=== block 1 ===
File: src/rtl/spwm_seq_ctrl_if.sv
// Request, sine-table and comparator-side signals of the sine-PWM sequencer.
// The sequencer takes the master view; the host/ROM/comparator side takes the slave view.
interface spwm_seq_ctrl_if #(
  parameter int DUTY_W  = 13,
  parameter int PHASE_W = 16,
  parameter int ADDR_W  = 6
);
  logic               start;
  logic               stop;
  logic [PHASE_W-1:0] freq_word;
  logic [8:0]         amp;
  logic [ADDR_W-1:0]  tbl_addr;
  logic [DUTY_W-1:0]  tbl_data;
  logic [DUTY_W-1:0]  duty;
  logic               period_start;
  logic               busy;
  logic               active;

  modport master (
    input  start, stop, freq_word, amp, tbl_data,
    output tbl_addr, duty, period_start, busy, active
  );

  modport slave (
    output start, stop, freq_word, amp, tbl_data,
    input  tbl_addr, duty, period_start, busy, active
  );
endinterface

File: src/rtl/spwm_seq_ctrl.sv
// Sine-PWM sequencer: period counter, per-period phase step, sine fetch, soft-ramped
// amplitude scaling; the sample fetched in period k is committed to duty at the wrap into k+1.
module spwm_seq_ctrl #(
  parameter int PERIOD_TOP = 5000,
  parameter int DUTY_W     = 13,
  parameter int PHASE_W    = 16,
  parameter int ADDR_W     = 6,
  parameter int RAMP_STEP  = 64
) (
  input  logic            clk,
  input  logic            rst_n,
  spwm_seq_ctrl_if.master bus
);
  localparam int CNT_W  = $clog2(PERIOD_TOP + 1);
  localparam int CENTER = PERIOD_TOP / 2;
  localparam int D_W    = DUTY_W + 1;
  localparam int P_W    = D_W + 10;

  localparam logic [CNT_W-1:0]        CNT_TOP  = CNT_W'(PERIOD_TOP);
  localparam logic signed [D_W-1:0]   CENTER_D = D_W'(CENTER);
  localparam logic signed [P_W-1:0]   CENTER_P = P_W'(CENTER);
  localparam logic signed [P_W-1:0]   TOP_P    = P_W'(PERIOD_TOP);
  localparam logic [8:0]              AMP_FULL = 9'd256;
  localparam logic [9:0]              STEP_X   = 10'(RAMP_STEP);

  typedef enum logic [1:0] {IDLE, RAMP_UP, RUN, RAMP_DOWN} state_t;

  state_t                  state_q, state_d;
  logic [CNT_W-1:0]        cnt_q, cnt_d;
  logic [PHASE_W-1:0]      phase_q, phase_d;
  logic [8:0]              amp_eff_q, amp_eff_d;
  logic [DUTY_W-1:0]       data_q, data_d;
  logic signed [P_W-1:0]   prod_q, prod_d;
  logic [DUTY_W-1:0]       shadow_q, shadow_d;
  logic [DUTY_W-1:0]       duty_q, duty_d;
  logic [ADDR_W-1:0]       tbl_addr_q, tbl_addr_d;
  logic                    period_start_q, period_start_d;
  logic                    busy_q, busy_d;
  logic                    active_q, active_d;

  logic                    wrap;
  logic [8:0]              amp_tgt, amp_up, amp_dn, amp_run;
  logic [9:0]              up_sum, dn_lim;
  logic signed [D_W-1:0]   diff;
  logic signed [P_W-1:0]   prod_calc, scaled;
  logic [DUTY_W-1:0]       shadow_calc;

  assign wrap = (state_q != IDLE) && (cnt_q == CNT_TOP);

  // Amplitude candidates; all comparisons done in 10 bits so amp_eff+step cannot overflow.
  assign amp_tgt = (bus.amp > AMP_FULL) ? AMP_FULL : bus.amp;
  assign up_sum  = {1'b0, amp_eff_q} + STEP_X;
  assign amp_up  = (up_sum >= {1'b0, amp_tgt}) ? amp_tgt : up_sum[8:0];
  assign amp_dn  = ({1'b0, amp_eff_q} > STEP_X) ? (amp_eff_q - STEP_X[8:0]) : 9'd0;
  assign dn_lim  = {1'b0, amp_tgt} + STEP_X;
  assign amp_run = (amp_eff_q < amp_tgt) ? amp_up :
                   (({1'b0, amp_eff_q} > dn_lim) ? (amp_eff_q - STEP_X[8:0]) : amp_tgt);

  // Scale the centred sample; >>> keeps negative half-waves flooring correctly.
  assign diff        = $signed({1'b0, data_q}) - CENTER_D;
  assign prod_calc   = diff * $signed({1'b0, amp_eff_q});
  assign scaled      = CENTER_P + (prod_q >>> 8);
  assign shadow_calc = scaled[P_W-1]    ? {DUTY_W{1'b0}} :
                       (scaled > TOP_P) ? DUTY_W'(PERIOD_TOP) : scaled[DUTY_W-1:0];

  always_comb begin
    state_d    = state_q;
    cnt_d      = cnt_q;
    phase_d    = phase_q;
    amp_eff_d  = amp_eff_q;
    data_d     = data_q;
    prod_d     = prod_q;
    shadow_d   = shadow_q;
    duty_d     = duty_q;
    tbl_addr_d = tbl_addr_q;

    if (state_q == IDLE) begin
      cnt_d     = '0;
      phase_d   = '0;
      amp_eff_d = '0;
      duty_d    = '0;
      if (bus.start && !bus.stop) state_d = RAMP_UP;
    end else begin
      cnt_d = wrap ? '0 : cnt_q + CNT_W'(1);
      if (cnt_q == CNT_W'(1)) tbl_addr_d = phase_q[PHASE_W-1 -: ADDR_W];
      if (cnt_q == CNT_W'(2)) data_d     = bus.tbl_data;
      if (cnt_q == CNT_W'(3)) prod_d     = prod_calc;
      if (cnt_q == CNT_W'(4)) shadow_d   = shadow_calc;

      if (wrap) begin
        duty_d  = shadow_q;
        phase_d = phase_q + bus.freq_word;
        case (state_q)
          RAMP_UP: begin
            if (bus.stop) begin
              state_d = RAMP_DOWN;
            end else begin
              amp_eff_d = amp_up;
              if (amp_up == amp_tgt) state_d = RUN;
            end
          end
          RUN: begin
            if (bus.stop) state_d = RAMP_DOWN;
            else          amp_eff_d = amp_run;
          end
          RAMP_DOWN: begin
            if (amp_eff_q == 9'd0) begin
              state_d = IDLE;
              duty_d  = '0;
              phase_d = '0;
            end else if (bus.start && !bus.stop) begin
              state_d = RAMP_UP;
            end else begin
              amp_eff_d = amp_dn;
            end
          end
          default: ;
        endcase
      end
    end

    period_start_d = (state_d != IDLE) && (cnt_d == '0);
    busy_d         = (state_d != IDLE);
    active_d       = (state_d == RUN);
  end

  always_ff @(posedge clk or negedge rst_n) begin
    if (!rst_n) begin
      state_q        <= IDLE;
      cnt_q          <= '0;
      phase_q        <= '0;
      amp_eff_q      <= '0;
      data_q         <= '0;
      prod_q         <= '0;
      shadow_q       <= DUTY_W'(CENTER);
      duty_q         <= '0;
      tbl_addr_q     <= '0;
      period_start_q <= 1'b0;
      busy_q         <= 1'b0;
      active_q       <= 1'b0;
    end else begin
      state_q        <= state_d;
      cnt_q          <= cnt_d;
      phase_q        <= phase_d;
      amp_eff_q      <= amp_eff_d;
      data_q         <= data_d;
      prod_q         <= prod_d;
      shadow_q       <= shadow_d;
      duty_q         <= duty_d;
      tbl_addr_q     <= tbl_addr_d;
      period_start_q <= period_start_d;
      busy_q         <= busy_d;
      active_q       <= active_d;
    end
  end

  assign bus.tbl_addr     = tbl_addr_q;
  assign bus.duty         = duty_q;
  assign bus.period_start = period_start_q;
  assign bus.busy         = busy_q;
  assign bus.active       = active_q;
endmodule

File: src/flat_wrapper.sv
// flat-port wrapper written by rule: the top's interface ports become plain ports
module spwm_seq_ctrl_flat 
#(
  parameter int PERIOD_TOP = 5000,
  parameter int DUTY_W     = 13,
  parameter int PHASE_W    = 16,
  parameter int ADDR_W     = 6,
  parameter int RAMP_STEP  = 64
)
  (clk, rst_n, bus_start, bus_stop, bus_freq_word, bus_amp, bus_tbl_data, bus_tbl_addr, bus_duty, bus_period_start, bus_busy, bus_active);
  spwm_seq_ctrl_if #(.DUTY_W(DUTY_W), .PHASE_W(PHASE_W), .ADDR_W(ADDR_W)) bus_i ();
  input  logic clk;
  input  logic rst_n;
  input wire logic [$bits(bus_i.start)-1:0] bus_start;
  input wire logic [$bits(bus_i.stop)-1:0] bus_stop;
  input wire logic [$bits(bus_i.freq_word)-1:0] bus_freq_word;
  input wire logic [$bits(bus_i.amp)-1:0] bus_amp;
  input wire logic [$bits(bus_i.tbl_data)-1:0] bus_tbl_data;
  output wire logic [$bits(bus_i.tbl_addr)-1:0] bus_tbl_addr;
  output wire logic [$bits(bus_i.duty)-1:0] bus_duty;
  output wire logic [$bits(bus_i.period_start)-1:0] bus_period_start;
  output wire logic [$bits(bus_i.busy)-1:0] bus_busy;
  output wire logic [$bits(bus_i.active)-1:0] bus_active;
  assign bus_i.start = bus_start;
  assign bus_i.stop = bus_stop;
  assign bus_i.freq_word = bus_freq_word;
  assign bus_i.amp = bus_amp;
  assign bus_i.tbl_data = bus_tbl_data;
  assign bus_tbl_addr = bus_i.tbl_addr;
  assign bus_duty = bus_i.duty;
  assign bus_period_start = bus_i.period_start;
  assign bus_busy = bus_i.busy;
  assign bus_active = bus_i.active;
  spwm_seq_ctrl #(.PERIOD_TOP(PERIOD_TOP), .DUTY_W(DUTY_W), .PHASE_W(PHASE_W), .ADDR_W(ADDR_W), .RAMP_STEP(RAMP_STEP)) u_core (.clk(clk), .rst_n(rst_n), .bus(bus_i));
endmodule
File: config.mk
export PLATFORM = sky130hd
export DESIGN_NAME = spwm_seq_ctrl_flat
export DESIGN_NICKNAME = d
export VERILOG_FILES = /design/src/rtl/spwm_seq_ctrl_if.sv /design/src/rtl/spwm_seq_ctrl.sv /design/src/flat_wrapper.sv
export SDC_FILE = /design/constraint.sdc
export NUM_CORES = 1
export LEC_CHECK = 0
export ABC_AREA = 1
export CORE_MARGIN = 4
export CORE_UTILIZATION = 67
export CTS_CLUSTER_SIZE = 12
export DETAILED_ROUTE_END_ITERATION = 10
export GPL_ROUTABILITY_DRIVEN = 0
export PLACE_DENSITY = 0.88
export SYNTH_ARGS = -nofsm -noshare
export SYNTH_HDL_FRONTEND = slang
export SYNTH_SLANG_ARGS = --single-unit
File: constraint.sdc
create_clock -name clk -period 13.2 [get_ports clk]
set_input_delay 2.64 -clock clk [delete_from_list [all_inputs] [get_ports clk]]
set_output_delay 2.64 -clock clk [all_outputs]
set_load 0.05 [all_outputs]
=== block 2 ===
## src/rtl/morse_press_sequencer.sv

```systemverilog
// Morse key press sequencer: drives the tick counter, times presses and gaps,
// classifies dot/dash, collects up to MAX_SYMS symbols per letter and flags
// letter and word boundaries for the downstream decoder.
module morse_press_sequencer #(
    parameter int unsigned DOT_MAX_TICKS    = 2400,
    parameter int unsigned MIN_PRESS_TICKS  = 96,
    parameter int unsigned LETTER_GAP_TICKS = 2400,
    parameter int unsigned WORD_GAP_TICKS   = 6720,
    parameter int unsigned MAX_SYMS         = 5
) (
    input  logic        clk,
    input  logic        rst_n,
    input  logic        btn,
    input  logic [16:0] tick_count,
    output logic        tick_start,
    output logic        sym_valid,
    output logic        sym_dash,
    output logic        letter_valid,
    output logic [4:0]  letter_code,
    output logic [2:0]  letter_len,
    output logic        letter_err,
    output logic        word_end
);

    localparam int unsigned TICK_W = 17;
    localparam int unsigned CODE_W = 5;
    localparam int unsigned LEN_W  = 3;

    typedef enum logic [2:0] {
        IDLE   = 3'd0,
        PRESS  = 3'd1,
        CAPT_P = 3'd2,
        GAP    = 3'd3,
        CAPT_G = 3'd4
    } state_t;

    state_t              state_q, state_n;

    logic                btn_s1, btn_s2, btn_prev;
    logic [1:0]          arm_cnt;
    logic                armed_c, hold_c;
    logic                rise_q, fall_q;

    logic                acc_pend_q, acc_pend_n;
    logic                acc_dash_q, acc_dash_n;
    logic [CODE_W-1:0]   code_q, code_n;
    logic [LEN_W-1:0]    len_q, len_n;
    logic                err_q, err_n;
    logic                wpend_q, wpend_n;

    logic                tick_start_n;
    logic                sym_valid_n, sym_dash_n;
    logic                letter_valid_n, letter_err_n, word_end_n;
    logic [CODE_W-1:0]   letter_code_n;
    logic [LEN_W-1:0]    letter_len_n;

    // Edges are only trusted once the synchronizer holds post-reset samples,
    // so a key held through reset does not produce a phantom press.
    assign armed_c = (arm_cnt == 2'd3);
    // Capture states are single-cycle; edges seen there are held for the next state.
    assign hold_c  = (state_q == CAPT_P) || (state_q == CAPT_G);

    // Two-stage synchronizer plus registered, holdable edge detector
    always_ff @(posedge clk or negedge rst_n) begin
        if (!rst_n) begin
            btn_s1   <= 1'b0;
            btn_s2   <= 1'b0;
            btn_prev <= 1'b0;
            arm_cnt  <= 2'd0;
            rise_q   <= 1'b0;
            fall_q   <= 1'b0;
        end else begin
            btn_s1   <= btn;
            btn_s2   <= btn_s1;
            btn_prev <= btn_s2;
            if (!armed_c) begin
                arm_cnt <= arm_cnt + 2'd1;
            end
            rise_q <= (armed_c & btn_s2 & ~btn_prev) | (hold_c & rise_q);
            fall_q <= (armed_c & ~btn_s2 & btn_prev) | (hold_c & fall_q);
        end
    end

    // Next-state, symbol buffer and output logic
    always_comb begin
        state_n        = state_q;
        acc_pend_n     = 1'b0;
        acc_dash_n     = acc_dash_q;
        code_n         = code_q;
        len_n          = len_q;
        err_n          = err_q;
        wpend_n        = wpend_q;
        sym_valid_n    = 1'b0;
        sym_dash_n     = sym_dash;
        letter_valid_n = 1'b0;
        letter_code_n  = letter_code;
        letter_len_n   = letter_len;
        letter_err_n   = letter_err;
        word_end_n     = 1'b0;

        // Accept the symbol classified in the previous (capture) cycle
        if (acc_pend_q) begin
            sym_valid_n = 1'b1;
            sym_dash_n  = acc_dash_q;
            if (len_q < LEN_W'(MAX_SYMS)) begin
                code_n = {code_q[CODE_W-2:0], acc_dash_q};
                len_n  = len_q + LEN_W'(1);
            end else begin
                err_n  = 1'b1;
            end
        end

        unique case (state_q)
            IDLE: begin
                if (rise_q) state_n = PRESS;
            end
            PRESS: begin
                if (fall_q) state_n = CAPT_P;
            end
            CAPT_P: begin
                acc_pend_n = (tick_count >= TICK_W'(MIN_PRESS_TICKS));
                acc_dash_n = (tick_count >  TICK_W'(DOT_MAX_TICKS));
                state_n    = GAP;
            end
            GAP: begin
                // Letter closes strictly before the word, so len is empty at word time
                if (!acc_pend_q && (len_q != '0) &&
                    (tick_count >= TICK_W'(LETTER_GAP_TICKS))) begin
                    letter_valid_n = 1'b1;
                    letter_code_n  = code_q;
                    letter_len_n   = len_q;
                    letter_err_n   = err_q;
                    code_n         = '0;
                    len_n          = '0;
                    err_n          = 1'b0;
                    wpend_n        = 1'b1;
                end else if (tick_count >= TICK_W'(WORD_GAP_TICKS)) begin
                    word_end_n = wpend_q;
                    wpend_n    = 1'b0;
                    state_n    = IDLE;
                end
                if (rise_q) state_n = CAPT_G;
            end
            CAPT_G: begin
                state_n = PRESS;
            end
            default: begin
                state_n = IDLE;
            end
        endcase

        tick_start_n = (state_n == PRESS) || (state_n == GAP);
    end

    // State, buffer and registered outputs
    always_ff @(posedge clk or negedge rst_n) begin
        if (!rst_n) begin
            state_q      <= IDLE;
            acc_pend_q   <= 1'b0;
            acc_dash_q   <= 1'b0;
            code_q       <= '0;
            len_q        <= '0;
            err_q        <= 1'b0;
            wpend_q      <= 1'b0;
            tick_start   <= 1'b0;
            sym_valid    <= 1'b0;
            sym_dash     <= 1'b0;
            letter_valid <= 1'b0;
            letter_code  <= '0;
            letter_len   <= '0;
            letter_err   <= 1'b0;
            word_end     <= 1'b0;
        end else begin
            state_q      <= state_n;
            acc_pend_q   <= acc_pend_n;
            acc_dash_q   <= acc_dash_n;
            code_q       <= code_n;
            len_q        <= len_n;
            err_q        <= err_n;
            wpend_q      <= wpend_n;
            tick_start   <= tick_start_n;
            sym_valid    <= sym_valid_n;
            sym_dash     <= sym_dash_n;
            letter_valid <= letter_valid_n;
            letter_code  <= letter_code_n;
            letter_len   <= letter_len_n;
            letter_err   <= letter_err_n;
            word_end     <= word_end_n;
        end
    end

endmodule
```

## config.mk

```make
export PLATFORM = sky130hd
export DESIGN_NAME = morse_press_sequencer
export DESIGN_NICKNAME = d
export VERILOG_FILES = /design/src/rtl/morse_press_sequencer.sv
export SDC_FILE = /design/constraint.sdc
export NUM_CORES = 1
export LEC_CHECK = 0
export CAP_MARGIN = 20
export CELL_PAD_IN_SITES_DETAIL_PLACEMENT = 1
export CELL_PAD_IN_SITES_GLOBAL_PLACEMENT = 2
export CORE_MARGIN = 2
export CORE_UTILIZATION = 32
export DETAILED_ROUTE_END_ITERATION = 12
export GPL_ROUTABILITY_DRIVEN = 1
export PLACE_DENSITY = 0.74
export RECOVER_POWER = 100
export SLEW_MARGIN = 0
export SYNTH_ARGS = -nofsm -noshare
export SYNTH_HDL_FRONTEND = slang
export SYNTH_SLANG_ARGS = --single-unit
export TNS_END_PERCENT = 10
```

## constraint.sdc

```tcl
create_clock -name clk -period 2.15 [get_ports clk]
set_input_delay 0.645 -clock clk [delete_from_list [all_inputs] [get_ports clk]]
set_output_delay 0.645 -clock clk [all_outputs]
set_load 0.005 [all_outputs]
```


## Gallery

Signal wires on met1.
picture 1
Drawn at 4 px/um. Supply wires on this layer in grey.
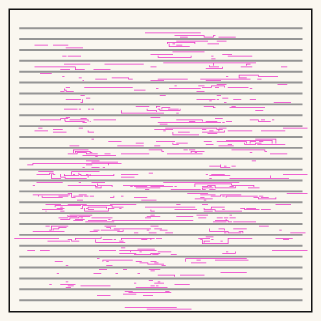
picture 2
Drawn at 2 px/um. Supply wires on this layer in grey.
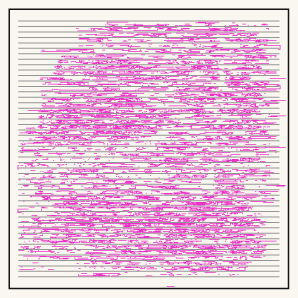
picture 2: block 1
picture 1: block 2
- largest die: picture 2

Key to picture 2:
- main direction: horizontal
- nets with wire on the layer: 1652
- wire length on this layer: 10800 um
- longest straight run: 45.5 um

block_1/cell_density.png
Drawn at 3 px/um. 14 x 14 tiles, from white (low) to dark blue (high), 0 to 100% covered.
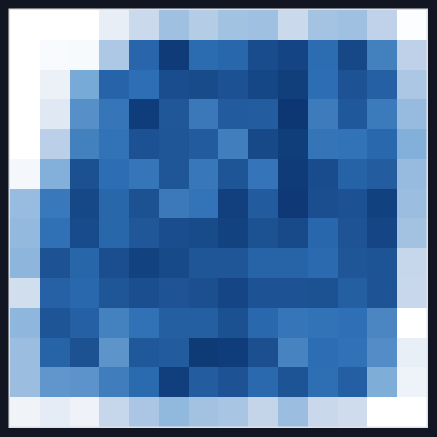
- mean over tiles: 64%
- densest ninth of the die: centre
- emptiest ninth of the die: north-west
- fullest tile: 97%
Final Util: 75.0%
core footprint: 16700 um^2
floorplan core density: 68.7%

==> results_dict.tcl, block 1 <==
# place-and-route summary
set metrics [dict create \
    cts_made_buffers 9 \
    post_cts_buffers 0 \
    synth_cells 1495 \
    clockBufferDepth 2 \
    min_path_type "reg -> reg" \
    top_cells_by_count "nand2_1 (318), inv_1 (301), nor2_1 (128), fa_1 (108), dfrtp_1 (99)" \
    dieArea_um2 19300 \
    drc 0 \
    status "complete, no violations" \
    grt_pass1_vias 10500 \
    nWellTaps 220 \
    crit_slowest_cell "fa_1" \
    yosysUniqueCellTypes 51 \
    postSynthNetCount 1738 \
    holdPathStages 2 \
    sh_seq_area_pct 20.8 \
    mi_logic_area_um2 7520 \
]
block_2/clocks.png
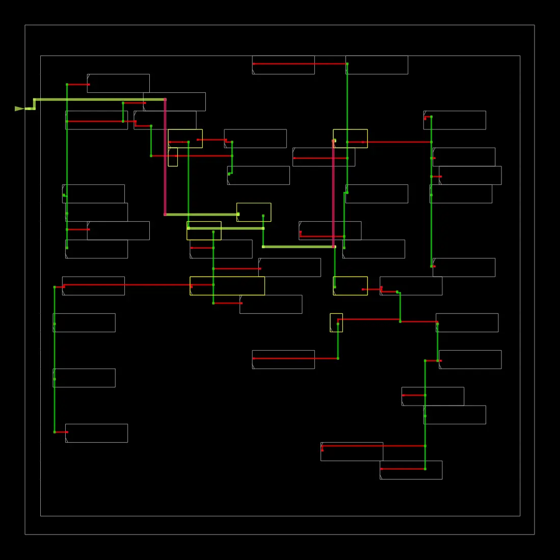
Final Skew: 8.00 ps
Num CTS Buffers: 5

==> results_dict.tcl, block 2 <==
# place-and-route summary
set metrics [dict create \
    place_inst 250 \
    slew_viol_final 0 \
    synthToLayoutAreaGrowth_pct 40.1 \
    place_worst_setup_slack_ps -402 \
    worst-path-buf-inv 2 \
    vdd_ir_drop_max_v 0.000495 \
    grt_use_met2_pct 27.4 \
    clk_pin_slew_ps 70 \
    clock_cell_area_share_pct 4.73 \
    yosys_warnings 0 \
    top_cells_by_count "dfrtp_1 (36), nand2_1 (15), mux2_4 (9), nand3_1 (8), nor2_1 (8)" \
    flop_area_um2 901 \
    fillerInstances 552 \
    hold_end "btn_s2$_DFF_PN0_" \
    use_met1_pct 16.8 \
    status "complete, no violations" \
    hpwlAfterDp_um 2760 \
    ys_sh_aoi_pct 12.9 \
    die_w_um 75.3 \
    ys.flop_type "dfrtp_1" \
    top_layer_used "met4" \
    powerSeq_mw 1.07 \
    slowest_delay_ps 440 \
    grt_pass1_wl_um 6270 \
]

=== block 3 ===
block_3/clocks.png
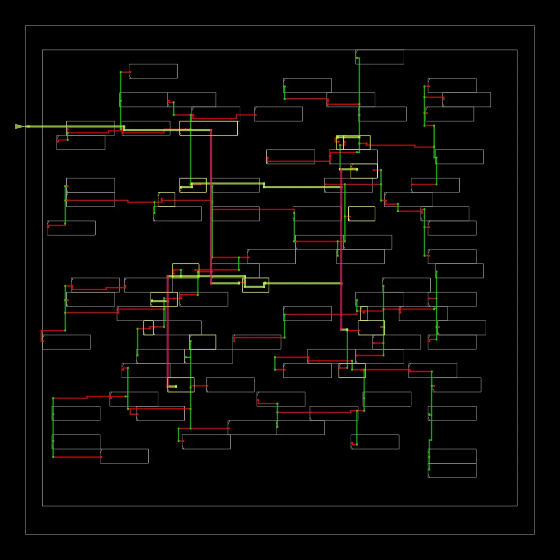

### config.mk
export PLATFORM = sky130hd
export DESIGN_NAME = fetch_execute_control
export DESIGN_NICKNAME = d
export VERILOG_FILES = /design/src/rtl/fetch_execute_control_pkg.sv /design/src/rtl/fetch_execute_control_instr_decode.sv /design/src/rtl/fetch_execute_control.sv
export SDC_FILE = /design/constraint.sdc
export NUM_CORES = 1
export LEC_CHECK = 0
export CORE_MARGIN = 3
export CORE_UTILIZATION = 49
export CTS_BUF_LIST = sky130_fd_sc_hd__clkbuf_8
export DETAILED_ROUTE_END_ITERATION = 16
export HOLD_SLACK_MARGIN = 0.12
export PLACE_DENSITY = 0.95
export SYNTH_ARGS = -nofsm -noshare
export SYNTH_HDL_FRONTEND = slang
export SYNTH_SLANG_ARGS = --single-unit
### constraint.sdc
create_clock -name clk -period 5.1 [get_ports clk]
set_clock_uncertainty 0.1 [all_clocks]
set_input_delay 1.275 -clock clk [delete_from_list [all_inputs] [get_ports clk]]
set_output_delay 1.275 -clock clk [all_outputs]
set_load 0.005 [all_outputs]
### src/rtl/fetch_execute_control_pkg.sv
// Shared definitions for the accumulator-machine fetch/execute controller:
// opcodes, FSM states, instruction classes and SKIPCOND condition codes.
package fetch_execute_control_pkg;

   localparam logic [3:0] OP_LOAD     = 4'h1;
   localparam logic [3:0] OP_STORE    = 4'h2;
   localparam logic [3:0] OP_ADD      = 4'h3;
   localparam logic [3:0] OP_SUBT     = 4'h4;
   localparam logic [3:0] OP_HALT     = 4'h7;
   localparam logic [3:0] OP_SKIPCOND = 4'h8;
   localparam logic [3:0] OP_JUMP     = 4'h9;
   localparam logic [3:0] OP_CLEAR    = 4'hA;

   localparam logic [1:0] SKIP_NEG   = 2'b00;
   localparam logic [1:0] SKIP_ZERO  = 2'b01;
   localparam logic [1:0] SKIP_POS   = 2'b10;
   localparam logic [1:0] SKIP_NEVER = 2'b11;

   localparam logic [3:0] ALU_ADD = 4'b0000;
   localparam logic [3:0] ALU_SUB = 4'b0001;

   typedef enum logic [3:0] {
      ST_IDLE   = 4'd0,
      ST_FETCH0 = 4'd1,
      ST_FETCH1 = 4'd2,
      ST_DECODE = 4'd3,
      ST_READ0  = 4'd4,
      ST_READ1  = 4'd5,
      ST_EXEC   = 4'd6,
      ST_WRITE  = 4'd7,
      ST_HALTED = 4'd8
   } state_t;

   typedef enum logic [2:0] {
      CLS_LOAD  = 3'd0,
      CLS_STORE = 3'd1,
      CLS_ADD   = 3'd2,
      CLS_SUBT  = 3'd3,
      CLS_HALT  = 3'd4,
      CLS_SKIP  = 3'd5,
      CLS_JUMP  = 3'd6,
      CLS_CLEAR = 3'd7
   } instr_class_t;

endpackage

### src/rtl/fetch_execute_control_instr_decode.sv
// Combinational opcode decoder: maps IR[15:12] to an instruction class and
// flags opcodes outside the instruction set.
module fetch_execute_control_instr_decode
   import fetch_execute_control_pkg::*;
(
   input  logic [3:0] opcode,
   output logic [2:0] cls,
   output logic       illegal
);

   always_comb begin
      cls     = CLS_HALT;
      illegal = 1'b0;
      case (opcode)
         OP_LOAD:     cls = CLS_LOAD;
         OP_STORE:    cls = CLS_STORE;
         OP_ADD:      cls = CLS_ADD;
         OP_SUBT:     cls = CLS_SUBT;
         OP_HALT:     cls = CLS_HALT;
         OP_SKIPCOND: cls = CLS_SKIP;
         OP_JUMP:     cls = CLS_JUMP;
         OP_CLEAR:    cls = CLS_CLEAR;
         default:     illegal = 1'b1;
      endcase
   end

endmodule

### src/rtl/fetch_execute_control.sv
// Multi-cycle fetch/decode/execute controller for a 12-bit-address accumulator
// machine with registered main memory and an external combinational ALU.
module fetch_execute_control
   import fetch_execute_control_pkg::*;
#(
   parameter logic [11:0] RESET_PC = 12'h000
)
(
   input  logic        clk,
   input  logic        reset,
   input  logic        start,
   output logic [15:0] mem_addr,
   output logic [15:0] mem_wdata,
   output logic        mem_write_enable,
   input  logic [15:0] mem_rdata,
   output logic [3:0]  alu_opcode,
   output logic [15:0] alu_operand1,
   output logic [15:0] alu_operand2,
   input  logic [15:0] alu_result,
   output logic [11:0] pc,
   output logic [15:0] ac,
   output logic [15:0] ir,
   output logic [3:0]  state,
   output logic        halted,
   output logic        illegal_op,
   output logic        instr_retired
);

   state_t             st;
   logic [11:0]        mar;
   logic [15:0]        mbr;
   logic [2:0]         cls;
   logic               illegal;
   logic [11:0]        pc_inc;
   logic signed [15:0] ac_s;
   logic               skip;
   logic               short_instr;

   fetch_execute_control_instr_decode u_decode (
      .opcode  (ir[15:12]),
      .cls     (cls),
      .illegal (illegal)
   );

   assign pc_inc       = pc + 12'd1;
   assign ac_s         = ac;
   assign state        = st;
   assign halted       = (st == ST_HALTED);
   assign mem_write_enable = (st == ST_WRITE);
   assign mem_addr     = {4'b0000, ((st == ST_WRITE) || (st == ST_READ0)) ? mar : pc};
   assign mem_wdata    = ac;
   assign alu_opcode   = (cls == CLS_SUBT) ? ALU_SUB : ALU_ADD;
   assign alu_operand1 = ac;
   assign alu_operand2 = mbr;

   // Instructions that finish in DECODE retire there; illegal opcodes never retire.
   assign short_instr   = (cls == CLS_HALT) || (cls == CLS_SKIP) ||
                          (cls == CLS_JUMP) || (cls == CLS_CLEAR);
   assign instr_retired = (st == ST_EXEC) || (st == ST_WRITE) ||
                          ((st == ST_DECODE) && !illegal && short_instr);

   always_comb begin
      skip = 1'b0;
      case (ir[11:10])
         SKIP_NEG:  skip = (ac_s < 16'sd0);
         SKIP_ZERO: skip = (ac_s == 16'sd0);
         SKIP_POS:  skip = (ac_s > 16'sd0);
         default:   skip = 1'b0;
      endcase
   end

   always_ff @(posedge clk or posedge reset) begin
      if (reset) begin
         st         <= ST_IDLE;
         pc         <= RESET_PC;
         ac         <= '0;
         ir         <= '0;
         mar        <= '0;
         mbr        <= '0;
         illegal_op <= 1'b0;
      end else begin
         case (st)
            ST_IDLE:   if (start) st <= ST_FETCH0;
            ST_FETCH0: st <= ST_FETCH1;
            ST_FETCH1: begin
               ir <= mem_rdata;
               pc <= pc_inc;
               st <= ST_DECODE;
            end
            ST_DECODE: begin
               mar <= ir[11:0];
               st  <= ST_FETCH0;
               if (illegal) begin
                  illegal_op <= 1'b1;
                  st         <= ST_HALTED;
               end else begin
                  case (cls)
                     CLS_LOAD, CLS_ADD, CLS_SUBT: st <= ST_READ0;
                     CLS_STORE: st <= ST_WRITE;
                     CLS_JUMP:  pc <= ir[11:0];
                     CLS_CLEAR: ac <= '0;
                     CLS_SKIP:  if (skip) pc <= pc_inc;
                     default:   st <= ST_HALTED;
                  endcase
               end
            end
            ST_READ0: st <= ST_READ1;
            ST_READ1: begin
               mbr <= mem_rdata;
               st  <= ST_EXEC;
            end
            ST_EXEC: begin
               ac <= (cls == CLS_LOAD) ? mbr : alu_result;
               st <= ST_FETCH0;
            end
            ST_WRITE: st <= ST_FETCH0;
            ST_HALTED: begin
               if (start) begin
                  illegal_op <= 1'b0;
                  st         <= ST_FETCH0;
               end
            end
            default: st <= ST_IDLE;
         endcase
      end
   end

endmodule
=== block 4 ===
`src/rtl/seed_collect.sv`:
```
`default_nettype none
// ============================================================================
// Module      : seed_collect
// Description : Raster-tracks the compare-stage pixel stream and writes the
//               linear address of every border-safe keypoint into seed RAM.
// Revision    : 1.0  initial release
// ============================================================================
module seed_collect #(
    parameter int WIDE       = 256,
    parameter int HIGN       = 256,
    parameter int CNT_DW     = 16,
    parameter int BORDER     = 8,
    parameter int SEED_DEPTH = 511
) (
    input  logic              clk,
    input  logic              rst,
    input  logic              frame_start,
    input  logic              pix_valid,
    input  logic              is_extrema,
    input  logic              desc_busy,
    output logic              wr_en_seed,
    output logic [8:0]        wr_addr_seed,
    output logic [CNT_DW-1:0] wr_data_seed,
    output logic [8:0]        cnt_seed,
    output logic              cpr_end,
    output logic              frame_empty,
    output logic              overflow,
    output logic              err_busy
);

    typedef enum logic [1:0] {
        IDLE    = 2'd0,
        COLLECT = 2'd1,
        DONE    = 2'd2,
        HOLD    = 2'd3
    } state_t;

    localparam logic [15:0] X_LO     = 16'(BORDER);
    localparam logic [15:0] X_HI     = 16'(WIDE - 1 - BORDER);
    localparam logic [15:0] Y_LO     = 16'(BORDER);
    localparam logic [15:0] Y_HI     = 16'(HIGN - 1 - BORDER);
    localparam logic [15:0] X_LAST   = 16'(WIDE - 1);
    localparam logic [15:0] Y_LAST   = 16'(HIGN - 1);
    localparam logic [8:0]  CNT_FULL = 9'(SEED_DEPTH);
    localparam logic [47:0] WIDE_W   = 48'(WIDE);

    state_t            state;
    state_t            state_nx;
    logic [15:0]       x;
    logic [15:0]       y;
    logic              hold_first;

    logic              restart;
    logic              take;
    logic              in_window;
    logic              accept;
    logic              last_pix;
    logic [15:0]       cur_x;
    logic [15:0]       cur_y;
    logic [8:0]        cnt_base;
    logic [47:0]       lin_full;
    logic [CNT_DW-1:0] lin_data;

    // A frame_start restarts the frame at this very pixel, so the pixel in
    // flight is evaluated against the restarted position and count.
    always_comb begin
        restart   = frame_start && ((state == IDLE) || (state == COLLECT));
        take      = pix_valid && (restart || (state == COLLECT));
        cur_x     = restart ? 16'd0 : x;
        cur_y     = restart ? 16'd0 : y;
        cnt_base  = restart ? 9'd0 : cnt_seed;
        in_window = (cur_x >= X_LO) && (cur_x <= X_HI) &&
                    (cur_y >= Y_LO) && (cur_y <= Y_HI);
        accept    = take && is_extrema && in_window;
        last_pix  = (cur_x == X_LAST) && (cur_y == Y_LAST);
        lin_full  = ({32'd0, cur_y} * WIDE_W) + {32'd0, cur_x};
        lin_data  = CNT_DW'(lin_full);
    end

    always_comb begin
        state_nx = state;
        case (state)
            IDLE: begin
                if (restart) begin
                    state_nx = (take && last_pix) ? DONE : COLLECT;
                end
            end
            COLLECT: begin
                if (take && last_pix) begin
                    state_nx = DONE;
                end
            end
            DONE: begin
                state_nx = (cnt_seed != 9'd0) ? HOLD : IDLE;
            end
            HOLD: begin
                // Reader busy trails cpr_end by one cycle, so the first HOLD
                // cycle cannot trust a low desc_busy.
                if (!hold_first && !desc_busy) begin
                    state_nx = IDLE;
                end
            end
            default: state_nx = IDLE;
        endcase
    end

    always_ff @(posedge clk or negedge rst) begin
        if (!rst) begin
            state <= IDLE;
        end else begin
            state <= state_nx;
        end
    end

    always_ff @(posedge clk or negedge rst) begin
        if (!rst) begin
            x            <= 16'd0;
            y            <= 16'd0;
            hold_first   <= 1'b0;
            wr_en_seed   <= 1'b0;
            wr_addr_seed <= 9'd0;
            wr_data_seed <= '0;
            cnt_seed     <= 9'd0;
            cpr_end      <= 1'b0;
            frame_empty  <= 1'b0;
            overflow     <= 1'b0;
            err_busy     <= 1'b0;
        end else begin
            wr_en_seed  <= 1'b0;
            cpr_end     <= 1'b0;
            frame_empty <= 1'b0;
            err_busy    <= 1'b0;
            hold_first  <= (state == DONE);

            if (restart) begin
                cnt_seed <= 9'd0;
                overflow <= 1'b0;
                x        <= 16'd0;
                y        <= 16'd0;
            end

            if (take) begin
                if (cur_x == X_LAST) begin
                    x <= 16'd0;
                    y <= cur_y + 16'd1;
                end else begin
                    x <= cur_x + 16'd1;
                end
            end

            if (accept) begin
                if (cnt_base == CNT_FULL) begin
                    overflow <= 1'b1;
                end else begin
                    wr_en_seed   <= 1'b1;
                    wr_addr_seed <= cnt_base;
                    wr_data_seed <= lin_data;
                    cnt_seed     <= cnt_base + 9'd1;
                end
            end

            if (state == DONE) begin
                cpr_end     <= (cnt_seed != 9'd0);
                frame_empty <= (cnt_seed == 9'd0);
            end

            if ((state == HOLD) && frame_start) begin
                err_busy <= 1'b1;
            end
        end
    end

endmodule
`default_nettype wire
```
`config.mk`:
```
export PLATFORM = sky130hd
export DESIGN_NAME = seed_collect
export DESIGN_NICKNAME = d
export VERILOG_FILES = /design/src/rtl/seed_collect.sv
export SDC_FILE = /design/constraint.sdc
export NUM_CORES = 1
export LEC_CHECK = 0
export ABC_AREA = 0
export CAP_MARGIN = 0
export CORE_AREA = 4 4 119 121
export DETAILED_ROUTE_END_ITERATION = 12
export DIE_AREA = 0 0 123 125
export PLACE_DENSITY = 0.45
export SYNTH_ARGS = -nofsm -noshare
export SYNTH_HDL_FRONTEND = slang
export SYNTH_SLANG_ARGS = --single-unit
```
`constraint.sdc`:
```
create_clock -name clk -period 3.6 [get_ports clk]
set_clock_uncertainty 0.1 [all_clocks]
set_input_delay 0.72 -clock clk [delete_from_list [all_inputs] [get_ports clk]]
set_output_delay 0.72 -clock clk [all_outputs]
set_load 0.01 [all_outputs]
```
=== block 5 ===
## src/rtl/s_mem_rr_arbiter_if.sv

```systemverilog
// Requester and memory-port bundle for the shared S-memory arbiter.
// The slave modport is the arbiter's view; master is the requesters and memory model.
interface s_mem_rr_arbiter_if #(
    parameter int NUM_REQ = 4,
    parameter int ADDR_W  = 8,
    parameter int DATA_W  = 8
);
    localparam int GID_W = (NUM_REQ > 1) ? $clog2(NUM_REQ) : 1;

    logic [NUM_REQ-1:0]        req;
    logic [NUM_REQ-1:0]        req_wren;
    logic [NUM_REQ*ADDR_W-1:0] req_addr;
    logic [NUM_REQ*DATA_W-1:0] req_wdata;
    logic [NUM_REQ-1:0]        ack;
    logic [DATA_W-1:0]         rdata;
    logic [GID_W-1:0]          grant_id;
    logic                      busy;
    logic [ADDR_W-1:0]         mem_addr;
    logic [DATA_W-1:0]         mem_wdata;
    logic                      mem_wren;
    logic [DATA_W-1:0]         mem_q;

    modport slave (
        input  req, req_wren, req_addr, req_wdata, mem_q,
        output ack, rdata, grant_id, busy, mem_addr, mem_wdata, mem_wren
    );

    modport master (
        output req, req_wren, req_addr, req_wdata, mem_q,
        input  ack, rdata, grant_id, busy, mem_addr, mem_wdata, mem_wren
    );
endinterface

```

## src/rtl/s_mem_rr_arbiter.sv

```systemverilog
// Round-robin arbiter and access sequencer for the single-port RC4 S-memory.
// Optional macro S_MEM_ARB_PRIO0_EN makes requester 0 strict highest priority.
module s_mem_rr_arbiter #(
    parameter int NUM_REQ = 4,
    parameter int ADDR_W  = 8,
    parameter int DATA_W  = 8,
    parameter int RD_LAT  = 2
) (
    input  logic               sm_clk,
    input  logic               reset,
    s_mem_rr_arbiter_if.slave  bus
);
    localparam int GID_W = (NUM_REQ > 1) ? $clog2(NUM_REQ) : 1;
    // WAIT spans RD_LAT-1 cycles; the counter runs down to zero.
    localparam logic [2:0] WAIT_LOAD = (RD_LAT > 1) ? 3'(RD_LAT - 2) : 3'd0;

    typedef enum logic [2:0] {
        IDLE,
        ISSUE,
        WAIT,
        CAPTURE,
        ACK
    } state_t;

    state_t             state;
    logic [GID_W-1:0]   last_grant;
    logic [2:0]         wait_cnt;
    logic [GID_W-1:0]   winner;

    // First set bit searching upward from last+1, wrapping.
    function automatic logic [GID_W-1:0] rr_pick(input logic [NUM_REQ-1:0] r,
                                                 input logic [GID_W-1:0]   last);
        logic [GID_W-1:0] pick;
        logic [GID_W-1:0] cand;
        int               idx;
        pick = '0;
        for (int k = NUM_REQ; k >= 1; k--) begin
            idx  = (int'(last) + k) % NUM_REQ;
            cand = GID_W'(idx);
            if (r[cand]) begin
                pick = cand;
            end
        end
        return pick;
    endfunction

    function automatic logic [NUM_REQ-1:0] onehot(input logic [GID_W-1:0] id);
        logic [NUM_REQ-1:0] v;
        v     = '0;
        v[id] = 1'b1;
        return v;
    endfunction

`ifdef S_MEM_ARB_PRIO0_EN
    logic [NUM_REQ-1:0] req_others;

    always_comb begin
        req_others    = bus.req;
        req_others[0] = 1'b0;
        winner        = bus.req[0] ? '0 : rr_pick(req_others, last_grant);
    end
`else
    always_comb begin
        winner = rr_pick(bus.req, last_grant);
    end
`endif

    always_ff @(posedge sm_clk) begin
        if (reset) begin
            state         <= IDLE;
            last_grant    <= GID_W'(NUM_REQ - 1);
            wait_cnt      <= '0;
            bus.ack       <= '0;
            bus.rdata     <= '0;
            bus.grant_id  <= '0;
            bus.busy      <= 1'b0;
            bus.mem_addr  <= '0;
            bus.mem_wdata <= '0;
            bus.mem_wren  <= 1'b0;
        end else begin
            case (state)
                // Grant edge: request fields are captured here and nowhere else.
                IDLE: begin
                    if (|bus.req) begin
                        bus.grant_id  <= winner;
                        bus.mem_addr  <= bus.req_addr[int'(winner)*ADDR_W +: ADDR_W];
                        bus.mem_wdata <= bus.req_wdata[int'(winner)*DATA_W +: DATA_W];
                        bus.mem_wren  <= bus.req_wren[winner];
                        bus.busy      <= 1'b1;
                        state         <= ISSUE;
                    end
                end
                // Address on the port; the write strobe lives only in this cycle.
                ISSUE: begin
                    bus.mem_wren <= 1'b0;
                    if (bus.mem_wren) begin
                        bus.ack <= onehot(bus.grant_id);
                        state   <= ACK;
                    end else if (RD_LAT > 1) begin
                        wait_cnt <= WAIT_LOAD;
                        state    <= WAIT;
                    end else begin
                        state <= CAPTURE;
                    end
                end
                WAIT: begin
                    if (wait_cnt == 3'd0) begin
                        state <= CAPTURE;
                    end else begin
                        wait_cnt <= wait_cnt - 3'd1;
                    end
                end
                // mem_q is valid this cycle; it is presented with the ack.
                CAPTURE: begin
                    bus.rdata <= bus.mem_q;
                    bus.ack   <= onehot(bus.grant_id);
                    state     <= ACK;
                end
                ACK: begin
                    bus.ack  <= '0;
                    bus.busy <= 1'b0;
`ifdef S_MEM_ARB_PRIO0_EN
                    // Requester 0 sits outside the rotation, so it never moves the pointer.
                    if (bus.grant_id != '0) begin
                        last_grant <= bus.grant_id;
                    end
`else
                    last_grant <= bus.grant_id;
`endif
                    state <= IDLE;
                end
                default: begin
                    state <= IDLE;
                end
            endcase
        end
    end
endmodule

```

## src/flat_wrapper.sv

```systemverilog
// flat-port wrapper written by rule: the top's interface ports become plain ports
module s_mem_rr_arbiter_flat 
#(
    parameter int NUM_REQ = 4,
    parameter int ADDR_W  = 8,
    parameter int DATA_W  = 8,
    parameter int RD_LAT  = 2
)
  (sm_clk, reset, bus_req, bus_req_wren, bus_req_addr, bus_req_wdata, bus_mem_q, bus_ack, bus_rdata, bus_grant_id, bus_busy, bus_mem_addr, bus_mem_wdata, bus_mem_wren);
  s_mem_rr_arbiter_if #(.NUM_REQ(NUM_REQ), .ADDR_W(ADDR_W), .DATA_W(DATA_W)) bus_i ();
  input  logic sm_clk;
  input  logic reset;
  input wire logic [$bits(bus_i.req)-1:0] bus_req;
  input wire logic [$bits(bus_i.req_wren)-1:0] bus_req_wren;
  input wire logic [$bits(bus_i.req_addr)-1:0] bus_req_addr;
  input wire logic [$bits(bus_i.req_wdata)-1:0] bus_req_wdata;
  input wire logic [$bits(bus_i.mem_q)-1:0] bus_mem_q;
  output wire logic [$bits(bus_i.ack)-1:0] bus_ack;
  output wire logic [$bits(bus_i.rdata)-1:0] bus_rdata;
  output wire logic [$bits(bus_i.grant_id)-1:0] bus_grant_id;
  output wire logic [$bits(bus_i.busy)-1:0] bus_busy;
  output wire logic [$bits(bus_i.mem_addr)-1:0] bus_mem_addr;
  output wire logic [$bits(bus_i.mem_wdata)-1:0] bus_mem_wdata;
  output wire logic [$bits(bus_i.mem_wren)-1:0] bus_mem_wren;
  assign bus_i.req = bus_req;
  assign bus_i.req_wren = bus_req_wren;
  assign bus_i.req_addr = bus_req_addr;
  assign bus_i.req_wdata = bus_req_wdata;
  assign bus_i.mem_q = bus_mem_q;
  assign bus_ack = bus_i.ack;
  assign bus_rdata = bus_i.rdata;
  assign bus_grant_id = bus_i.grant_id;
  assign bus_busy = bus_i.busy;
  assign bus_mem_addr = bus_i.mem_addr;
  assign bus_mem_wdata = bus_i.mem_wdata;
  assign bus_mem_wren = bus_i.mem_wren;
  s_mem_rr_arbiter #(.NUM_REQ(NUM_REQ), .ADDR_W(ADDR_W), .DATA_W(DATA_W), .RD_LAT(RD_LAT)) u_core (.sm_clk(sm_clk), .reset(reset), .bus(bus_i));
endmodule
```

## config.mk

```make
export PLATFORM = sky130hd
export DESIGN_NAME = s_mem_rr_arbiter_flat
export DESIGN_NICKNAME = d
export VERILOG_FILES = /design/src/rtl/s_mem_rr_arbiter_if.sv /design/src/rtl/s_mem_rr_arbiter.sv /design/src/flat_wrapper.sv
export SDC_FILE = /design/constraint.sdc
export NUM_CORES = 1
export LEC_CHECK = 0
export CELL_PAD_IN_SITES_DETAIL_PLACEMENT = 2
export CELL_PAD_IN_SITES_GLOBAL_PLACEMENT = 2
export CORE_MARGIN = 10
export CORE_UTILIZATION = 19
export DETAILED_ROUTE_END_ITERATION = 16
export PLACE_DENSITY = 0.77
export SLEW_MARGIN = 25
export SYNTH_ARGS = -nofsm -noshare
export SYNTH_HDL_FRONTEND = slang
export SYNTH_SLANG_ARGS = --single-unit
```

## constraint.sdc

```tcl
create_clock -name sm_clk -period 2 [get_ports sm_clk]
set_input_delay 0.4 -clock sm_clk [delete_from_list [all_inputs] [get_ports sm_clk]]
set_output_delay 0.4 -clock sm_clk [all_outputs]
set_load 0.05 [all_outputs]
```

=== block 6 ===
===== src/rtl/prog_loader_if.sv =====
// rtl/prog_loader_if.sv - host byte link, core control and program-memory write port of the loader
interface prog_loader_if #(
    parameter int ADDR_W = 13,
    parameter int DATA_W = 8
);
    logic [DATA_W-1:0] host_data;
    logic              host_valid;
    logic              host_ready;
    logic              halt;
    logic [ADDR_W-1:0] ld_addr;
    logic [DATA_W-1:0] ld_data;
    logic              ld_wr;
    logic              core_rst;
    logic              busy;
    logic              load_done;
    logic              err;

    modport master (
        output host_data, host_valid, halt,
        input  host_ready, ld_addr, ld_data, ld_wr, core_rst, busy, load_done, err
    );

    modport slave (
        input  host_data, host_valid, halt,
        output host_ready, ld_addr, ld_data, ld_wr, core_rst, busy, load_done, err
    );
endinterface


===== src/rtl/prog_loader.sv =====
// rtl/prog_loader.sv - framed byte-stream program loader holding the core in reset until checksum passes
module prog_loader #(
    parameter int ADDR_W   = 13,
    parameter int DATA_W   = 8,
    parameter int RST_HOLD = 4
) (
    input  logic          clk_i,
    input  logic          rst_i,
    prog_loader_if.slave  bus
);
    localparam int LEN_W  = 2 * DATA_W;
    localparam int HOLD_W = (RST_HOLD > 1) ? $clog2(RST_HOLD) : 1;
    localparam logic [DATA_W-1:0] SYNC    = DATA_W'(8'hA5);
    localparam logic [LEN_W-1:0]  MAX_LEN = LEN_W'(1 << ADDR_W);
    localparam logic [HOLD_W-1:0] HOLD_END = HOLD_W'(RST_HOLD - 1);

    typedef enum logic [3:0] {
        S_IDLE,
        S_ADDR_H,
        S_ADDR_L,
        S_LEN_H,
        S_LEN_L,
        S_DATA,
        S_WRITE,
        S_CSUM,
        S_RELEASE,
        S_RUN,
        S_ERROR
    } state_e;

    state_e              state_q, state_d;
    logic [ADDR_W-1:0]   addr_q, addr_d;
    logic [DATA_W-1:0]   len_hi_q, len_hi_d;
    logic [LEN_W-1:0]    cnt_q, cnt_d;
    logic [DATA_W-1:0]   csum_q, csum_d;
    logic [HOLD_W-1:0]   hold_q, hold_d;
    logic [ADDR_W-1:0]   ld_addr_q, ld_addr_d;
    logic [DATA_W-1:0]   ld_data_q, ld_data_d;

    logic                ready_s;
    logic                xfer;
    logic [DATA_W-1:0]   sum_nxt;
    logic [LEN_W-1:0]    len_full;

    // In RUN the link only opens once the core has halted.
    always_comb begin
        ready_s = 1'b0;
        unique case (state_q)
            S_IDLE, S_ADDR_H, S_ADDR_L, S_LEN_H, S_LEN_L,
            S_DATA, S_CSUM, S_ERROR: ready_s = 1'b1;
            S_RUN:                   ready_s = bus.halt;
            default:                 ready_s = 1'b0;
        endcase
    end

    assign bus.host_ready = ready_s && !rst_i;
    assign xfer           = bus.host_valid && bus.host_ready;
    assign sum_nxt        = csum_q + bus.host_data;
    assign len_full       = {len_hi_q, bus.host_data};

    always_comb begin
        state_d   = state_q;
        addr_d    = addr_q;
        len_hi_d  = len_hi_q;
        cnt_d     = cnt_q;
        csum_d    = csum_q;
        hold_d    = hold_q;
        ld_addr_d = ld_addr_q;
        ld_data_d = ld_data_q;

        unique case (state_q)
            S_IDLE, S_RUN, S_ERROR: begin
                if (xfer && bus.host_data == SYNC) begin
                    csum_d  = SYNC;
                    state_d = S_ADDR_H;
                end
            end
            S_ADDR_H: begin
                if (xfer) begin
                    addr_d[ADDR_W-1:DATA_W] = bus.host_data[ADDR_W-DATA_W-1:0];
                    csum_d  = sum_nxt;
                    state_d = S_ADDR_L;
                end
            end
            S_ADDR_L: begin
                if (xfer) begin
                    addr_d[DATA_W-1:0] = bus.host_data;
                    csum_d  = sum_nxt;
                    state_d = S_LEN_H;
                end
            end
            S_LEN_H: begin
                if (xfer) begin
                    len_hi_d = bus.host_data;
                    csum_d   = sum_nxt;
                    state_d  = S_LEN_L;
                end
            end
            S_LEN_L: begin
                if (xfer) begin
                    cnt_d  = len_full;
                    csum_d = sum_nxt;
                    if (len_full > MAX_LEN) begin
                        state_d = S_ERROR;
                    end else if (len_full == '0) begin
                        state_d = S_CSUM;
                    end else begin
                        state_d = S_DATA;
                    end
                end
            end
            S_DATA: begin
                if (xfer) begin
                    ld_data_d = bus.host_data;
                    ld_addr_d = addr_q;
                    csum_d    = sum_nxt;
                    state_d   = S_WRITE;
                end
            end
            S_WRITE: begin
                // Address wraps naturally at the top of the ADDR_W space.
                addr_d  = addr_q + ADDR_W'(1);
                cnt_d   = cnt_q - LEN_W'(1);
                state_d = (cnt_q == LEN_W'(1)) ? S_CSUM : S_DATA;
            end
            S_CSUM: begin
                if (xfer) begin
                    csum_d  = sum_nxt;
                    hold_d  = '0;
                    state_d = (sum_nxt == '0) ? S_RELEASE : S_ERROR;
                end
            end
            S_RELEASE: begin
                if (hold_q == HOLD_END) begin
                    state_d = S_RUN;
                end else begin
                    hold_d = hold_q + HOLD_W'(1);
                end
            end
            default: state_d = S_IDLE;
        endcase
    end

    always_ff @(posedge clk_i) begin
        if (rst_i) begin
            state_q   <= S_IDLE;
            addr_q    <= '0;
            len_hi_q  <= '0;
            cnt_q     <= '0;
            csum_q    <= '0;
            hold_q    <= '0;
            ld_addr_q <= '0;
            ld_data_q <= '0;
        end else begin
            state_q   <= state_d;
            addr_q    <= addr_d;
            len_hi_q  <= len_hi_d;
            cnt_q     <= cnt_d;
            csum_q    <= csum_d;
            hold_q    <= hold_d;
            ld_addr_q <= ld_addr_d;
            ld_data_q <= ld_data_d;
        end
    end

    // ERROR and RUN are only left through ADDR_H, so err/load_done follow the state directly.
    assign bus.ld_addr   = ld_addr_q;
    assign bus.ld_data   = ld_data_q;
    assign bus.ld_wr     = (state_q == S_WRITE);
    assign bus.core_rst  = (state_q != S_RUN);
    assign bus.load_done = (state_q == S_RUN);
    assign bus.err       = (state_q == S_ERROR);
    assign bus.busy      = (state_q == S_ADDR_H) || (state_q == S_ADDR_L) ||
                           (state_q == S_LEN_H)  || (state_q == S_LEN_L)  ||
                           (state_q == S_DATA)   || (state_q == S_WRITE)  ||
                           (state_q == S_CSUM)   || (state_q == S_RELEASE);
endmodule


===== src/flat_wrapper.sv =====
// flat-port wrapper written by rule: the top's interface ports become plain ports
module prog_loader_flat 
#(
    parameter int ADDR_W   = 13,
    parameter int DATA_W   = 8,
    parameter int RST_HOLD = 4
)
  (clk_i, rst_i, bus_host_data, bus_host_valid, bus_halt, bus_host_ready, bus_ld_addr, bus_ld_data, bus_ld_wr, bus_core_rst, bus_busy, bus_load_done, bus_err);
  prog_loader_if #(.ADDR_W(ADDR_W), .DATA_W(DATA_W)) bus_i ();
  input  logic clk_i;
  input  logic rst_i;
  input wire logic [$bits(bus_i.host_data)-1:0] bus_host_data;
  input wire logic [$bits(bus_i.host_valid)-1:0] bus_host_valid;
  input wire logic [$bits(bus_i.halt)-1:0] bus_halt;
  output wire logic [$bits(bus_i.host_ready)-1:0] bus_host_ready;
  output wire logic [$bits(bus_i.ld_addr)-1:0] bus_ld_addr;
  output wire logic [$bits(bus_i.ld_data)-1:0] bus_ld_data;
  output wire logic [$bits(bus_i.ld_wr)-1:0] bus_ld_wr;
  output wire logic [$bits(bus_i.core_rst)-1:0] bus_core_rst;
  output wire logic [$bits(bus_i.busy)-1:0] bus_busy;
  output wire logic [$bits(bus_i.load_done)-1:0] bus_load_done;
  output wire logic [$bits(bus_i.err)-1:0] bus_err;
  assign bus_i.host_data = bus_host_data;
  assign bus_i.host_valid = bus_host_valid;
  assign bus_i.halt = bus_halt;
  assign bus_host_ready = bus_i.host_ready;
  assign bus_ld_addr = bus_i.ld_addr;
  assign bus_ld_data = bus_i.ld_data;
  assign bus_ld_wr = bus_i.ld_wr;
  assign bus_core_rst = bus_i.core_rst;
  assign bus_busy = bus_i.busy;
  assign bus_load_done = bus_i.load_done;
  assign bus_err = bus_i.err;
  prog_loader #(.ADDR_W(ADDR_W), .DATA_W(DATA_W), .RST_HOLD(RST_HOLD)) u_core (.clk_i(clk_i), .rst_i(rst_i), .bus(bus_i));
endmodule

===== config.mk =====
export PLATFORM = sky130hd
export DESIGN_NAME = prog_loader_flat
export DESIGN_NICKNAME = d
export VERILOG_FILES = /design/src/rtl/prog_loader_if.sv /design/src/rtl/prog_loader.sv /design/src/flat_wrapper.sv
export SDC_FILE = /design/constraint.sdc
export NUM_CORES = 1
export LEC_CHECK = 0
export ABC_AREA = 1
export CAP_MARGIN = 15
export CORE_MARGIN = 5
export CORE_UTILIZATION = 40
export CTS_CLUSTER_DIAMETER = 40
export DETAILED_ROUTE_END_ITERATION = 12
export PLACE_DENSITY = 0.56
export SLEW_MARGIN = 20
export SYNTH_ARGS = -nofsm -noshare
export SYNTH_HDL_FRONTEND = slang
export SYNTH_SLANG_ARGS = --single-unit

===== constraint.sdc =====
create_clock -name clk_i -period 3.9 [get_ports clk_i]
set_input_delay 0.585 -clock clk_i [delete_from_list [all_inputs] [get_ports clk_i]]
set_output_delay 0.585 -clock clk_i [all_outputs]
set_load 0.1 [all_outputs]

block_5/layer_met1.png
Drawn at 2 px/um. Supply wires on this layer in grey.
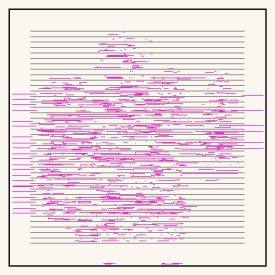
- wire length on this layer: 3770 um
- main direction: horizontal

==> results_dict.tcl, block 5 <==
# place-and-route summary
set metrics [dict create \
    required_ps 2170 \
    place_worst_setup_slack_ps -421 \
    buf_share_pct 36.0 \
    firstDrtPassIters 4 \
    async_flop_share_pct 0 \
    worst_slack_ps 72.9 \
    cts_tree "yes" \
    buffers 137 \
    dieArea_um2 16300 \
    grt_max_degree 21 \
    portBuffers 113 \
    holdPathStages 2 \
    layout_top_cell "clkdlybuf4s50_1" \
    synth_stat.cells 248 \
    seq_area_frac_synth_pct 36.4 \
    status "complete, no violations" \
    yosysChipArea_um2 2200 \
    floorplan.die.height_um 128 \
    holdBufCountCts 0 \
]
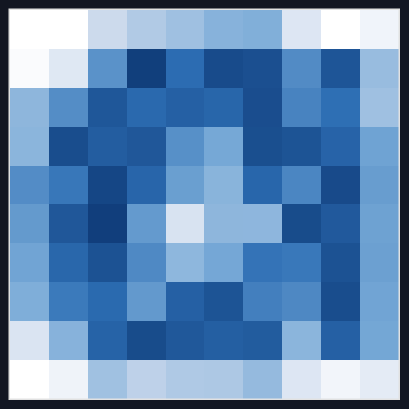
block_3/cell_density.png
Drawn at 4 px/um. 10 x 10 tiles, from white (low) to dark blue (high), 0 to 100% covered.
- emptiest ninth of the die: north-west
- fullest tile: 94%
- nearly empty tiles: 4.0%
- tiles over 75% full: 37%
- mean over tiles: 57%

Notes on block_3/clocks.png above:
CLK BUF: 11
Sink Count: 77
Num CTS Buffers: 9
Flops: 77

==> results_dict.tcl, block 3 <==
# place-and-route summary
set metrics [dict create \
    status "complete, no violations" \
    busiest_layer "met2" \
    drive_gt1_share_pct 19.0 \
    worstHoldStart "mar[10]$_DFFE_PP0P_" \
    dr_wl_met2_um 5470 \
    top_cell_area_share_pct 47.3 \
    yosysUniqueCellTypes 45 \
    holdBufCountCts 0 \
    rows 32 \
    worst-path-buf-inv 2 \
    grt_pass1_vias 3244 \
    drtIter0Drc 124 \
    floorplan.die.height_um 97.1 \
    fmaxAchievable_mhz 275 \
    core_um2 7890 \
    ys.flop_type "dfrtp_1" \
    layout_top_cell "clkdlybuf4s50_1" \
    path_max_fanout 15 \
    min_path_type "reg -> reg" \
    final_cells 597 \
    yosys.area_share.adder_pct 0.307 \
    grt_pass1_wl_um 16700 \
    worst_slew_pin_slew_ps 1060 \
    clockRootBuffer "clkbuf_8" \
]
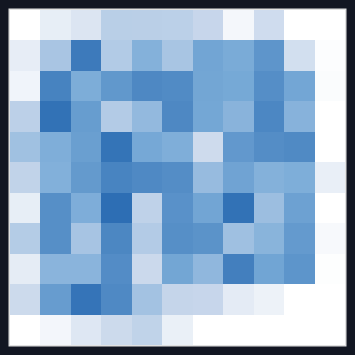
block_6/cell_density.png
Drawn at 3 px/um. 11 x 11 tiles, from white (low) to dark blue (high), 0 to 100% covered.
- tiles over 75% full: 0.80%
- nearly empty tiles: 13%
- emptiest ninth of the die: south-east
- fullest tile: 75%
- mean over tiles: 37%
Final Util: 47.1%
floorplan core density: 40.6%

block_6/clk_routes.png
Drawn at 3 px/um.
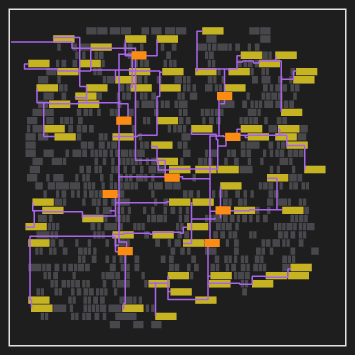
- clock drivers: orange (count 9)
- flip-flops: yellow (count 72)
- clock wires: purple (length 1040 um)
- routed clock nets: 10

==> results_dict.tcl, block 6 <==
# place-and-route summary
set metrics [dict create \
    nClkBuffers 11 \
    grt_use_met2_pct 29.3 \
    startpoint "u_core.state_q[1]$_SDFFE_PP0P_" \
    status "complete, no violations" \
    routed_wirelength_um 11300 \
    wl_per_cell_um 13.7 \
    buf_share_pct 8.86 \
    required_ps 3310 \
    logic_gate_count 472 \
    hpwlAfterDp_um 8240 \
    place_worst_setup_slack_ps 1060 \
    syn_area_per_cell_um2 6.41 \
    yosysUniqueCellTypes 31 \
    hold_end "u_core.bus.ld_data[4]$_SDFFE_PP0P_" \
    fillerInstances 1078 \
    drive_gt1_share_pct 5.86 \
    synthToLayoutAreaGrowth_pct 16.1 \
    switching_share_pct 28.1 \
    ys.flops 72 \
    fin_skew_ps 7.11 \
    top_layer_used "met4" \
    drc 0 \
    period_used_pct 77.3 \
    cp.depth 5 \
    worstSetupEndpointType "output pin" \
    dieArea_um2 12500 \
]
block_4/layer_met3.png
Drawn at 4 px/um. Cells faint in the background.
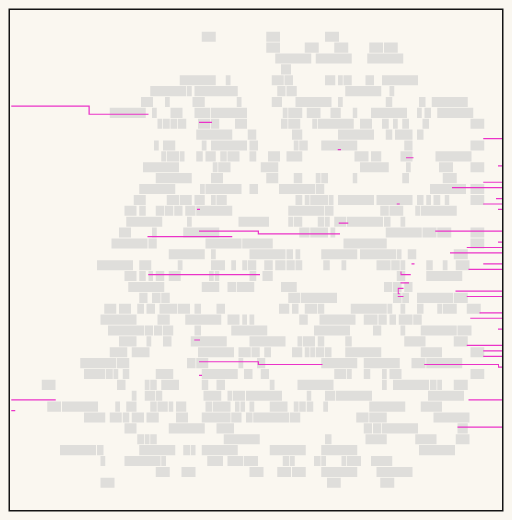
- nets with wire on the layer: 34
- wire length on this layer: 348 um
- longest straight run: 27.6 um

==> results_dict.tcl, block 4 <==
# place-and-route summary
set metrics [dict create \
    status "complete, no violations" \
    seq_area_frac_synth_pct 48.0 \
    holdBufCountCts 0 \
    logic_family "simple AND/OR/NAND/NOR gates" \
    drive_gt1_share_pct 13.3 \
    portBuffers 44 \
    clk_pin_slew_ps 60 \
    required_ps 3710 \
    ctsResizeCount 0 \
    fin_crit_ps 3140 \
    yosysChipArea_um2 3860 \
    p_comb_share_pct 2.9 \
    wl_met3_um 348 \
    powerSeq_mw 0.836 \
    power_density_nw_per_um2 376 \
    slew_viol_final 0 \
    crit_chain "clkdlybuf4s50_1 > nand2b_2 > nand2_1 > inv_1 > ha_1 > fa_1 > a21o_1 > a21oi_1 > o21bai_1 > a21oi_1 > xor2_1 > o21ai_0" \
]

=== block 7 ===
block_7/cell_density.png
Drawn at 2 px/um. 14 x 18 tiles, from white (low) to dark blue (high), 0 to 100% covered.
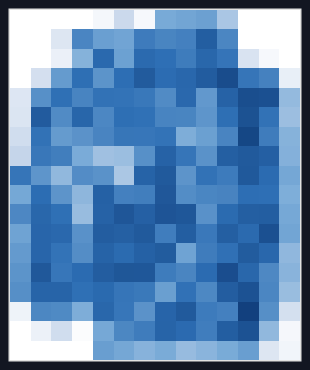

## config.mk

```make
export PLATFORM = sky130hd
export DESIGN_NAME = mult_seq_ctrl_flat
export DESIGN_NICKNAME = d
export VERILOG_FILES = /design/src/rtl/mult_seq_ctrl_pkg.sv /design/src/rtl/mult_seq_ctrl_if.sv /design/src/rtl/mult_seq_datapath.sv /design/src/rtl/mult_seq_ctrl.sv /design/src/flat_wrapper.sv
export SDC_FILE = /design/constraint.sdc
export NUM_CORES = 1
export LEC_CHECK = 0
export CORE_AREA = 2 2 143 173
export CTS_CLUSTER_DIAMETER = 80
export DETAILED_ROUTE_END_ITERATION = 12
export DIE_AREA = 0 0 145 175
export PLACE_DENSITY = 0.77
export SLEW_MARGIN = 15
export SYNTH_ARGS = -nofsm -noshare
export SYNTH_HDL_FRONTEND = slang
export SYNTH_HIERARCHICAL = 1
export SYNTH_SLANG_ARGS = --single-unit
```

## constraint.sdc

```tcl
create_clock -name CLK -period 3.15 [get_ports CLK]
set_input_delay 0.63 -clock CLK [delete_from_list [all_inputs] [get_ports CLK]]
set_output_delay 0.63 -clock CLK [all_outputs]
set_load 0.02 [all_outputs]
```

## src/rtl/mult_seq_ctrl_pkg.sv

```systemverilog
// rtl/mult_seq_ctrl_pkg.sv - shared constants and state encoding for the sequential multiplier
package mult_pkg;
  localparam int MULT_WIDTH = 32;
  localparam int CNT_W      = 6;

  typedef enum logic [1:0] {
    S_IDLE = 2'd0,
    S_CALC = 2'd1,
    S_FIX  = 2'd2,
    S_DONE = 2'd3
  } state_t;

  // The product is negative only for a signed multiply with operands of opposite sign.
  function automatic logic result_neg(input logic sgn, input logic a_msb, input logic b_msb);
    return sgn & (a_msb ^ b_msb);
  endfunction
endpackage

```

## src/rtl/mult_seq_ctrl_if.sv

```systemverilog
// rtl/mult_seq_ctrl_if.sv - request/result bundle between pipeline and multiplier
interface mult_seq_ctrl_if
  import mult_pkg::*;
#(
  parameter int WIDTH = MULT_WIDTH
);
  logic             Start;
  logic             Signed;
  logic [WIDTH-1:0] A;
  logic [WIDTH-1:0] B;
  logic             Busy;
  logic             Done;
  logic [WIDTH-1:0] HI;
  logic [WIDTH-1:0] LO;

  modport master (output Start, Signed, A, B, input Busy, Done, HI, LO);
  modport slave  (input Start, Signed, A, B, output Busy, Done, HI, LO);
endinterface

```

## src/rtl/mult_seq_datapath.sv

```systemverilog
// rtl/mult_seq_datapath.sv - multiplicand/product registers, shift-add step and sign fix
module mult_seq_datapath
  import mult_pkg::*;
#(
  parameter int WIDTH = MULT_WIDTH
) (
  input  logic             clk,
  input  logic             rst_n,
  input  logic             load,
  input  logic             step,
  input  logic             fix,
  input  logic             sgn,
  input  logic             neg,
  input  logic [WIDTH-1:0] a,
  input  logic [WIDTH-1:0] b,
  output logic [WIDTH-1:0] hi,
  output logic [WIDTH-1:0] lo
);
  logic [WIDTH-1:0]   mcand;
  logic [2*WIDTH-1:0] prod;
  logic [WIDTH-1:0]   a_mag;
  logic [WIDTH-1:0]   b_mag;
  logic [WIDTH:0]     sum;
  logic [2*WIDTH-1:0] fixed;

  // Magnitudes are treated as unsigned, so the most negative value maps onto itself correctly.
  always_comb begin
    a_mag = (sgn && a[WIDTH-1]) ? -a : a;
    b_mag = (sgn && b[WIDTH-1]) ? -b : b;
    sum   = {1'b0, prod[2*WIDTH-1:WIDTH]} + {1'b0, (prod[0] ? mcand : {WIDTH{1'b0}})};
    fixed = neg ? -prod : prod;
  end

  always_ff @(posedge clk or negedge rst_n) begin
    if (!rst_n) begin
      mcand <= '0;
      prod  <= '0;
      hi    <= '0;
      lo    <= '0;
    end else if (load) begin
      mcand <= a_mag;
      prod  <= {{WIDTH{1'b0}}, b_mag};
    end else if (step) begin
      prod <= {sum, prod[WIDTH-1:1]};
    end else if (fix) begin
      prod <= fixed;
      hi   <= fixed[2*WIDTH-1:WIDTH];
      lo   <= fixed[WIDTH-1:0];
    end
  end
endmodule

```

## src/rtl/mult_seq_ctrl.sv

```systemverilog
// rtl/mult_seq_ctrl.sv - FSM and iteration counter sequencing the shift-add multiplier
module mult_seq_ctrl
  import mult_pkg::*;
#(
  parameter int WIDTH = MULT_WIDTH,
  parameter int CNT_W = mult_pkg::CNT_W
) (
  input logic            CLK,
  input logic            nRST,
  mult_seq_ctrl_if.slave bus
);
  localparam logic [CNT_W-1:0] LAST = CNT_W'(WIDTH - 1);

  state_t           state;
  logic [CNT_W-1:0] cnt;
  logic             neg;
  logic             busy;
  logic             done;
  logic             load;
  logic             step;
  logic             fix;
  logic [WIDTH-1:0] hi;
  logic [WIDTH-1:0] lo;

  always_comb begin
    load = bus.Start && (state == S_IDLE || state == S_DONE);
    step = (state == S_CALC);
    fix  = (state == S_FIX);
  end

  always_ff @(posedge CLK or negedge nRST) begin
    if (!nRST) begin
      state <= S_IDLE;
      cnt   <= '0;
      neg   <= 1'b0;
      busy  <= 1'b0;
      done  <= 1'b0;
    end else begin
      done <= 1'b0;
      case (state)
        S_IDLE, S_DONE: begin
          if (bus.Start) begin
            state <= S_CALC;
            cnt   <= '0;
            neg   <= result_neg(bus.Signed, bus.A[WIDTH-1], bus.B[WIDTH-1]);
            busy  <= 1'b1;
          end else begin
            state <= S_IDLE;
          end
        end
        S_CALC: begin
          cnt <= cnt + CNT_W'(1);
          if (cnt == LAST) state <= S_FIX;
        end
        S_FIX: begin
          state <= S_DONE;
          busy  <= 1'b0;
          done  <= 1'b1;
        end
        default: state <= S_IDLE;
      endcase
    end
  end

  mult_seq_datapath #(.WIDTH(WIDTH)) u_dp (
    .clk   (CLK),
    .rst_n (nRST),
    .load  (load),
    .step  (step),
    .fix   (fix),
    .sgn   (bus.Signed),
    .neg   (neg),
    .a     (bus.A),
    .b     (bus.B),
    .hi    (hi),
    .lo    (lo)
  );

  assign bus.Busy = busy;
  assign bus.Done = done;
  assign bus.HI   = hi;
  assign bus.LO   = lo;
endmodule

```

## src/flat_wrapper.sv

```systemverilog
// flat-port wrapper written by rule: the top's interface ports become plain ports
module mult_seq_ctrl_flat import mult_pkg::*;
#(
  parameter int WIDTH = MULT_WIDTH,
  parameter int CNT_W = mult_pkg::CNT_W
)
  (CLK, nRST, bus_Start, bus_Signed, bus_A, bus_B, bus_Busy, bus_Done, bus_HI, bus_LO);
  mult_seq_ctrl_if #(.WIDTH(WIDTH)) bus_i ();
  input logic CLK;
  input logic nRST;
  input wire logic [$bits(bus_i.Start)-1:0] bus_Start;
  input wire logic [$bits(bus_i.Signed)-1:0] bus_Signed;
  input wire logic [$bits(bus_i.A)-1:0] bus_A;
  input wire logic [$bits(bus_i.B)-1:0] bus_B;
  output wire logic [$bits(bus_i.Busy)-1:0] bus_Busy;
  output wire logic [$bits(bus_i.Done)-1:0] bus_Done;
  output wire logic [$bits(bus_i.HI)-1:0] bus_HI;
  output wire logic [$bits(bus_i.LO)-1:0] bus_LO;
  assign bus_i.Start = bus_Start;
  assign bus_i.Signed = bus_Signed;
  assign bus_i.A = bus_A;
  assign bus_i.B = bus_B;
  assign bus_Busy = bus_i.Busy;
  assign bus_Done = bus_i.Done;
  assign bus_HI = bus_i.HI;
  assign bus_LO = bus_i.LO;
  mult_seq_ctrl #(.WIDTH(WIDTH), .CNT_W(CNT_W)) u_core (.CLK(CLK), .nRST(nRST), .bus(bus_i));
endmodule
```

=== block 8 ===
<file path="src/rtl/vi_core_pkg.sv">
// Shared core constants and typedefs for the integer register stage.
package vi_core_pkg;

  localparam int DATA_W = 64;
  localparam int ADDR_W = 5;
  localparam int NREGS  = 32;

  typedef logic [ADDR_W-1:0] reg_addr_t;
  typedef logic [DATA_W-1:0] xlen_data_t;

  localparam reg_addr_t ZERO_REG = '0;

endpackage

</file>
<file path="src/rtl/int_regfile_sb_scoreboard.sv">
// Pending-write scoreboard: busy vector, set/clear priority and stall generation.
// Hazard masks come from the top so the forwarding policy lives in one place.
module int_scoreboard #(
  parameter int ADDR_W = vi_core_pkg::ADDR_W,
  parameter int NREGS  = vi_core_pkg::NREGS
) (
  input  logic              clock,
  input  logic              reset,
  input  logic              issue_valid,
  input  logic [ADDR_W-1:0] addr_a,
  input  logic [ADDR_W-1:0] addr_b,
  input  logic [ADDR_W-1:0] dest,
  input  logic              write_enable,
  input  logic              wb_enable,
  input  logic [ADDR_W-1:0] wb_addr,
  input  logic              mask_a,
  input  logic              mask_b,
  input  logic              mask_w,
  output logic              stall,
  output logic [NREGS-1:0]  busy
);
  import vi_core_pkg::*;

  logic             haz_a;
  logic             haz_b;
  logic             haz_w;
  logic             issue_accept;
  logic [NREGS-1:0] set_vec;
  logic [NREGS-1:0] clr_vec;
  logic [NREGS-1:0] busy_next;

  // NOTE: every always_comb output gets a default first so no path can infer a latch.
  always_comb begin
    haz_a        = busy[addr_a] && (addr_a != ZERO_REG) && !mask_a;
    haz_b        = busy[addr_b] && (addr_b != ZERO_REG) && !mask_b;
    haz_w        = write_enable && busy[dest] && (dest != ZERO_REG) && !mask_w;
    stall        = issue_valid && (haz_a || haz_b || haz_w);
    issue_accept = issue_valid && !stall;

    set_vec = '0;
    clr_vec = '0;
    if (issue_accept && write_enable && (dest != ZERO_REG)) set_vec[dest] = 1'b1;
    if (wb_enable && (wb_addr != ZERO_REG))                 clr_vec[wb_addr] = 1'b1;

    // Set applied after clear: a new producer in flight outranks the retiring one.
    busy_next    = (busy & ~clr_vec) | set_vec;
    busy_next[0] = 1'b0;
  end

  // NOTE: sequential state uses non-blocking assignments so all flops update together.
  always_ff @(posedge clock or negedge reset) begin
    if (!reset) busy <= '0;
    else        busy <= busy_next;
  end

endmodule

</file>
<file path="src/rtl/int_regfile_sb.sv">
// Integer register file with pending-write scoreboard; x0 reads as zero.
// Define REGFILE_BYPASS_EN to forward same-cycle writebacks and mask the matching hazards.
module int_regfile_sb #(
  parameter int DATA_W = vi_core_pkg::DATA_W,
  parameter int ADDR_W = vi_core_pkg::ADDR_W,
  parameter int NREGS  = vi_core_pkg::NREGS
) (
  input  logic              clock,
  input  logic              reset,
  input  logic              reg_issue_valid,
  input  logic [ADDR_W-1:0] reg_read_addr_a,
  input  logic [ADDR_W-1:0] reg_read_addr_b,
  input  logic [ADDR_W-1:0] reg_write_addr,
  input  logic              reg_int_write_enable,
  input  logic              wb_write_enable,
  input  logic [ADDR_W-1:0] wb_write_addr,
  input  logic [DATA_W-1:0] wb_write_data,
  output logic [DATA_W-1:0] reg_int_data_a,
  output logic [DATA_W-1:0] reg_int_data_b,
  output logic              reg_stall,
  output logic [NREGS-1:0]  reg_pending
);
  import vi_core_pkg::*;

  logic [DATA_W-1:0] regs [NREGS];
  logic              fwd_a;
  logic              fwd_b;
  logic              fwd_w;

  // NOTE: the array takes the async reset because reset must clear contents immediately.
  always_ff @(posedge clock or negedge reset) begin
    if (!reset) begin
      for (int i = 0; i < NREGS; i++) regs[i] <= '0;
    end else if (wb_write_enable && (wb_write_addr != ZERO_REG)) begin
      regs[wb_write_addr] <= wb_write_data;
    end
  end

`ifdef REGFILE_BYPASS_EN
  assign fwd_a = wb_write_enable && (wb_write_addr == reg_read_addr_a) && (reg_read_addr_a != ZERO_REG);
  assign fwd_b = wb_write_enable && (wb_write_addr == reg_read_addr_b) && (reg_read_addr_b != ZERO_REG);
  assign fwd_w = wb_write_enable && (wb_write_addr == reg_write_addr)  && (reg_write_addr  != ZERO_REG);
`else
  assign fwd_a = 1'b0;
  assign fwd_b = 1'b0;
  assign fwd_w = 1'b0;
`endif

  always_comb begin
    reg_int_data_a = '0;
    reg_int_data_b = '0;
    if (reg_read_addr_a != ZERO_REG) reg_int_data_a = regs[reg_read_addr_a];
    if (reg_read_addr_b != ZERO_REG) reg_int_data_b = regs[reg_read_addr_b];
    if (fwd_a) reg_int_data_a = wb_write_data;
    if (fwd_b) reg_int_data_b = wb_write_data;
  end

  int_scoreboard #(
    .ADDR_W (ADDR_W),
    .NREGS  (NREGS)
  ) u_scoreboard (
    .clock        (clock),
    .reset        (reset),
    .issue_valid  (reg_issue_valid),
    .addr_a       (reg_read_addr_a),
    .addr_b       (reg_read_addr_b),
    .dest         (reg_write_addr),
    .write_enable (reg_int_write_enable),
    .wb_enable    (wb_write_enable),
    .wb_addr      (wb_write_addr),
    .mask_a       (fwd_a),
    .mask_b       (fwd_b),
    .mask_w       (fwd_w),
    .stall        (reg_stall),
    .busy         (reg_pending)
  );

endmodule

</file>
<file path="config.mk">
export PLATFORM = sky130hd
export DESIGN_NAME = int_regfile_sb
export DESIGN_NICKNAME = d
export VERILOG_FILES = /design/src/rtl/vi_core_pkg.sv /design/src/rtl/int_regfile_sb_scoreboard.sv /design/src/rtl/int_regfile_sb.sv
export SDC_FILE = /design/constraint.sdc
export NUM_CORES = 2
export LEC_CHECK = 0
export CORE_MARGIN = 2
export CORE_UTILIZATION = 59
export CTS_BUF_LIST = sky130_fd_sc_hd__clkbuf_8
export DETAILED_ROUTE_END_ITERATION = 7
export PLACE_DENSITY = 0.84
export SLEW_MARGIN = 20
export SYNTH_ARGS = -nofsm -noshare
export SYNTH_HDL_FRONTEND = slang
export SYNTH_SLANG_ARGS = --single-unit
</file>
<file path="constraint.sdc">
create_clock -name clock -period 3.4 [get_ports clock]
set_input_delay 0.68 -clock clock [delete_from_list [all_inputs] [get_ports clock]]
set_output_delay 0.68 -clock clock [all_outputs]
set_load 0.005 [all_outputs]
</file>
=== block 9 ===
<file path="src/rtl/gbuffer_write_arbiter_if.sv">
// Write-side bundle between raster/shader producers, the arbiter and gbuffer_mgr.
// The arbiter takes the slave view; the producer/manager side takes the master view.
interface gbuffer_write_arbiter_if #(
  parameter int NUM_REQ = 4,
  parameter int ADDR_W  = 32,
  parameter int MASK_W  = 8
);
  localparam int IDX_W = $clog2(NUM_REQ);

  logic [NUM_REQ-1:0]        req_valid;
  logic [NUM_REQ-1:0]        req_ready;
  logic [NUM_REQ*ADDR_W-1:0] req_addr;
  logic [NUM_REQ*MASK_W-1:0] req_mask;
  logic [NUM_REQ-1:0]        req_last;
  logic                      out_valid;
  logic                      out_ready;
  logic [ADDR_W-1:0]         out_addr;
  logic [MASK_W-1:0]         out_mask;
  logic                      mgr_full;
  logic [IDX_W-1:0]          grant_id;
  logic                      frame_done;
  logic [15:0]               frame_cnt;

  modport slave (
    input  req_valid, req_addr, req_mask, req_last, out_ready, mgr_full,
    output req_ready, out_valid, out_addr, out_mask, grant_id, frame_done, frame_cnt
  );

  modport master (
    output req_valid, req_addr, req_mask, req_last, out_ready, mgr_full,
    input  req_ready, out_valid, out_addr, out_mask, grant_id, frame_done, frame_cnt
  );
endinterface

</file>
<file path="src/rtl/gbuffer_write_arbiter.sv">
// Round-robin arbiter sharing gbuffer_mgr's write port among NUM_REQ producers,
// dropping zero-mask beats and fencing each frame with a drain then a frame_done pulse.
module gbuffer_write_arbiter #(
  parameter int NUM_REQ      = 4,
  parameter int ADDR_W       = 32,
  parameter int MASK_W       = 8,
  parameter int DRAIN_CYCLES = 16
) (
  input  logic                    clk,
  input  logic                    rst_n,
  gbuffer_write_arbiter_if.slave  bus
);
  localparam int IDX_W = $clog2(NUM_REQ);
  localparam int CNT_W = $clog2(DRAIN_CYCLES + 1);
  localparam logic [IDX_W:0]   NUM_REQ_W = (IDX_W + 1)'(NUM_REQ);
  localparam logic [IDX_W-1:0] LAST_IDX  = IDX_W'(NUM_REQ - 1);
  localparam logic [CNT_W-1:0] CNT_LAST  = CNT_W'(DRAIN_CYCLES - 1);

  typedef enum logic [1:0] {RUN, DRAIN, DONE} state_t;

  state_t             state, state_next;
  logic [IDX_W-1:0]   ptr;
  logic [NUM_REQ-1:0] done_vec;
  logic [CNT_W-1:0]   drain_cnt;
  logic               out_valid_q;
  logic [ADDR_W-1:0]  out_addr_q;
  logic [MASK_W-1:0]  out_mask_q;
  logic [IDX_W-1:0]   grant_id_q;
  logic [15:0]        frame_cnt_q;

  logic [NUM_REQ-1:0] eligible;
  logic               slot_free;
  logic               found;
  logic [IDX_W-1:0]   gidx;
  logic [IDX_W:0]     pos;
  logic [IDX_W-1:0]   cand;
  logic               accept;
  logic               drain_ok;
  logic [ADDR_W-1:0]  g_addr;
  logic [MASK_W-1:0]  g_mask;
  logic               g_last;

  // First eligible requester at or above the pointer, wrapping modulo NUM_REQ.
  always_comb begin
    eligible  = bus.req_valid & ~done_vec;
    slot_free = ~out_valid_q | bus.out_ready;
    found     = 1'b0;
    gidx      = '0;
    pos       = '0;
    cand      = '0;
    for (int unsigned k = 0; k < NUM_REQ; k++) begin
      pos  = {1'b0, ptr} + (IDX_W + 1)'(k);
      cand = (pos >= NUM_REQ_W) ? IDX_W'(pos - NUM_REQ_W) : IDX_W'(pos);
      if (!found && eligible[cand]) begin
        found = 1'b1;
        gidx  = cand;
      end
    end
  end

  assign g_addr   = bus.req_addr[gidx*ADDR_W +: ADDR_W];
  assign g_mask   = bus.req_mask[gidx*MASK_W +: MASK_W];
  assign g_last   = bus.req_last[gidx];
  assign drain_ok = ~out_valid_q & ~bus.mgr_full;

  always_ff @(posedge clk) begin
    if (!rst_n) state <= RUN;
    else        state <= state_next;
  end

  always_comb begin
    state_next = state;
    unique case (state)
      RUN:     if (&done_vec) state_next = DRAIN;
      DRAIN:   if (drain_ok && drain_cnt == CNT_LAST) state_next = DONE;
      DONE:    state_next = RUN;
      default: state_next = RUN;
    endcase
  end

  always_comb begin
    accept         = (state == RUN) && slot_free && found;
    bus.req_ready  = accept ? (NUM_REQ'(1) << gidx) : '0;
    bus.frame_done = (state == DONE);
  end

  always_ff @(posedge clk) begin
    if (!rst_n) begin
      ptr         <= '0;
      done_vec    <= '0;
      drain_cnt   <= '0;
      out_valid_q <= 1'b0;
      out_addr_q  <= '0;
      out_mask_q  <= '0;
      grant_id_q  <= '0;
      frame_cnt_q <= '0;
    end else begin
      if (out_valid_q && bus.out_ready) out_valid_q <= 1'b0;

      // Zero-mask beats are consumed here without ever occupying the output slot.
      if (accept) begin
        ptr        <= (gidx == LAST_IDX) ? '0 : gidx + 1'b1;
        grant_id_q <= gidx;
        if (g_last) done_vec[gidx] <= 1'b1;
        if (g_mask != '0) begin
          out_valid_q <= 1'b1;
          out_addr_q  <= g_addr;
          out_mask_q  <= g_mask;
        end
      end

      case (state)
        DRAIN:   drain_cnt <= drain_ok ? drain_cnt + 1'b1 : '0;
        DONE: begin
          drain_cnt   <= '0;
          done_vec    <= '0;
          frame_cnt_q <= frame_cnt_q + 16'd1;
        end
        default: drain_cnt <= '0;
      endcase
    end
  end

  assign bus.out_valid = out_valid_q;
  assign bus.out_addr  = out_addr_q;
  assign bus.out_mask  = out_mask_q;
  assign bus.grant_id  = grant_id_q;
  assign bus.frame_cnt = frame_cnt_q;
endmodule

</file>
<file path="src/flat_wrapper.sv">
// flat-port wrapper written by rule: the top's interface ports become plain ports
module gbuffer_write_arbiter_flat 
#(
  parameter int NUM_REQ      = 4,
  parameter int ADDR_W       = 32,
  parameter int MASK_W       = 8,
  parameter int DRAIN_CYCLES = 16
)
  (clk, rst_n, bus_req_valid, bus_req_addr, bus_req_mask, bus_req_last, bus_out_ready, bus_mgr_full, bus_req_ready, bus_out_valid, bus_out_addr, bus_out_mask, bus_grant_id, bus_frame_done, bus_frame_cnt);
  gbuffer_write_arbiter_if #(.NUM_REQ(NUM_REQ), .ADDR_W(ADDR_W), .MASK_W(MASK_W)) bus_i ();
  input  logic clk;
  input  logic rst_n;
  input wire logic [$bits(bus_i.req_valid)-1:0] bus_req_valid;
  input wire logic [$bits(bus_i.req_addr)-1:0] bus_req_addr;
  input wire logic [$bits(bus_i.req_mask)-1:0] bus_req_mask;
  input wire logic [$bits(bus_i.req_last)-1:0] bus_req_last;
  input wire logic [$bits(bus_i.out_ready)-1:0] bus_out_ready;
  input wire logic [$bits(bus_i.mgr_full)-1:0] bus_mgr_full;
  output wire logic [$bits(bus_i.req_ready)-1:0] bus_req_ready;
  output wire logic [$bits(bus_i.out_valid)-1:0] bus_out_valid;
  output wire logic [$bits(bus_i.out_addr)-1:0] bus_out_addr;
  output wire logic [$bits(bus_i.out_mask)-1:0] bus_out_mask;
  output wire logic [$bits(bus_i.grant_id)-1:0] bus_grant_id;
  output wire logic [$bits(bus_i.frame_done)-1:0] bus_frame_done;
  output wire logic [$bits(bus_i.frame_cnt)-1:0] bus_frame_cnt;
  assign bus_i.req_valid = bus_req_valid;
  assign bus_i.req_addr = bus_req_addr;
  assign bus_i.req_mask = bus_req_mask;
  assign bus_i.req_last = bus_req_last;
  assign bus_i.out_ready = bus_out_ready;
  assign bus_i.mgr_full = bus_mgr_full;
  assign bus_req_ready = bus_i.req_ready;
  assign bus_out_valid = bus_i.out_valid;
  assign bus_out_addr = bus_i.out_addr;
  assign bus_out_mask = bus_i.out_mask;
  assign bus_grant_id = bus_i.grant_id;
  assign bus_frame_done = bus_i.frame_done;
  assign bus_frame_cnt = bus_i.frame_cnt;
  gbuffer_write_arbiter #(.NUM_REQ(NUM_REQ), .ADDR_W(ADDR_W), .MASK_W(MASK_W), .DRAIN_CYCLES(DRAIN_CYCLES)) u_core (.clk(clk), .rst_n(rst_n), .bus(bus_i));
endmodule
</file>
<file path="config.mk">
export PLATFORM = sky130hd
export DESIGN_NAME = gbuffer_write_arbiter_flat
export DESIGN_NICKNAME = d
export VERILOG_FILES = /design/src/rtl/gbuffer_write_arbiter_if.sv /design/src/rtl/gbuffer_write_arbiter.sv /design/src/flat_wrapper.sv
export SDC_FILE = /design/constraint.sdc
export NUM_CORES = 1
export LEC_CHECK = 0
export CORE_AREA = 3 3 110 112
export CTS_CLUSTER_SIZE = 40
export DETAILED_ROUTE_END_ITERATION = 10
export DIE_AREA = 0 0 113 115
export PLACE_DENSITY_LB_ADDON = 0.2
export SKIP_LAST_GASP = 1
export SYNTH_ARGS = -nofsm -noshare
export SYNTH_HDL_FRONTEND = slang
export SYNTH_SLANG_ARGS = --single-unit
</file>
<file path="constraint.sdc">
create_clock -name clk -period 3.2 [get_ports clk]
set_clock_uncertainty 0.2 [all_clocks]
set_input_delay 0.48 -clock clk [delete_from_list [all_inputs] [get_ports clk]]
set_output_delay 0.48 -clock clk [all_outputs]
set_load 0.01 [all_outputs]
</file>
=== block 10 ===
**src/rtl/mul_pkg.sv**
```systemverilog
// Shared types and elaboration helpers for the shift-add multiplier.
package mul_pkg;

   typedef enum logic [1:0] {
      IDLE = 2'd0,
      RUN  = 2'd1,
      DONE = 2'd2
   } state_t;

   // Number of RUN steps needed to consume a w-bit multiplier d bits at a time.
   function automatic int num_digits(input int w, input int d);
      return w / d;
   endfunction

   function automatic int clog2(input int v);
      int res;
      res = 0;
      for (int i = 0; i < 32; i++) begin
         if ((64'd1 << res) < 64'(v)) res = res + 1;
      end
      return res;
   endfunction

endpackage

```
**src/rtl/mul_digit_step.sv**
```systemverilog
// One digit-serial step: acc + (mcand * slice) << (cnt * digit).
module mul_digit_step #(
   parameter int width = 128,
   parameter int digit = 4,
   parameter int cnt_w = 6
) (
   input  logic [2*width-1:0] acc,
   input  logic [width-1:0]   mcand,
   input  logic [digit-1:0]   slice,
   input  logic [cnt_w-1:0]   cnt,
   output logic [2*width-1:0] next_acc
);

   logic [width+digit-1:0] pp;
   logic [2*width-1:0]     pp_ext;
   int unsigned            sh;

   always_comb begin
      pp       = (width+digit)'(mcand) * (width+digit)'(slice);
      pp_ext   = (2*width)'(pp);
      sh       = 32'(cnt) * 32'(digit);
      next_acc = acc + (pp_ext << sh);
   end

endmodule

```
**src/rtl/shift_add_multiplier.sv**
```systemverilog
// Iterative unsigned multiplier: r = a*b in width/digit RUN cycles,
// enable/done/r producer handshake.
module shift_add_multiplier
   import mul_pkg::*;
#(
   parameter int width = 128,
   parameter int digit = 4
) (
   input  logic               clk,
   input  logic               reset,
   input  logic               enable,
   input  logic [width-1:0]   a,
   input  logic [width-1:0]   b,
   output logic               busy,
   output logic               done,
   output logic [2*width-1:0] r
);

   localparam int K  = num_digits(width, digit);
   localparam int CW = clog2(K) + 1;
   localparam logic [CW-1:0] LAST = CW'(K - 1);

   if (width % digit != 0) begin : g_bad_digit
      $error("shift_add_multiplier: width must be a multiple of digit");
   end

   // Handshake: enable is sampled only in IDLE or DONE; done stays high with
   // r stable until the next accepted enable.
   state_t             state, next_state;
   logic [width-1:0]   mcand, mplier;
   logic [2*width-1:0] acc, step_acc;
   logic [CW-1:0]      cnt;
   logic               last_step;

   assign last_step = (cnt == LAST);

   mul_digit_step #(
      .width (width),
      .digit (digit),
      .cnt_w (CW)
   ) u_step (
      .acc      (acc),
      .mcand    (mcand),
      .slice    (mplier[digit-1:0]),
      .cnt      (cnt),
      .next_acc (step_acc)
   );

   always_ff @(posedge clk or negedge reset) begin
      if (!reset) state <= IDLE;
      else        state <= next_state;
   end

   always_comb begin
      next_state = state;
      case (state)
         IDLE:    if (enable)    next_state = RUN;
         RUN:     if (last_step) next_state = DONE;
         DONE:    if (enable)    next_state = RUN;
         default:                next_state = IDLE;
      endcase
   end

   assign busy = (state == RUN);
   assign done = (state == DONE);

   always_ff @(posedge clk or negedge reset) begin
      if (!reset) begin
         mcand  <= '0;
         mplier <= '0;
         acc    <= '0;
         cnt    <= '0;
         r      <= '0;
      end else begin
         case (state)
            IDLE, DONE: begin
               if (enable) begin
                  mcand  <= a;
                  mplier <= b;
                  acc    <= '0;
                  cnt    <= '0;
               end
            end
            RUN: begin
               acc    <= step_acc;
               mplier <= mplier >> digit;
               cnt    <= cnt + CW'(1);
               // r only moves when a new product is complete, so it holds
               // the previous result throughout a restart.
               if (last_step) r <= step_acc;
            end
            default: ;
         endcase
      end
   end

endmodule

```
**config.mk**
```make
export PLATFORM = sky130hd
export DESIGN_NAME = shift_add_multiplier
export DESIGN_NICKNAME = d
export VERILOG_FILES = /design/src/rtl/mul_pkg.sv /design/src/rtl/mul_digit_step.sv /design/src/rtl/shift_add_multiplier.sv
export SDC_FILE = /design/constraint.sdc
export NUM_CORES = 2
export LEC_CHECK = 0
export CORE_MARGIN = 2
export CORE_UTILIZATION = 45
export CTS_CLUSTER_DIAMETER = 80
export CTS_CLUSTER_SIZE = 14
export DETAILED_ROUTE_END_ITERATION = 10
export PLACE_DENSITY = 0.69
export SYNTH_ARGS = -nofsm -noshare
export SYNTH_HDL_FRONTEND = slang
export SYNTH_SLANG_ARGS = --single-unit
```
**constraint.sdc**
```tcl
create_clock -name clk -period 17.55 [get_ports clk]
set_input_delay 3.51 -clock clk [delete_from_list [all_inputs] [get_ports clk]]
set_output_delay 3.51 -clock clk [all_outputs]
set_load 0.005 [all_outputs]
```

## Gallery

Routed clock nets over the placement.
Plate I
Drawn at 2 px/um.
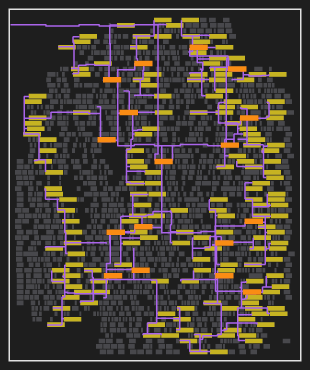
Plate II
Drawn at 1 px/um.
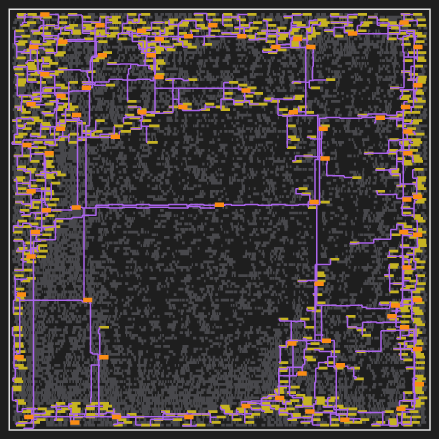
Plate III
Drawn at 3 px/um.
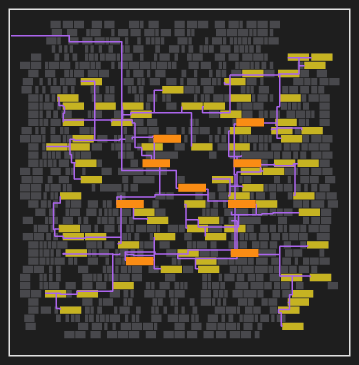
Plate IV
Drawn at 1 px/um.
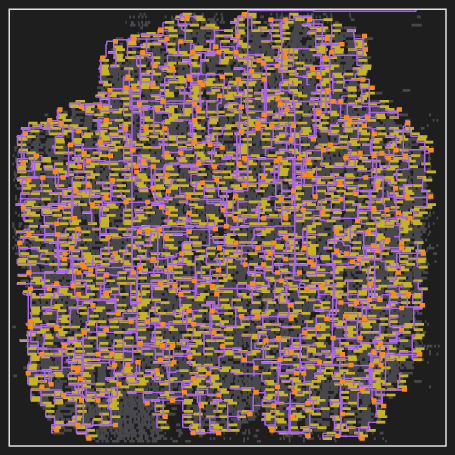
Of these, most sequential cells: Plate IV
- block 10 = Plate II
- block 7 = Plate I
- block 9 = Plate III
- block 8 = Plate IV

Key to Plate II:
- clock drivers: orange (count 74)
- clock wires: purple (length 11500 um)
- flip-flops: yellow (count 776)
- routed clock nets: 75

block_9/cell_density.png
Drawn at 3 px/um. 11 x 12 tiles, from white (low) to dark blue (high), 0 to 100% covered.
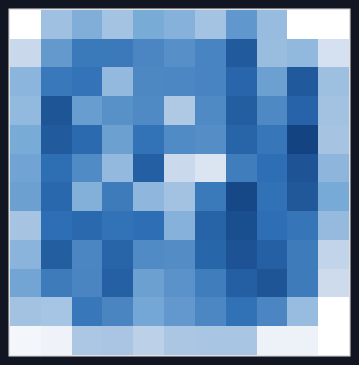
- fullest tile: 92%
- tiles over 75% full: 21%
- mean over tiles: 56%
- nearly empty tiles: 3.8%
- densest ninth of the die: east

==> results_dict.tcl, block 9 <==
# place-and-route summary
set metrics [dict create \
    mux_share_pct 0.899 \
    via_per_inst 5.38 \
    clock_cell_area_share_pct 4.74 \
    worst_slack_ps 9.75 \
    synth-edff-count 0 \
    mi_logic_area_um2 2740 \
    finalSetupViolCount 0 \
    flops 72 \
    clockBufferDepth 2 \
    synth.area.top_cells "dfxtp_1 (32%), nand2_1 (18%), nand3_1 (9.4%), a41o_1 (8.8%), nor3_1 (4.7%)" \
    period_used_pct 99.7 \
    gp_congestion 0.843 \
    required_ps 2520 \
    status "complete, no violations" \
    synth_stat.cells 632 \
    wl_per_cell_um 16.4 \
    buf_share_pct 35.7 \
    top_cells_by_count "nand2_1 (211), nand3_1 (84), dfxtp_1 (72), nor3_1 (42), a41o_1 (39)" \
    synthToLayoutAreaGrowth_pct 66.0 \
    worst-path-buf-inv 5 \
    postRouteAntennaNets 0 \
    min_path_type "reg -> reg" \
    nClkBuffers 9 \
    hold_end "u_core.drain_cnt[0]$_SDFF_PN0_" \
    gr-total-overflow 0 \
]
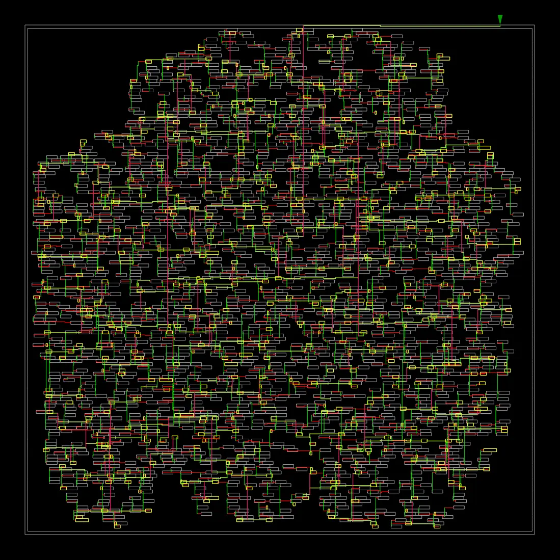
block_8/clocks.png
Final Skew: 17.1 ps
Flops: 2079
Sink Count: 2079

==> results_dict.tcl, block 8 <==
# place-and-route summary
set metrics [dict create \
    routed_wirelength_um 327000 \
    mux_share_pct 48.3 \
    syn_area_per_cell_um2 16.6 \
    gr-usage-met3_pct 7.35 \
    worst_slack_ps -364 \
    simple_gate_share_pct 0.921 \
    layout_top_cells "dfrtp_1 (2068), mux2_2 (1994), mux4_2 (1293)" \
    postSynthNetCount 6692 \
    status "finished with violations" \
    yosys_warnings 0 \
    largest_class "logic gates" \
    finalSetupViolCount 129 \
    r2r-start "u_scoreboard.busy[8]$_DFF_PN0_" \
    gp_congestion 0.878 \
    violations "setup timing" \
    wl_met1_um 118000 \
    largestRegisters "regs x2048, u_scoreboard.busy x31" \
    drc 0 \
    yosys.area_share.adder_pct 0 \
    start_kind "register" \
    wl_per_cell_um 33.1 \
    slew_headroom_pct 18.9 \
    period_used_pct 111 \
    ys.flops 2079 \
    use_met1_pct 44.9 \
    crit_top_cell "mux4_2" \
    warnings 57 \
]
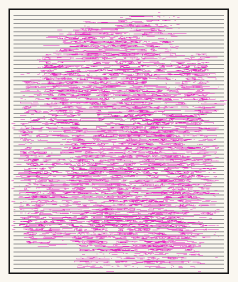
block_7/layer_met1.png
Drawn at 1.5 px/um. Supply wires on this layer in grey.
- wire length on this layer: 15300 um
- share of all routed wire: 41%

block_7/layer_met3.png
Drawn at 3 px/um. Cells faint in the background.
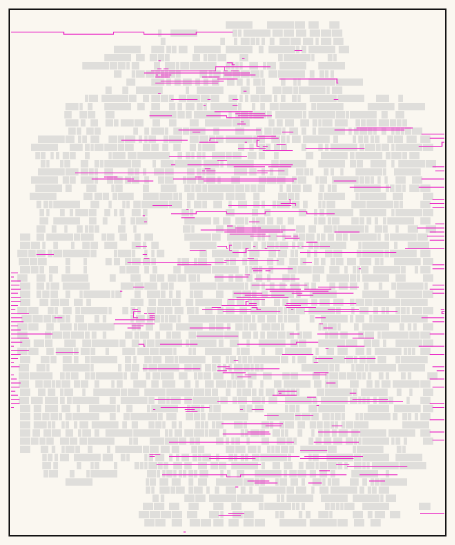
- main direction: horizontal
- nets with wire on the layer: 223
via count: 11700
final wirelength: 36800 um
met3 GRT Util: 4.88%

## Picture notes: block_7/cell_density.png
- fullest tile: 93%
- mean over tiles: 58%
- tiles over 75% full: 30%

==> results_dict.tcl, block 7 <==
# place-and-route summary
set metrics [dict create \
    status "complete, no violations" \
    antenna_found_initial 0 \
    path_max_fanout 32 \
    post_cts_buffers 0 \
    slew_viol_final 0 \
    clk_pin_slew_ps 70 \
    logic_gate_count 1193 \
    clockBufferDepth 2 \
    clk_latency_ps 450 \
    ios 134 \
    postRouteAntennaNets 0 \
    yosysChipArea_um2 12200 \
    cp_top_family "AND-OR/OR-AND gates" \
    busiest_layer "met2" \
    wl_met1_um 15300 \
    buf_share_pct 14.4 \
    top_area_cell "dfrtp_1" \
    worstSetupEndpointType "register" \
    final_cells 1980 \
    synth.area.top_cells "dfrtp_1 (35%), xor2_1 (6.8%), xnor2_1 (5.6%), nor2_1 (5.4%), nand2_1 (5.3%)" \
    num-nonclk-inverters 29 \
    critPathArrivalTime_ps 3370 \
    top_cells_by_count "nor2_1 (174), nand2_1 (172), dfrtp_1 (171), o21ai_0 (114), a21oi_1 (101)" \
    xor_share_pct 12.4 \
]
block_10/clocks.png
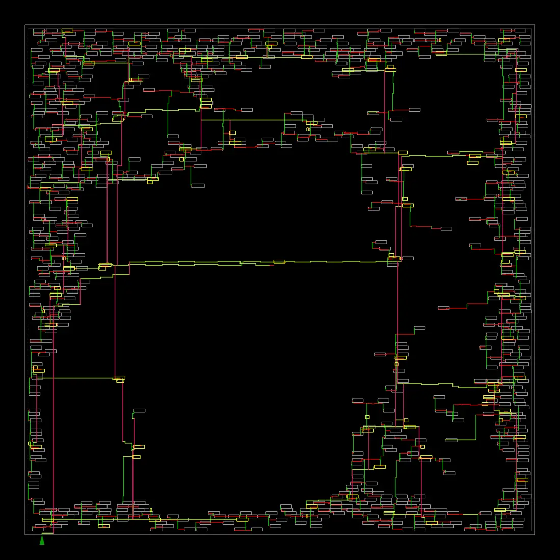
Clock Latency Late Sink: 750 ps

==> results_dict.tcl, block 10 <==
# place-and-route summary
set metrics [dict create \
    required_ps 18180 \
    r2r_end "r[254]$_DFFE_PN0P_" \
    hpwlAfterDp_um 311000 \
    status "finished with violations" \
    clockRootBuffer "clkbuf_16" \
    mux_share_pct 4.41 \
    violations "capacitance limit, slew limit" \
    layout_top_cells "nand2_1 (2242), a21oi_1 (797), dfrtp_1 (766)" \
    drv_cap 4 \
    sh_seq_area_pct 22.5 \
    clockBufferDepth 3 \
    clk_pin_slew_ps 70 \
    nClkBuffers 88 \
    fin_crit_ps 14900 \
    cts_made_buffers 74 \
    slew_viol_final 13 \
]

=== block 11 ===
block_11/clk_routes.png
Drawn at 6 px/um.
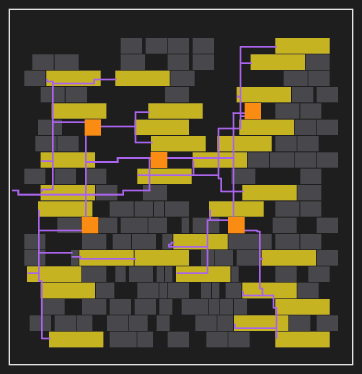

===== src/rtl/cpu_pkg.sv =====
// Shared core constants and the register-file
// dump engine state encoding.
package cpu_pkg;

  localparam int DATA_WIDTH     = 16;
  localparam int REG_ADDR_WIDTH = 3;

  typedef enum logic [1:0] {
    IDLE = 2'd0,
    READ = 2'd1,
    SEND = 2'd2,
    DONE = 2'd3
  } dump_state_t;

endpackage


===== src/rtl/regfile_dump.sv =====
// Register-file debug dump engine: walks an
// address range and streams (addr, value) pairs.
module regfile_dump
  import cpu_pkg::*;
#(
  parameter int DATA_WIDTH = cpu_pkg::DATA_WIDTH,
  parameter int ADDR_WIDTH = cpu_pkg::REG_ADDR_WIDTH
) (
  input  logic                  clock,
  input  logic                  reset_n,
  input  logic                  start,
  input  logic                  abort,
  input  logic [ADDR_WIDTH-1:0] first_addr,
  input  logic [ADDR_WIDTH-1:0] last_addr,
  output logic                  busy,
  output logic                  done,
  output logic [ADDR_WIDTH-1:0] rf_addr,
  input  logic [DATA_WIDTH-1:0] rf_data,
  output logic                  out_valid,
  input  logic                  out_ready,
  output logic [ADDR_WIDTH-1:0] out_addr,
  output logic [DATA_WIDTH-1:0] out_data
);

  dump_state_t state_q, state_d;

  logic [ADDR_WIDTH-1:0] cur_addr_q, cur_addr_d;
  logic [ADDR_WIDTH-1:0] end_addr_q, end_addr_d;
  logic [ADDR_WIDTH-1:0] out_addr_q, out_addr_d;
  logic [DATA_WIDTH-1:0] out_data_q, out_data_d;
  logic                  busy_q, busy_d;
  logic                  done_q, done_d;
  logic                  valid_q, valid_d;

  // Next-state, address walk and capture logic;
  // status flags are decoded from the next state
  // so every output leaves a flop.
  always_comb begin
    state_d    = state_q;
    cur_addr_d = cur_addr_q;
    end_addr_d = end_addr_q;
    out_addr_d = out_addr_q;
    out_data_d = out_data_q;
    unique case (state_q)
      IDLE: begin
        if (start) begin
          cur_addr_d = first_addr;
          end_addr_d = last_addr;
          state_d    = READ;
        end
      end
      READ: begin
        if (abort) begin
          state_d = IDLE;
        end else begin
          out_data_d = rf_data;
          out_addr_d = cur_addr_q;
          state_d    = SEND;
        end
      end
      SEND: begin
        if (abort) begin
          state_d = IDLE;
        end else if (out_ready) begin
          if (cur_addr_q == end_addr_q) begin
            state_d = DONE;
          end else begin
            cur_addr_d = cur_addr_q + ADDR_WIDTH'(1);
            state_d    = READ;
          end
        end
      end
      DONE: begin
        state_d = IDLE;
      end
      default: begin
        state_d = IDLE;
      end
    endcase
    busy_d  = (state_d != IDLE);
    done_d  = (state_d == DONE);
    valid_d = (state_d == SEND);
  end

  // State, address and output registers.
  always_ff @(posedge clock or negedge reset_n) begin
    if (!reset_n) begin
      state_q    <= IDLE;
      cur_addr_q <= '0;
      end_addr_q <= '0;
      out_addr_q <= '0;
      out_data_q <= '0;
      busy_q     <= 1'b0;
      done_q     <= 1'b0;
      valid_q    <= 1'b0;
    end else begin
      state_q    <= state_d;
      cur_addr_q <= cur_addr_d;
      end_addr_q <= end_addr_d;
      out_addr_q <= out_addr_d;
      out_data_q <= out_data_d;
      busy_q     <= busy_d;
      done_q     <= done_d;
      valid_q    <= valid_d;
    end
  end

  assign rf_addr   = cur_addr_q;
  assign busy      = busy_q;
  assign done      = done_q;
  assign out_valid = valid_q;
  assign out_addr  = out_addr_q;
  assign out_data  = out_data_q;

endmodule


===== config.mk =====
export PLATFORM = sky130hd
export DESIGN_NAME = regfile_dump
export DESIGN_NICKNAME = d
export VERILOG_FILES = /design/src/rtl/cpu_pkg.sv /design/src/rtl/regfile_dump.sv
export SDC_FILE = /design/constraint.sdc
export NUM_CORES = 1
export LEC_CHECK = 0
export CAP_MARGIN = 20
export CORE_AREA = 2 2 55 57
export CTS_BUF_LIST = sky130_fd_sc_hd__clkbuf_4
export DETAILED_ROUTE_END_ITERATION = 7
export DIE_AREA = 0 0 57 59
export PLACE_DENSITY = 0.94
export SLEW_MARGIN = 15
export SYNTH_ARGS = -nofsm -noshare
export SYNTH_HDL_FRONTEND = slang
export SYNTH_SLANG_ARGS = --single-unit

===== constraint.sdc =====
create_clock -name clock -period 2.3 [get_ports clock]
set_input_delay 0.69 -clock clock [delete_from_list [all_inputs] [get_ports clock]]
set_output_delay 0.69 -clock clock [all_outputs]
set_load 0.05 [all_outputs]

=== block 12 ===
**config.mk**
```make
export PLATFORM = sky130hd
export DESIGN_NAME = sht21_meas_seq_flat
export DESIGN_NICKNAME = d
export VERILOG_FILES = /design/src/rtl/sht21_meas_seq_if.sv /design/src/rtl/sht21_meas_seq.sv /design/src/flat_wrapper.sv
export SDC_FILE = /design/constraint.sdc
export NUM_CORES = 1
export LEC_CHECK = 0
export CAP_MARGIN = 20
export CORE_ASPECT_RATIO = 1.1
export CORE_MARGIN = 5
export CORE_UTILIZATION = 53
export CTS_CLUSTER_SIZE = 40
export DETAILED_ROUTE_END_ITERATION = 10
export PLACE_DENSITY = 0.8
export SYNTH_ARGS = -nofsm -noshare
export SYNTH_HDL_FRONTEND = slang
export SYNTH_SLANG_ARGS = --single-unit
export TNS_END_PERCENT = 50
```
**constraint.sdc**
```tcl
create_clock -name clk -period 3.1 [get_ports clk]
set_clock_uncertainty 0.2 [all_clocks]
set_input_delay 0.465 -clock clk [delete_from_list [all_inputs] [get_ports clk]]
set_output_delay 0.465 -clock clk [all_outputs]
set_load 0.05 [all_outputs]
```
**src/rtl/sht21_meas_seq_if.sv**
```systemverilog
// Command/response link between the SHT21 measurement sequencer and the IIC byte engine.
//   cmd_valid/cmd_ready : one command offered and accepted (valid/ready)
//   cmd_op              : 0=START 1=WRITE 2=READ_ACK 3=READ_NACK 4=STOP
//   cmd_data            : byte to write (WRITE only, else 0)
//   rsp_valid           : one-cycle completion of the accepted command
//   rsp_data            : byte read (READ_*)
//   rsp_nack            : slave NACKed a WRITE
interface sht21_meas_seq_if;
  logic       cmd_valid;
  logic       cmd_ready;
  logic [2:0] cmd_op;
  logic [7:0] cmd_data;
  logic       rsp_valid;
  logic [7:0] rsp_data;
  logic       rsp_nack;

  modport master (
    output cmd_valid, cmd_op, cmd_data,
    input  cmd_ready, rsp_valid, rsp_data, rsp_nack
  );

  modport slave (
    input  cmd_valid, cmd_op, cmd_data,
    output cmd_ready, rsp_valid, rsp_data, rsp_nack
  );
endinterface

```
**src/rtl/sht21_meas_seq.sv**
```systemverilog
// SHT21 measurement sequencer. Runs a no-hold-master temperature measurement followed by a
// humidity measurement, polling the sensor until conversion completes, checks CRC-8 on each
// result and publishes both raw words together.
//   clk, rst_n     : system clock, asynchronous active-low reset
//   start          : one-cycle request for a T+RH pair (ignored while busy)
//   auto_en        : repeat pairs every AUTO_PERIOD cycles of idle time
//   busy           : pair in progress
//   bus            : command/response link to the IIC byte engine (master side)
//   temp_raw/rh_raw: last good words, status bits [1:0] cleared
//   data_valid     : pulse when both words update
//   crc_err/nack_err/timeout_err : one-cycle error pulses
module sht21_meas_seq #(
  parameter logic [6:0]  DEV_ADDR    = 7'h40,
  parameter logic [31:0] MEAS_WAIT   = 32'd2_000_000,
  parameter logic [31:0] POLL_WAIT   = 32'd100_000,
  parameter logic [7:0]  MAX_POLL    = 8'd100,
  parameter logic [31:0] AUTO_PERIOD = 32'd100_000_000
) (
  input  logic                    clk,
  input  logic                    rst_n,
  input  logic                    start,
  input  logic                    auto_en,
  output logic                    busy,
  sht21_meas_seq_if.master        bus,
  output logic [15:0]             temp_raw,
  output logic [15:0]             rh_raw,
  output logic                    data_valid,
  output logic                    crc_err,
  output logic                    nack_err,
  output logic                    timeout_err
);

  localparam logic [2:0] OpStart = 3'd0;
  localparam logic [2:0] OpWrite = 3'd1;
  localparam logic [2:0] OpRdAck = 3'd2;
  localparam logic [2:0] OpRdNak = 3'd3;
  localparam logic [2:0] OpStop  = 3'd4;

  typedef enum logic [3:0] {
    StIdle, StStart, StWrAddrW, StWrCmd, StStop1, StWaitMeas, StPollStart, StWrAddrR,
    StPollStop, StPollWait, StRdMsb, StRdLsb, StRdCrc, StStop2, StCheck, StErrStop
  } state_e;

  state_e      state_q, state_d;
  logic        cmd_valid_q, cmd_valid_d, pend_q, pend_d;
  logic [2:0]  cmd_op_q, cmd_op_d;
  logic [7:0]  cmd_data_q, cmd_data_d;
  logic [31:0] timer_q, timer_d, auto_tmr_q, auto_tmr_d;
  logic [7:0]  poll_cnt_q, poll_cnt_d;
  logic        hum_q, hum_d, to_q, to_d;
  logic [7:0]  msb_q, msb_d, lsb_q, lsb_d, crc_q, crc_d;
  logic [15:0] hold_q, hold_d, temp_q, temp_d, rh_q, rh_d;
  logic        dv_q, dv_d, crc_err_q, crc_err_d, nack_err_q, nack_err_d, to_err_q, to_err_d;
  logic        busy_q, busy_d;

  logic        rsp_done, auto_hit, crc_ok;
  logic [15:0] word;

  // CRC-8, poly 0x31, init 0x00, MSB first over {msb, lsb}.
  function automatic logic [7:0] crc8(input logic [15:0] d);
    logic [7:0] c;
    c = 8'h00;
    for (int i = 15; i >= 0; i--) begin
      if (c[7] ^ d[i]) c = {c[6:0], 1'b0} ^ 8'h31;
      else             c = {c[6:0], 1'b0};
    end
    return c;
  endfunction

  // A response only counts while our accepted command is outstanding.
  assign rsp_done = pend_q && bus.rsp_valid;
  assign auto_hit = auto_en && (auto_tmr_q == AUTO_PERIOD - 32'd1);
  assign crc_ok   = (crc8({msb_q, lsb_q}) == crc_q);
  assign word     = {msb_q, lsb_q & 8'hFC};

  always_comb begin
    state_d     = state_q;
    cmd_valid_d = cmd_valid_q;
    cmd_op_d    = cmd_op_q;
    cmd_data_d  = cmd_data_q;
    pend_d      = pend_q;
    timer_d     = timer_q;
    auto_tmr_d  = '0;
    poll_cnt_d  = poll_cnt_q;
    hum_d       = hum_q;
    to_d        = to_q;
    msb_d       = msb_q;
    lsb_d       = lsb_q;
    crc_d       = crc_q;
    hold_d      = hold_q;
    temp_d      = temp_q;
    rh_d        = rh_q;
    dv_d        = 1'b0;
    crc_err_d   = 1'b0;
    nack_err_d  = 1'b0;
    to_err_d    = 1'b0;

    if (cmd_valid_q && bus.cmd_ready) begin
      cmd_valid_d = 1'b0;
      pend_d      = 1'b1;
    end
    if (rsp_done) pend_d = 1'b0;

    unique case (state_q)
      StIdle: begin
        if (auto_en) auto_tmr_d = auto_hit ? auto_tmr_q : auto_tmr_q + 32'd1;
        // busy_q still high in the pulse cycle keeps a back-to-back start out.
        if ((start || auto_hit) && !busy_q) begin
          state_d    = StStart;
          hum_d      = 1'b0;
          auto_tmr_d = '0;
        end
      end
      StStart:     if (rsp_done) state_d = StWrAddrW;
      StWrAddrW, StWrCmd: begin
        if (rsp_done) begin
          if (bus.rsp_nack) begin
            state_d = StErrStop;
            to_d    = 1'b0;
          end else begin
            state_d = (state_q == StWrAddrW) ? StWrCmd : StStop1;
          end
        end
      end
      StStop1: begin
        if (rsp_done) begin
          state_d = StWaitMeas;
          timer_d = '0;
        end
      end
      StWaitMeas: begin
        if (MEAS_WAIT == 32'd0 || timer_q == MEAS_WAIT - 32'd1) begin
          state_d    = StPollStart;
          timer_d    = '0;
          poll_cnt_d = '0;
        end else begin
          timer_d = timer_q + 32'd1;
        end
      end
      StPollStart: if (rsp_done) state_d = StWrAddrR;
      StWrAddrR: begin
        if (rsp_done) begin
          if (!bus.rsp_nack) begin
            state_d = StRdMsb;
          end else if (poll_cnt_q == MAX_POLL - 8'd1) begin
            state_d = StErrStop;
            to_d    = 1'b1;
          end else begin
            state_d = StPollStop;
          end
        end
      end
      StPollStop: begin
        if (rsp_done) begin
          state_d    = StPollWait;
          timer_d    = '0;
          poll_cnt_d = poll_cnt_q + 8'd1;
        end
      end
      StPollWait: begin
        if (POLL_WAIT == 32'd0 || timer_q == POLL_WAIT - 32'd1) begin
          state_d = StPollStart;
          timer_d = '0;
        end else begin
          timer_d = timer_q + 32'd1;
        end
      end
      StRdMsb: if (rsp_done) begin msb_d = bus.rsp_data; state_d = StRdLsb; end
      StRdLsb: if (rsp_done) begin lsb_d = bus.rsp_data; state_d = StRdCrc; end
      StRdCrc: if (rsp_done) begin crc_d = bus.rsp_data; state_d = StStop2; end
      StStop2: if (rsp_done) state_d = StCheck;
      StCheck: begin
        if (!crc_ok) begin
          crc_err_d = 1'b1;
          state_d   = StIdle;
        end else if (!hum_q) begin
          hold_d  = word;
          hum_d   = 1'b1;
          state_d = StStart;
        end else begin
          temp_d  = hold_q;
          rh_d    = word;
          dv_d    = 1'b1;
          state_d = StIdle;
        end
      end
      StErrStop: begin
        if (rsp_done) begin
          to_err_d   = to_q;
          nack_err_d = !to_q;
          state_d    = StIdle;
        end
      end
      default: state_d = StIdle;
    endcase

    // Each command state offers its command once, on entry.
    if (state_d != state_q) begin
      unique case (state_d)
        StStart, StPollStart: begin
          cmd_valid_d = 1'b1; cmd_op_d = OpStart; cmd_data_d = 8'h00;
        end
        StWrAddrW: begin
          cmd_valid_d = 1'b1; cmd_op_d = OpWrite; cmd_data_d = {DEV_ADDR, 1'b0};
        end
        StWrCmd: begin
          cmd_valid_d = 1'b1; cmd_op_d = OpWrite; cmd_data_d = hum_q ? 8'hF5 : 8'hF3;
        end
        StWrAddrR: begin
          cmd_valid_d = 1'b1; cmd_op_d = OpWrite; cmd_data_d = {DEV_ADDR, 1'b1};
        end
        StRdMsb, StRdLsb: begin
          cmd_valid_d = 1'b1; cmd_op_d = OpRdAck; cmd_data_d = 8'h00;
        end
        StRdCrc: begin
          cmd_valid_d = 1'b1; cmd_op_d = OpRdNak; cmd_data_d = 8'h00;
        end
        StStop1, StPollStop, StStop2, StErrStop: begin
          cmd_valid_d = 1'b1; cmd_op_d = OpStop; cmd_data_d = 8'h00;
        end
        default: ;
      endcase
    end

    busy_d = (state_d != StIdle) || dv_d || crc_err_d || nack_err_d || to_err_d;
  end

  always_ff @(posedge clk or negedge rst_n) begin
    if (!rst_n) begin
      state_q     <= StIdle;
      cmd_valid_q <= 1'b0;
      cmd_op_q    <= 3'd0;
      cmd_data_q  <= 8'h00;
      pend_q      <= 1'b0;
      timer_q     <= '0;
      auto_tmr_q  <= '0;
      poll_cnt_q  <= '0;
      hum_q       <= 1'b0;
      to_q        <= 1'b0;
      msb_q       <= '0;
      lsb_q       <= '0;
      crc_q       <= '0;
      hold_q      <= '0;
      temp_q      <= '0;
      rh_q        <= '0;
      dv_q        <= 1'b0;
      crc_err_q   <= 1'b0;
      nack_err_q  <= 1'b0;
      to_err_q    <= 1'b0;
      busy_q      <= 1'b0;
    end else begin
      state_q     <= state_d;
      cmd_valid_q <= cmd_valid_d;
      cmd_op_q    <= cmd_op_d;
      cmd_data_q  <= cmd_data_d;
      pend_q      <= pend_d;
      timer_q     <= timer_d;
      auto_tmr_q  <= auto_tmr_d;
      poll_cnt_q  <= poll_cnt_d;
      hum_q       <= hum_d;
      to_q        <= to_d;
      msb_q       <= msb_d;
      lsb_q       <= lsb_d;
      crc_q       <= crc_d;
      hold_q      <= hold_d;
      temp_q      <= temp_d;
      rh_q        <= rh_d;
      dv_q        <= dv_d;
      crc_err_q   <= crc_err_d;
      nack_err_q  <= nack_err_d;
      to_err_q    <= to_err_d;
      busy_q      <= busy_d;
    end
  end

  assign bus.cmd_valid = cmd_valid_q;
  assign bus.cmd_op    = cmd_op_q;
  assign bus.cmd_data  = cmd_data_q;
  assign busy          = busy_q;
  assign temp_raw      = temp_q;
  assign rh_raw        = rh_q;
  assign data_valid    = dv_q;
  assign crc_err       = crc_err_q;
  assign nack_err      = nack_err_q;
  assign timeout_err   = to_err_q;

endmodule
```
**src/flat_wrapper.sv**
```systemverilog
// flat-port wrapper written by rule: the top's interface ports become plain ports
module sht21_meas_seq_flat 
#(
  parameter logic [6:0]  DEV_ADDR    = 7'h40,
  parameter logic [31:0] MEAS_WAIT   = 32'd2_000_000,
  parameter logic [31:0] POLL_WAIT   = 32'd100_000,
  parameter logic [7:0]  MAX_POLL    = 8'd100,
  parameter logic [31:0] AUTO_PERIOD = 32'd100_000_000
)
  (clk, rst_n, start, auto_en, busy, temp_raw, rh_raw, data_valid, crc_err, nack_err, timeout_err, bus_cmd_valid, bus_cmd_op, bus_cmd_data, bus_cmd_ready, bus_rsp_valid, bus_rsp_data, bus_rsp_nack);
  sht21_meas_seq_if bus_i ();
  input  logic clk;
  input  logic rst_n;
  input  logic start;
  input  logic auto_en;
  output logic busy;
  output logic [15:0] temp_raw;
  output logic [15:0] rh_raw;
  output logic data_valid;
  output logic crc_err;
  output logic nack_err;
  output logic timeout_err;
  output wire logic [$bits(bus_i.cmd_valid)-1:0] bus_cmd_valid;
  output wire logic [$bits(bus_i.cmd_op)-1:0] bus_cmd_op;
  output wire logic [$bits(bus_i.cmd_data)-1:0] bus_cmd_data;
  input wire logic [$bits(bus_i.cmd_ready)-1:0] bus_cmd_ready;
  input wire logic [$bits(bus_i.rsp_valid)-1:0] bus_rsp_valid;
  input wire logic [$bits(bus_i.rsp_data)-1:0] bus_rsp_data;
  input wire logic [$bits(bus_i.rsp_nack)-1:0] bus_rsp_nack;
  assign bus_cmd_valid = bus_i.cmd_valid;
  assign bus_cmd_op = bus_i.cmd_op;
  assign bus_cmd_data = bus_i.cmd_data;
  assign bus_i.cmd_ready = bus_cmd_ready;
  assign bus_i.rsp_valid = bus_rsp_valid;
  assign bus_i.rsp_data = bus_rsp_data;
  assign bus_i.rsp_nack = bus_rsp_nack;
  sht21_meas_seq #(.DEV_ADDR(DEV_ADDR), .MEAS_WAIT(MEAS_WAIT), .POLL_WAIT(POLL_WAIT), .MAX_POLL(MAX_POLL), .AUTO_PERIOD(AUTO_PERIOD)) u_core (.clk(clk), .rst_n(rst_n), .start(start), .auto_en(auto_en), .busy(busy), .bus(bus_i), .temp_raw(temp_raw), .rh_raw(rh_raw), .data_valid(data_valid), .crc_err(crc_err), .nack_err(nack_err), .timeout_err(timeout_err));
endmodule
```
block_11/layer_met1.png
Drawn at 4 px/um. Supply wires on this layer in grey.
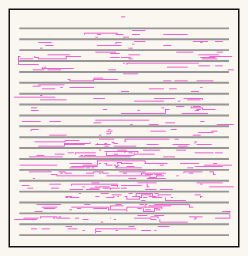
- longest straight run: 17.9 um
- nets with wire on the layer: 147
- main direction: horizontal
- share of all routed wire: 36%
via count: 925
met1 Use GR: 17.4%
final wirelength: 2650 um

block_11/cell_density.png
Drawn at 6 px/um. 11 x 12 tiles, from white (low) to dark blue (high), 0 to 100% covered.
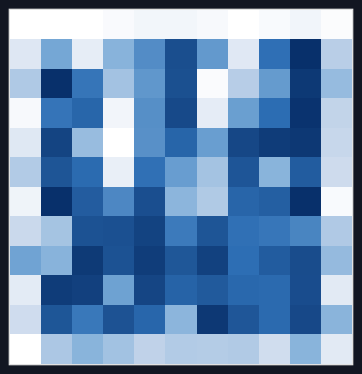
- mean over tiles: 54%
- tiles over 75% full: 38%
- fullest tile: 100%
- nearly empty tiles: 5.3%
- emptiest ninth of the die: north-west
floorplan core density: 46.4%
Final Util: 68.4%
core footprint: 2710 um^2

About block_11/clk_routes.png:
- clock drivers: orange (count 5)
- flip-flops: yellow (count 30)
- clock wires: purple (length 323 um)
- routed clock nets: 6

==> results_dict.tcl, block 11 <==
# place-and-route summary
set metrics [dict create \
    ctsResizeCount 1 \
    rsz0062_at_grt "no" \
    yosysUniqueCellTypes 25 \
    status "complete, no violations" \
    clock_sinks 30 \
    power_mw 2.53 \
    clk_pin_slew_ps 80 \
    grt_pass1_wl_um 4470 \
    r2r_end "rf_addr[1]$_DFFE_PN0P_" \
    worst-path-buf-inv 1 \
    largest_class "flip-flops and latches" \
    busiest_layer "met2" \
    synth_cells 87 \
    post_cts_buffers 0 \
    yosysChipArea_um2 1260 \
]
block_12/layer_met3.png
Drawn at 3 px/um. Cells faint in the background.
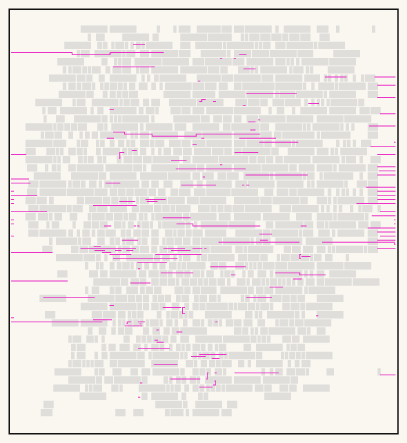
- longest straight run: 30.1 um
- wire length on this layer: 938 um
- share of all routed wire: 4.4%
- main direction: horizontal
- nets with wire on the layer: 102

block_12/clk_routes.png
Drawn at 3 px/um.
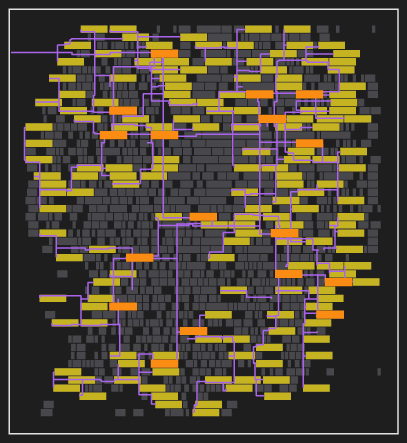
- flip-flops: yellow (count 159)
- clock drivers: orange (count 17)
- clock wires: purple (length 1970 um)
- routed clock nets: 18
- flops lie: widely spread
P_clk: 2.15 mW
clock share of power: 17.1%
Clock Latency Late Sink: 430 ps

==> results_dict.tcl, block 12 <==
# place-and-route summary
set metrics [dict create \
    status "finished with violations" \
    violations "setup timing" \
    slew_headroom_pct 53.9 \
    finalSetupViolCount 53 \
    postRouteAntennaNets 0 \
    worst_slack_ps -404 \
    core_util_floorplan_pct 53.4 \
    internal_power_mw 7.46 \
    period_used_pct 113 \
    critPathArrivalTime_ps 3670 \
    holdPathStages 2 \
    num-nonclk-inverters 15 \
    simple_gate_share_pct 23.3 \
    hpwlAfterDp_um 13600 \
    logic_gate_count 641 \
]


==> layout pictures side by side <==
Signal wires on met1.
image #1
Drawn at 2 px/um. Supply wires on this layer in grey.
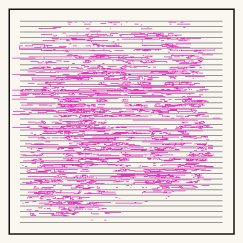
image #2
Drawn at 1 px/um. Supply wires on this layer in grey.
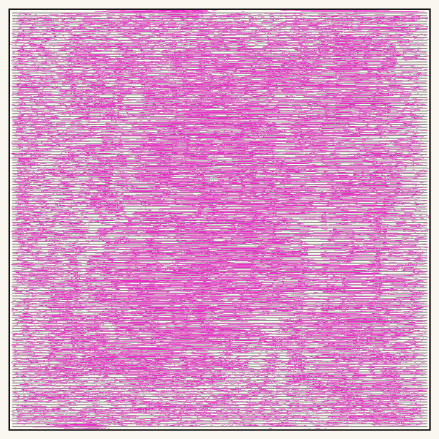
image #3
Drawn at 2 px/um. Supply wires on this layer in grey.
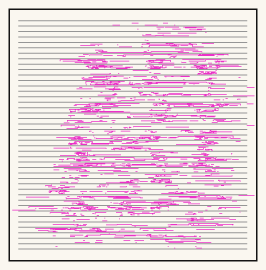
image #4
Drawn at 3 px/um. Supply wires on this layer in grey.
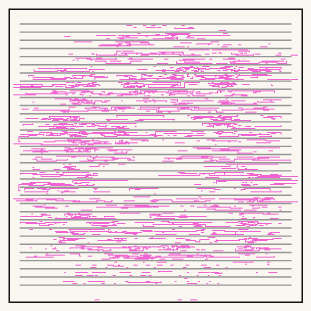
image #5
Drawn at 2 px/um. Supply wires on this layer in grey.
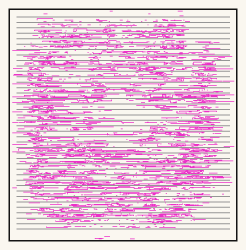
image #6
Drawn at 1 px/um. Supply wires on this layer in grey.
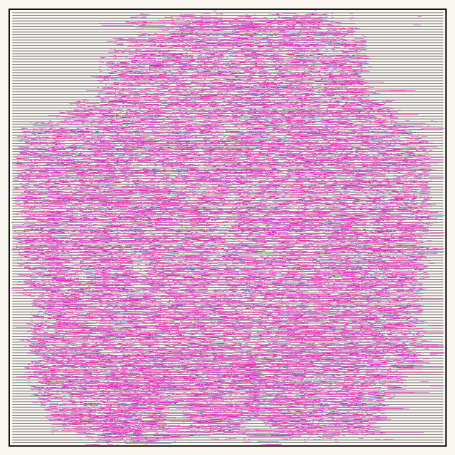
block 8: image #6
block 3: image #4
block 10: image #2
block 6: image #1
block 4: image #3
block 9: image #5
- smallest die: image #4

Key to image #3:
- longest straight run: 30.8 um
- share of all routed wire: 47%


==> screenshots <==
Routed clock nets over the placement.
(a)
Drawn at 4 px/um.
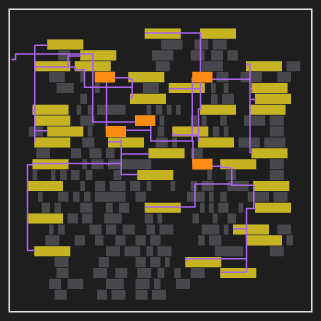
(b)
Drawn at 3 px/um.
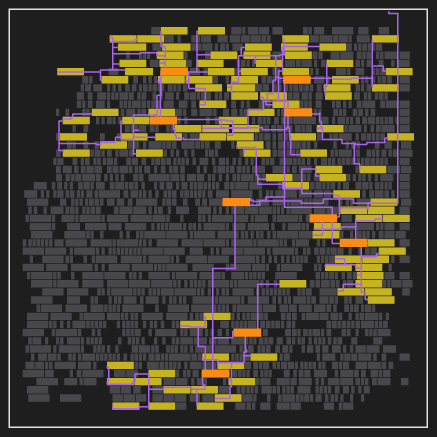
(c)
Drawn at 3 px/um.
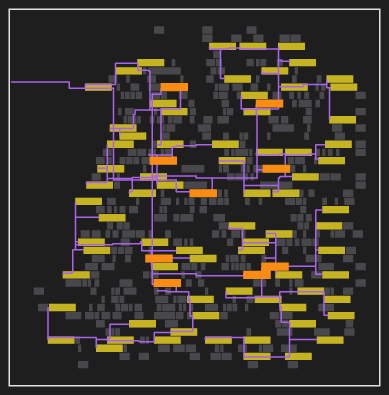
(d)
Drawn at 4 px/um.
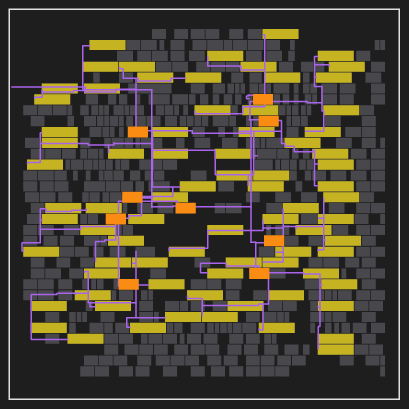
(e)
Drawn at 3 px/um.
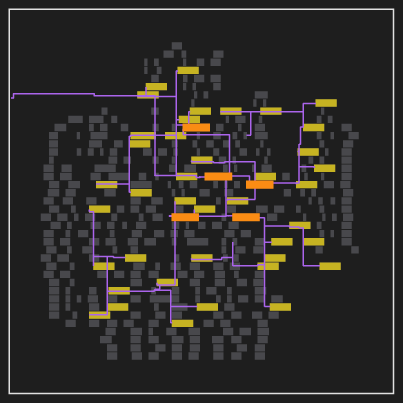
- smallest die: (a)
- most sequential cells: (b)
- (d) = block 3
- (a) = block 2
- (c) = block 4
- (e) = block 5
- (b) = block 1

Key to (e):
- clock wires: purple (length 661 um)
- clock drivers: orange (count 5)
- flip-flops: yellow (count 40)
- routed clock nets: 6

Power and IR drop assume default switching activity.
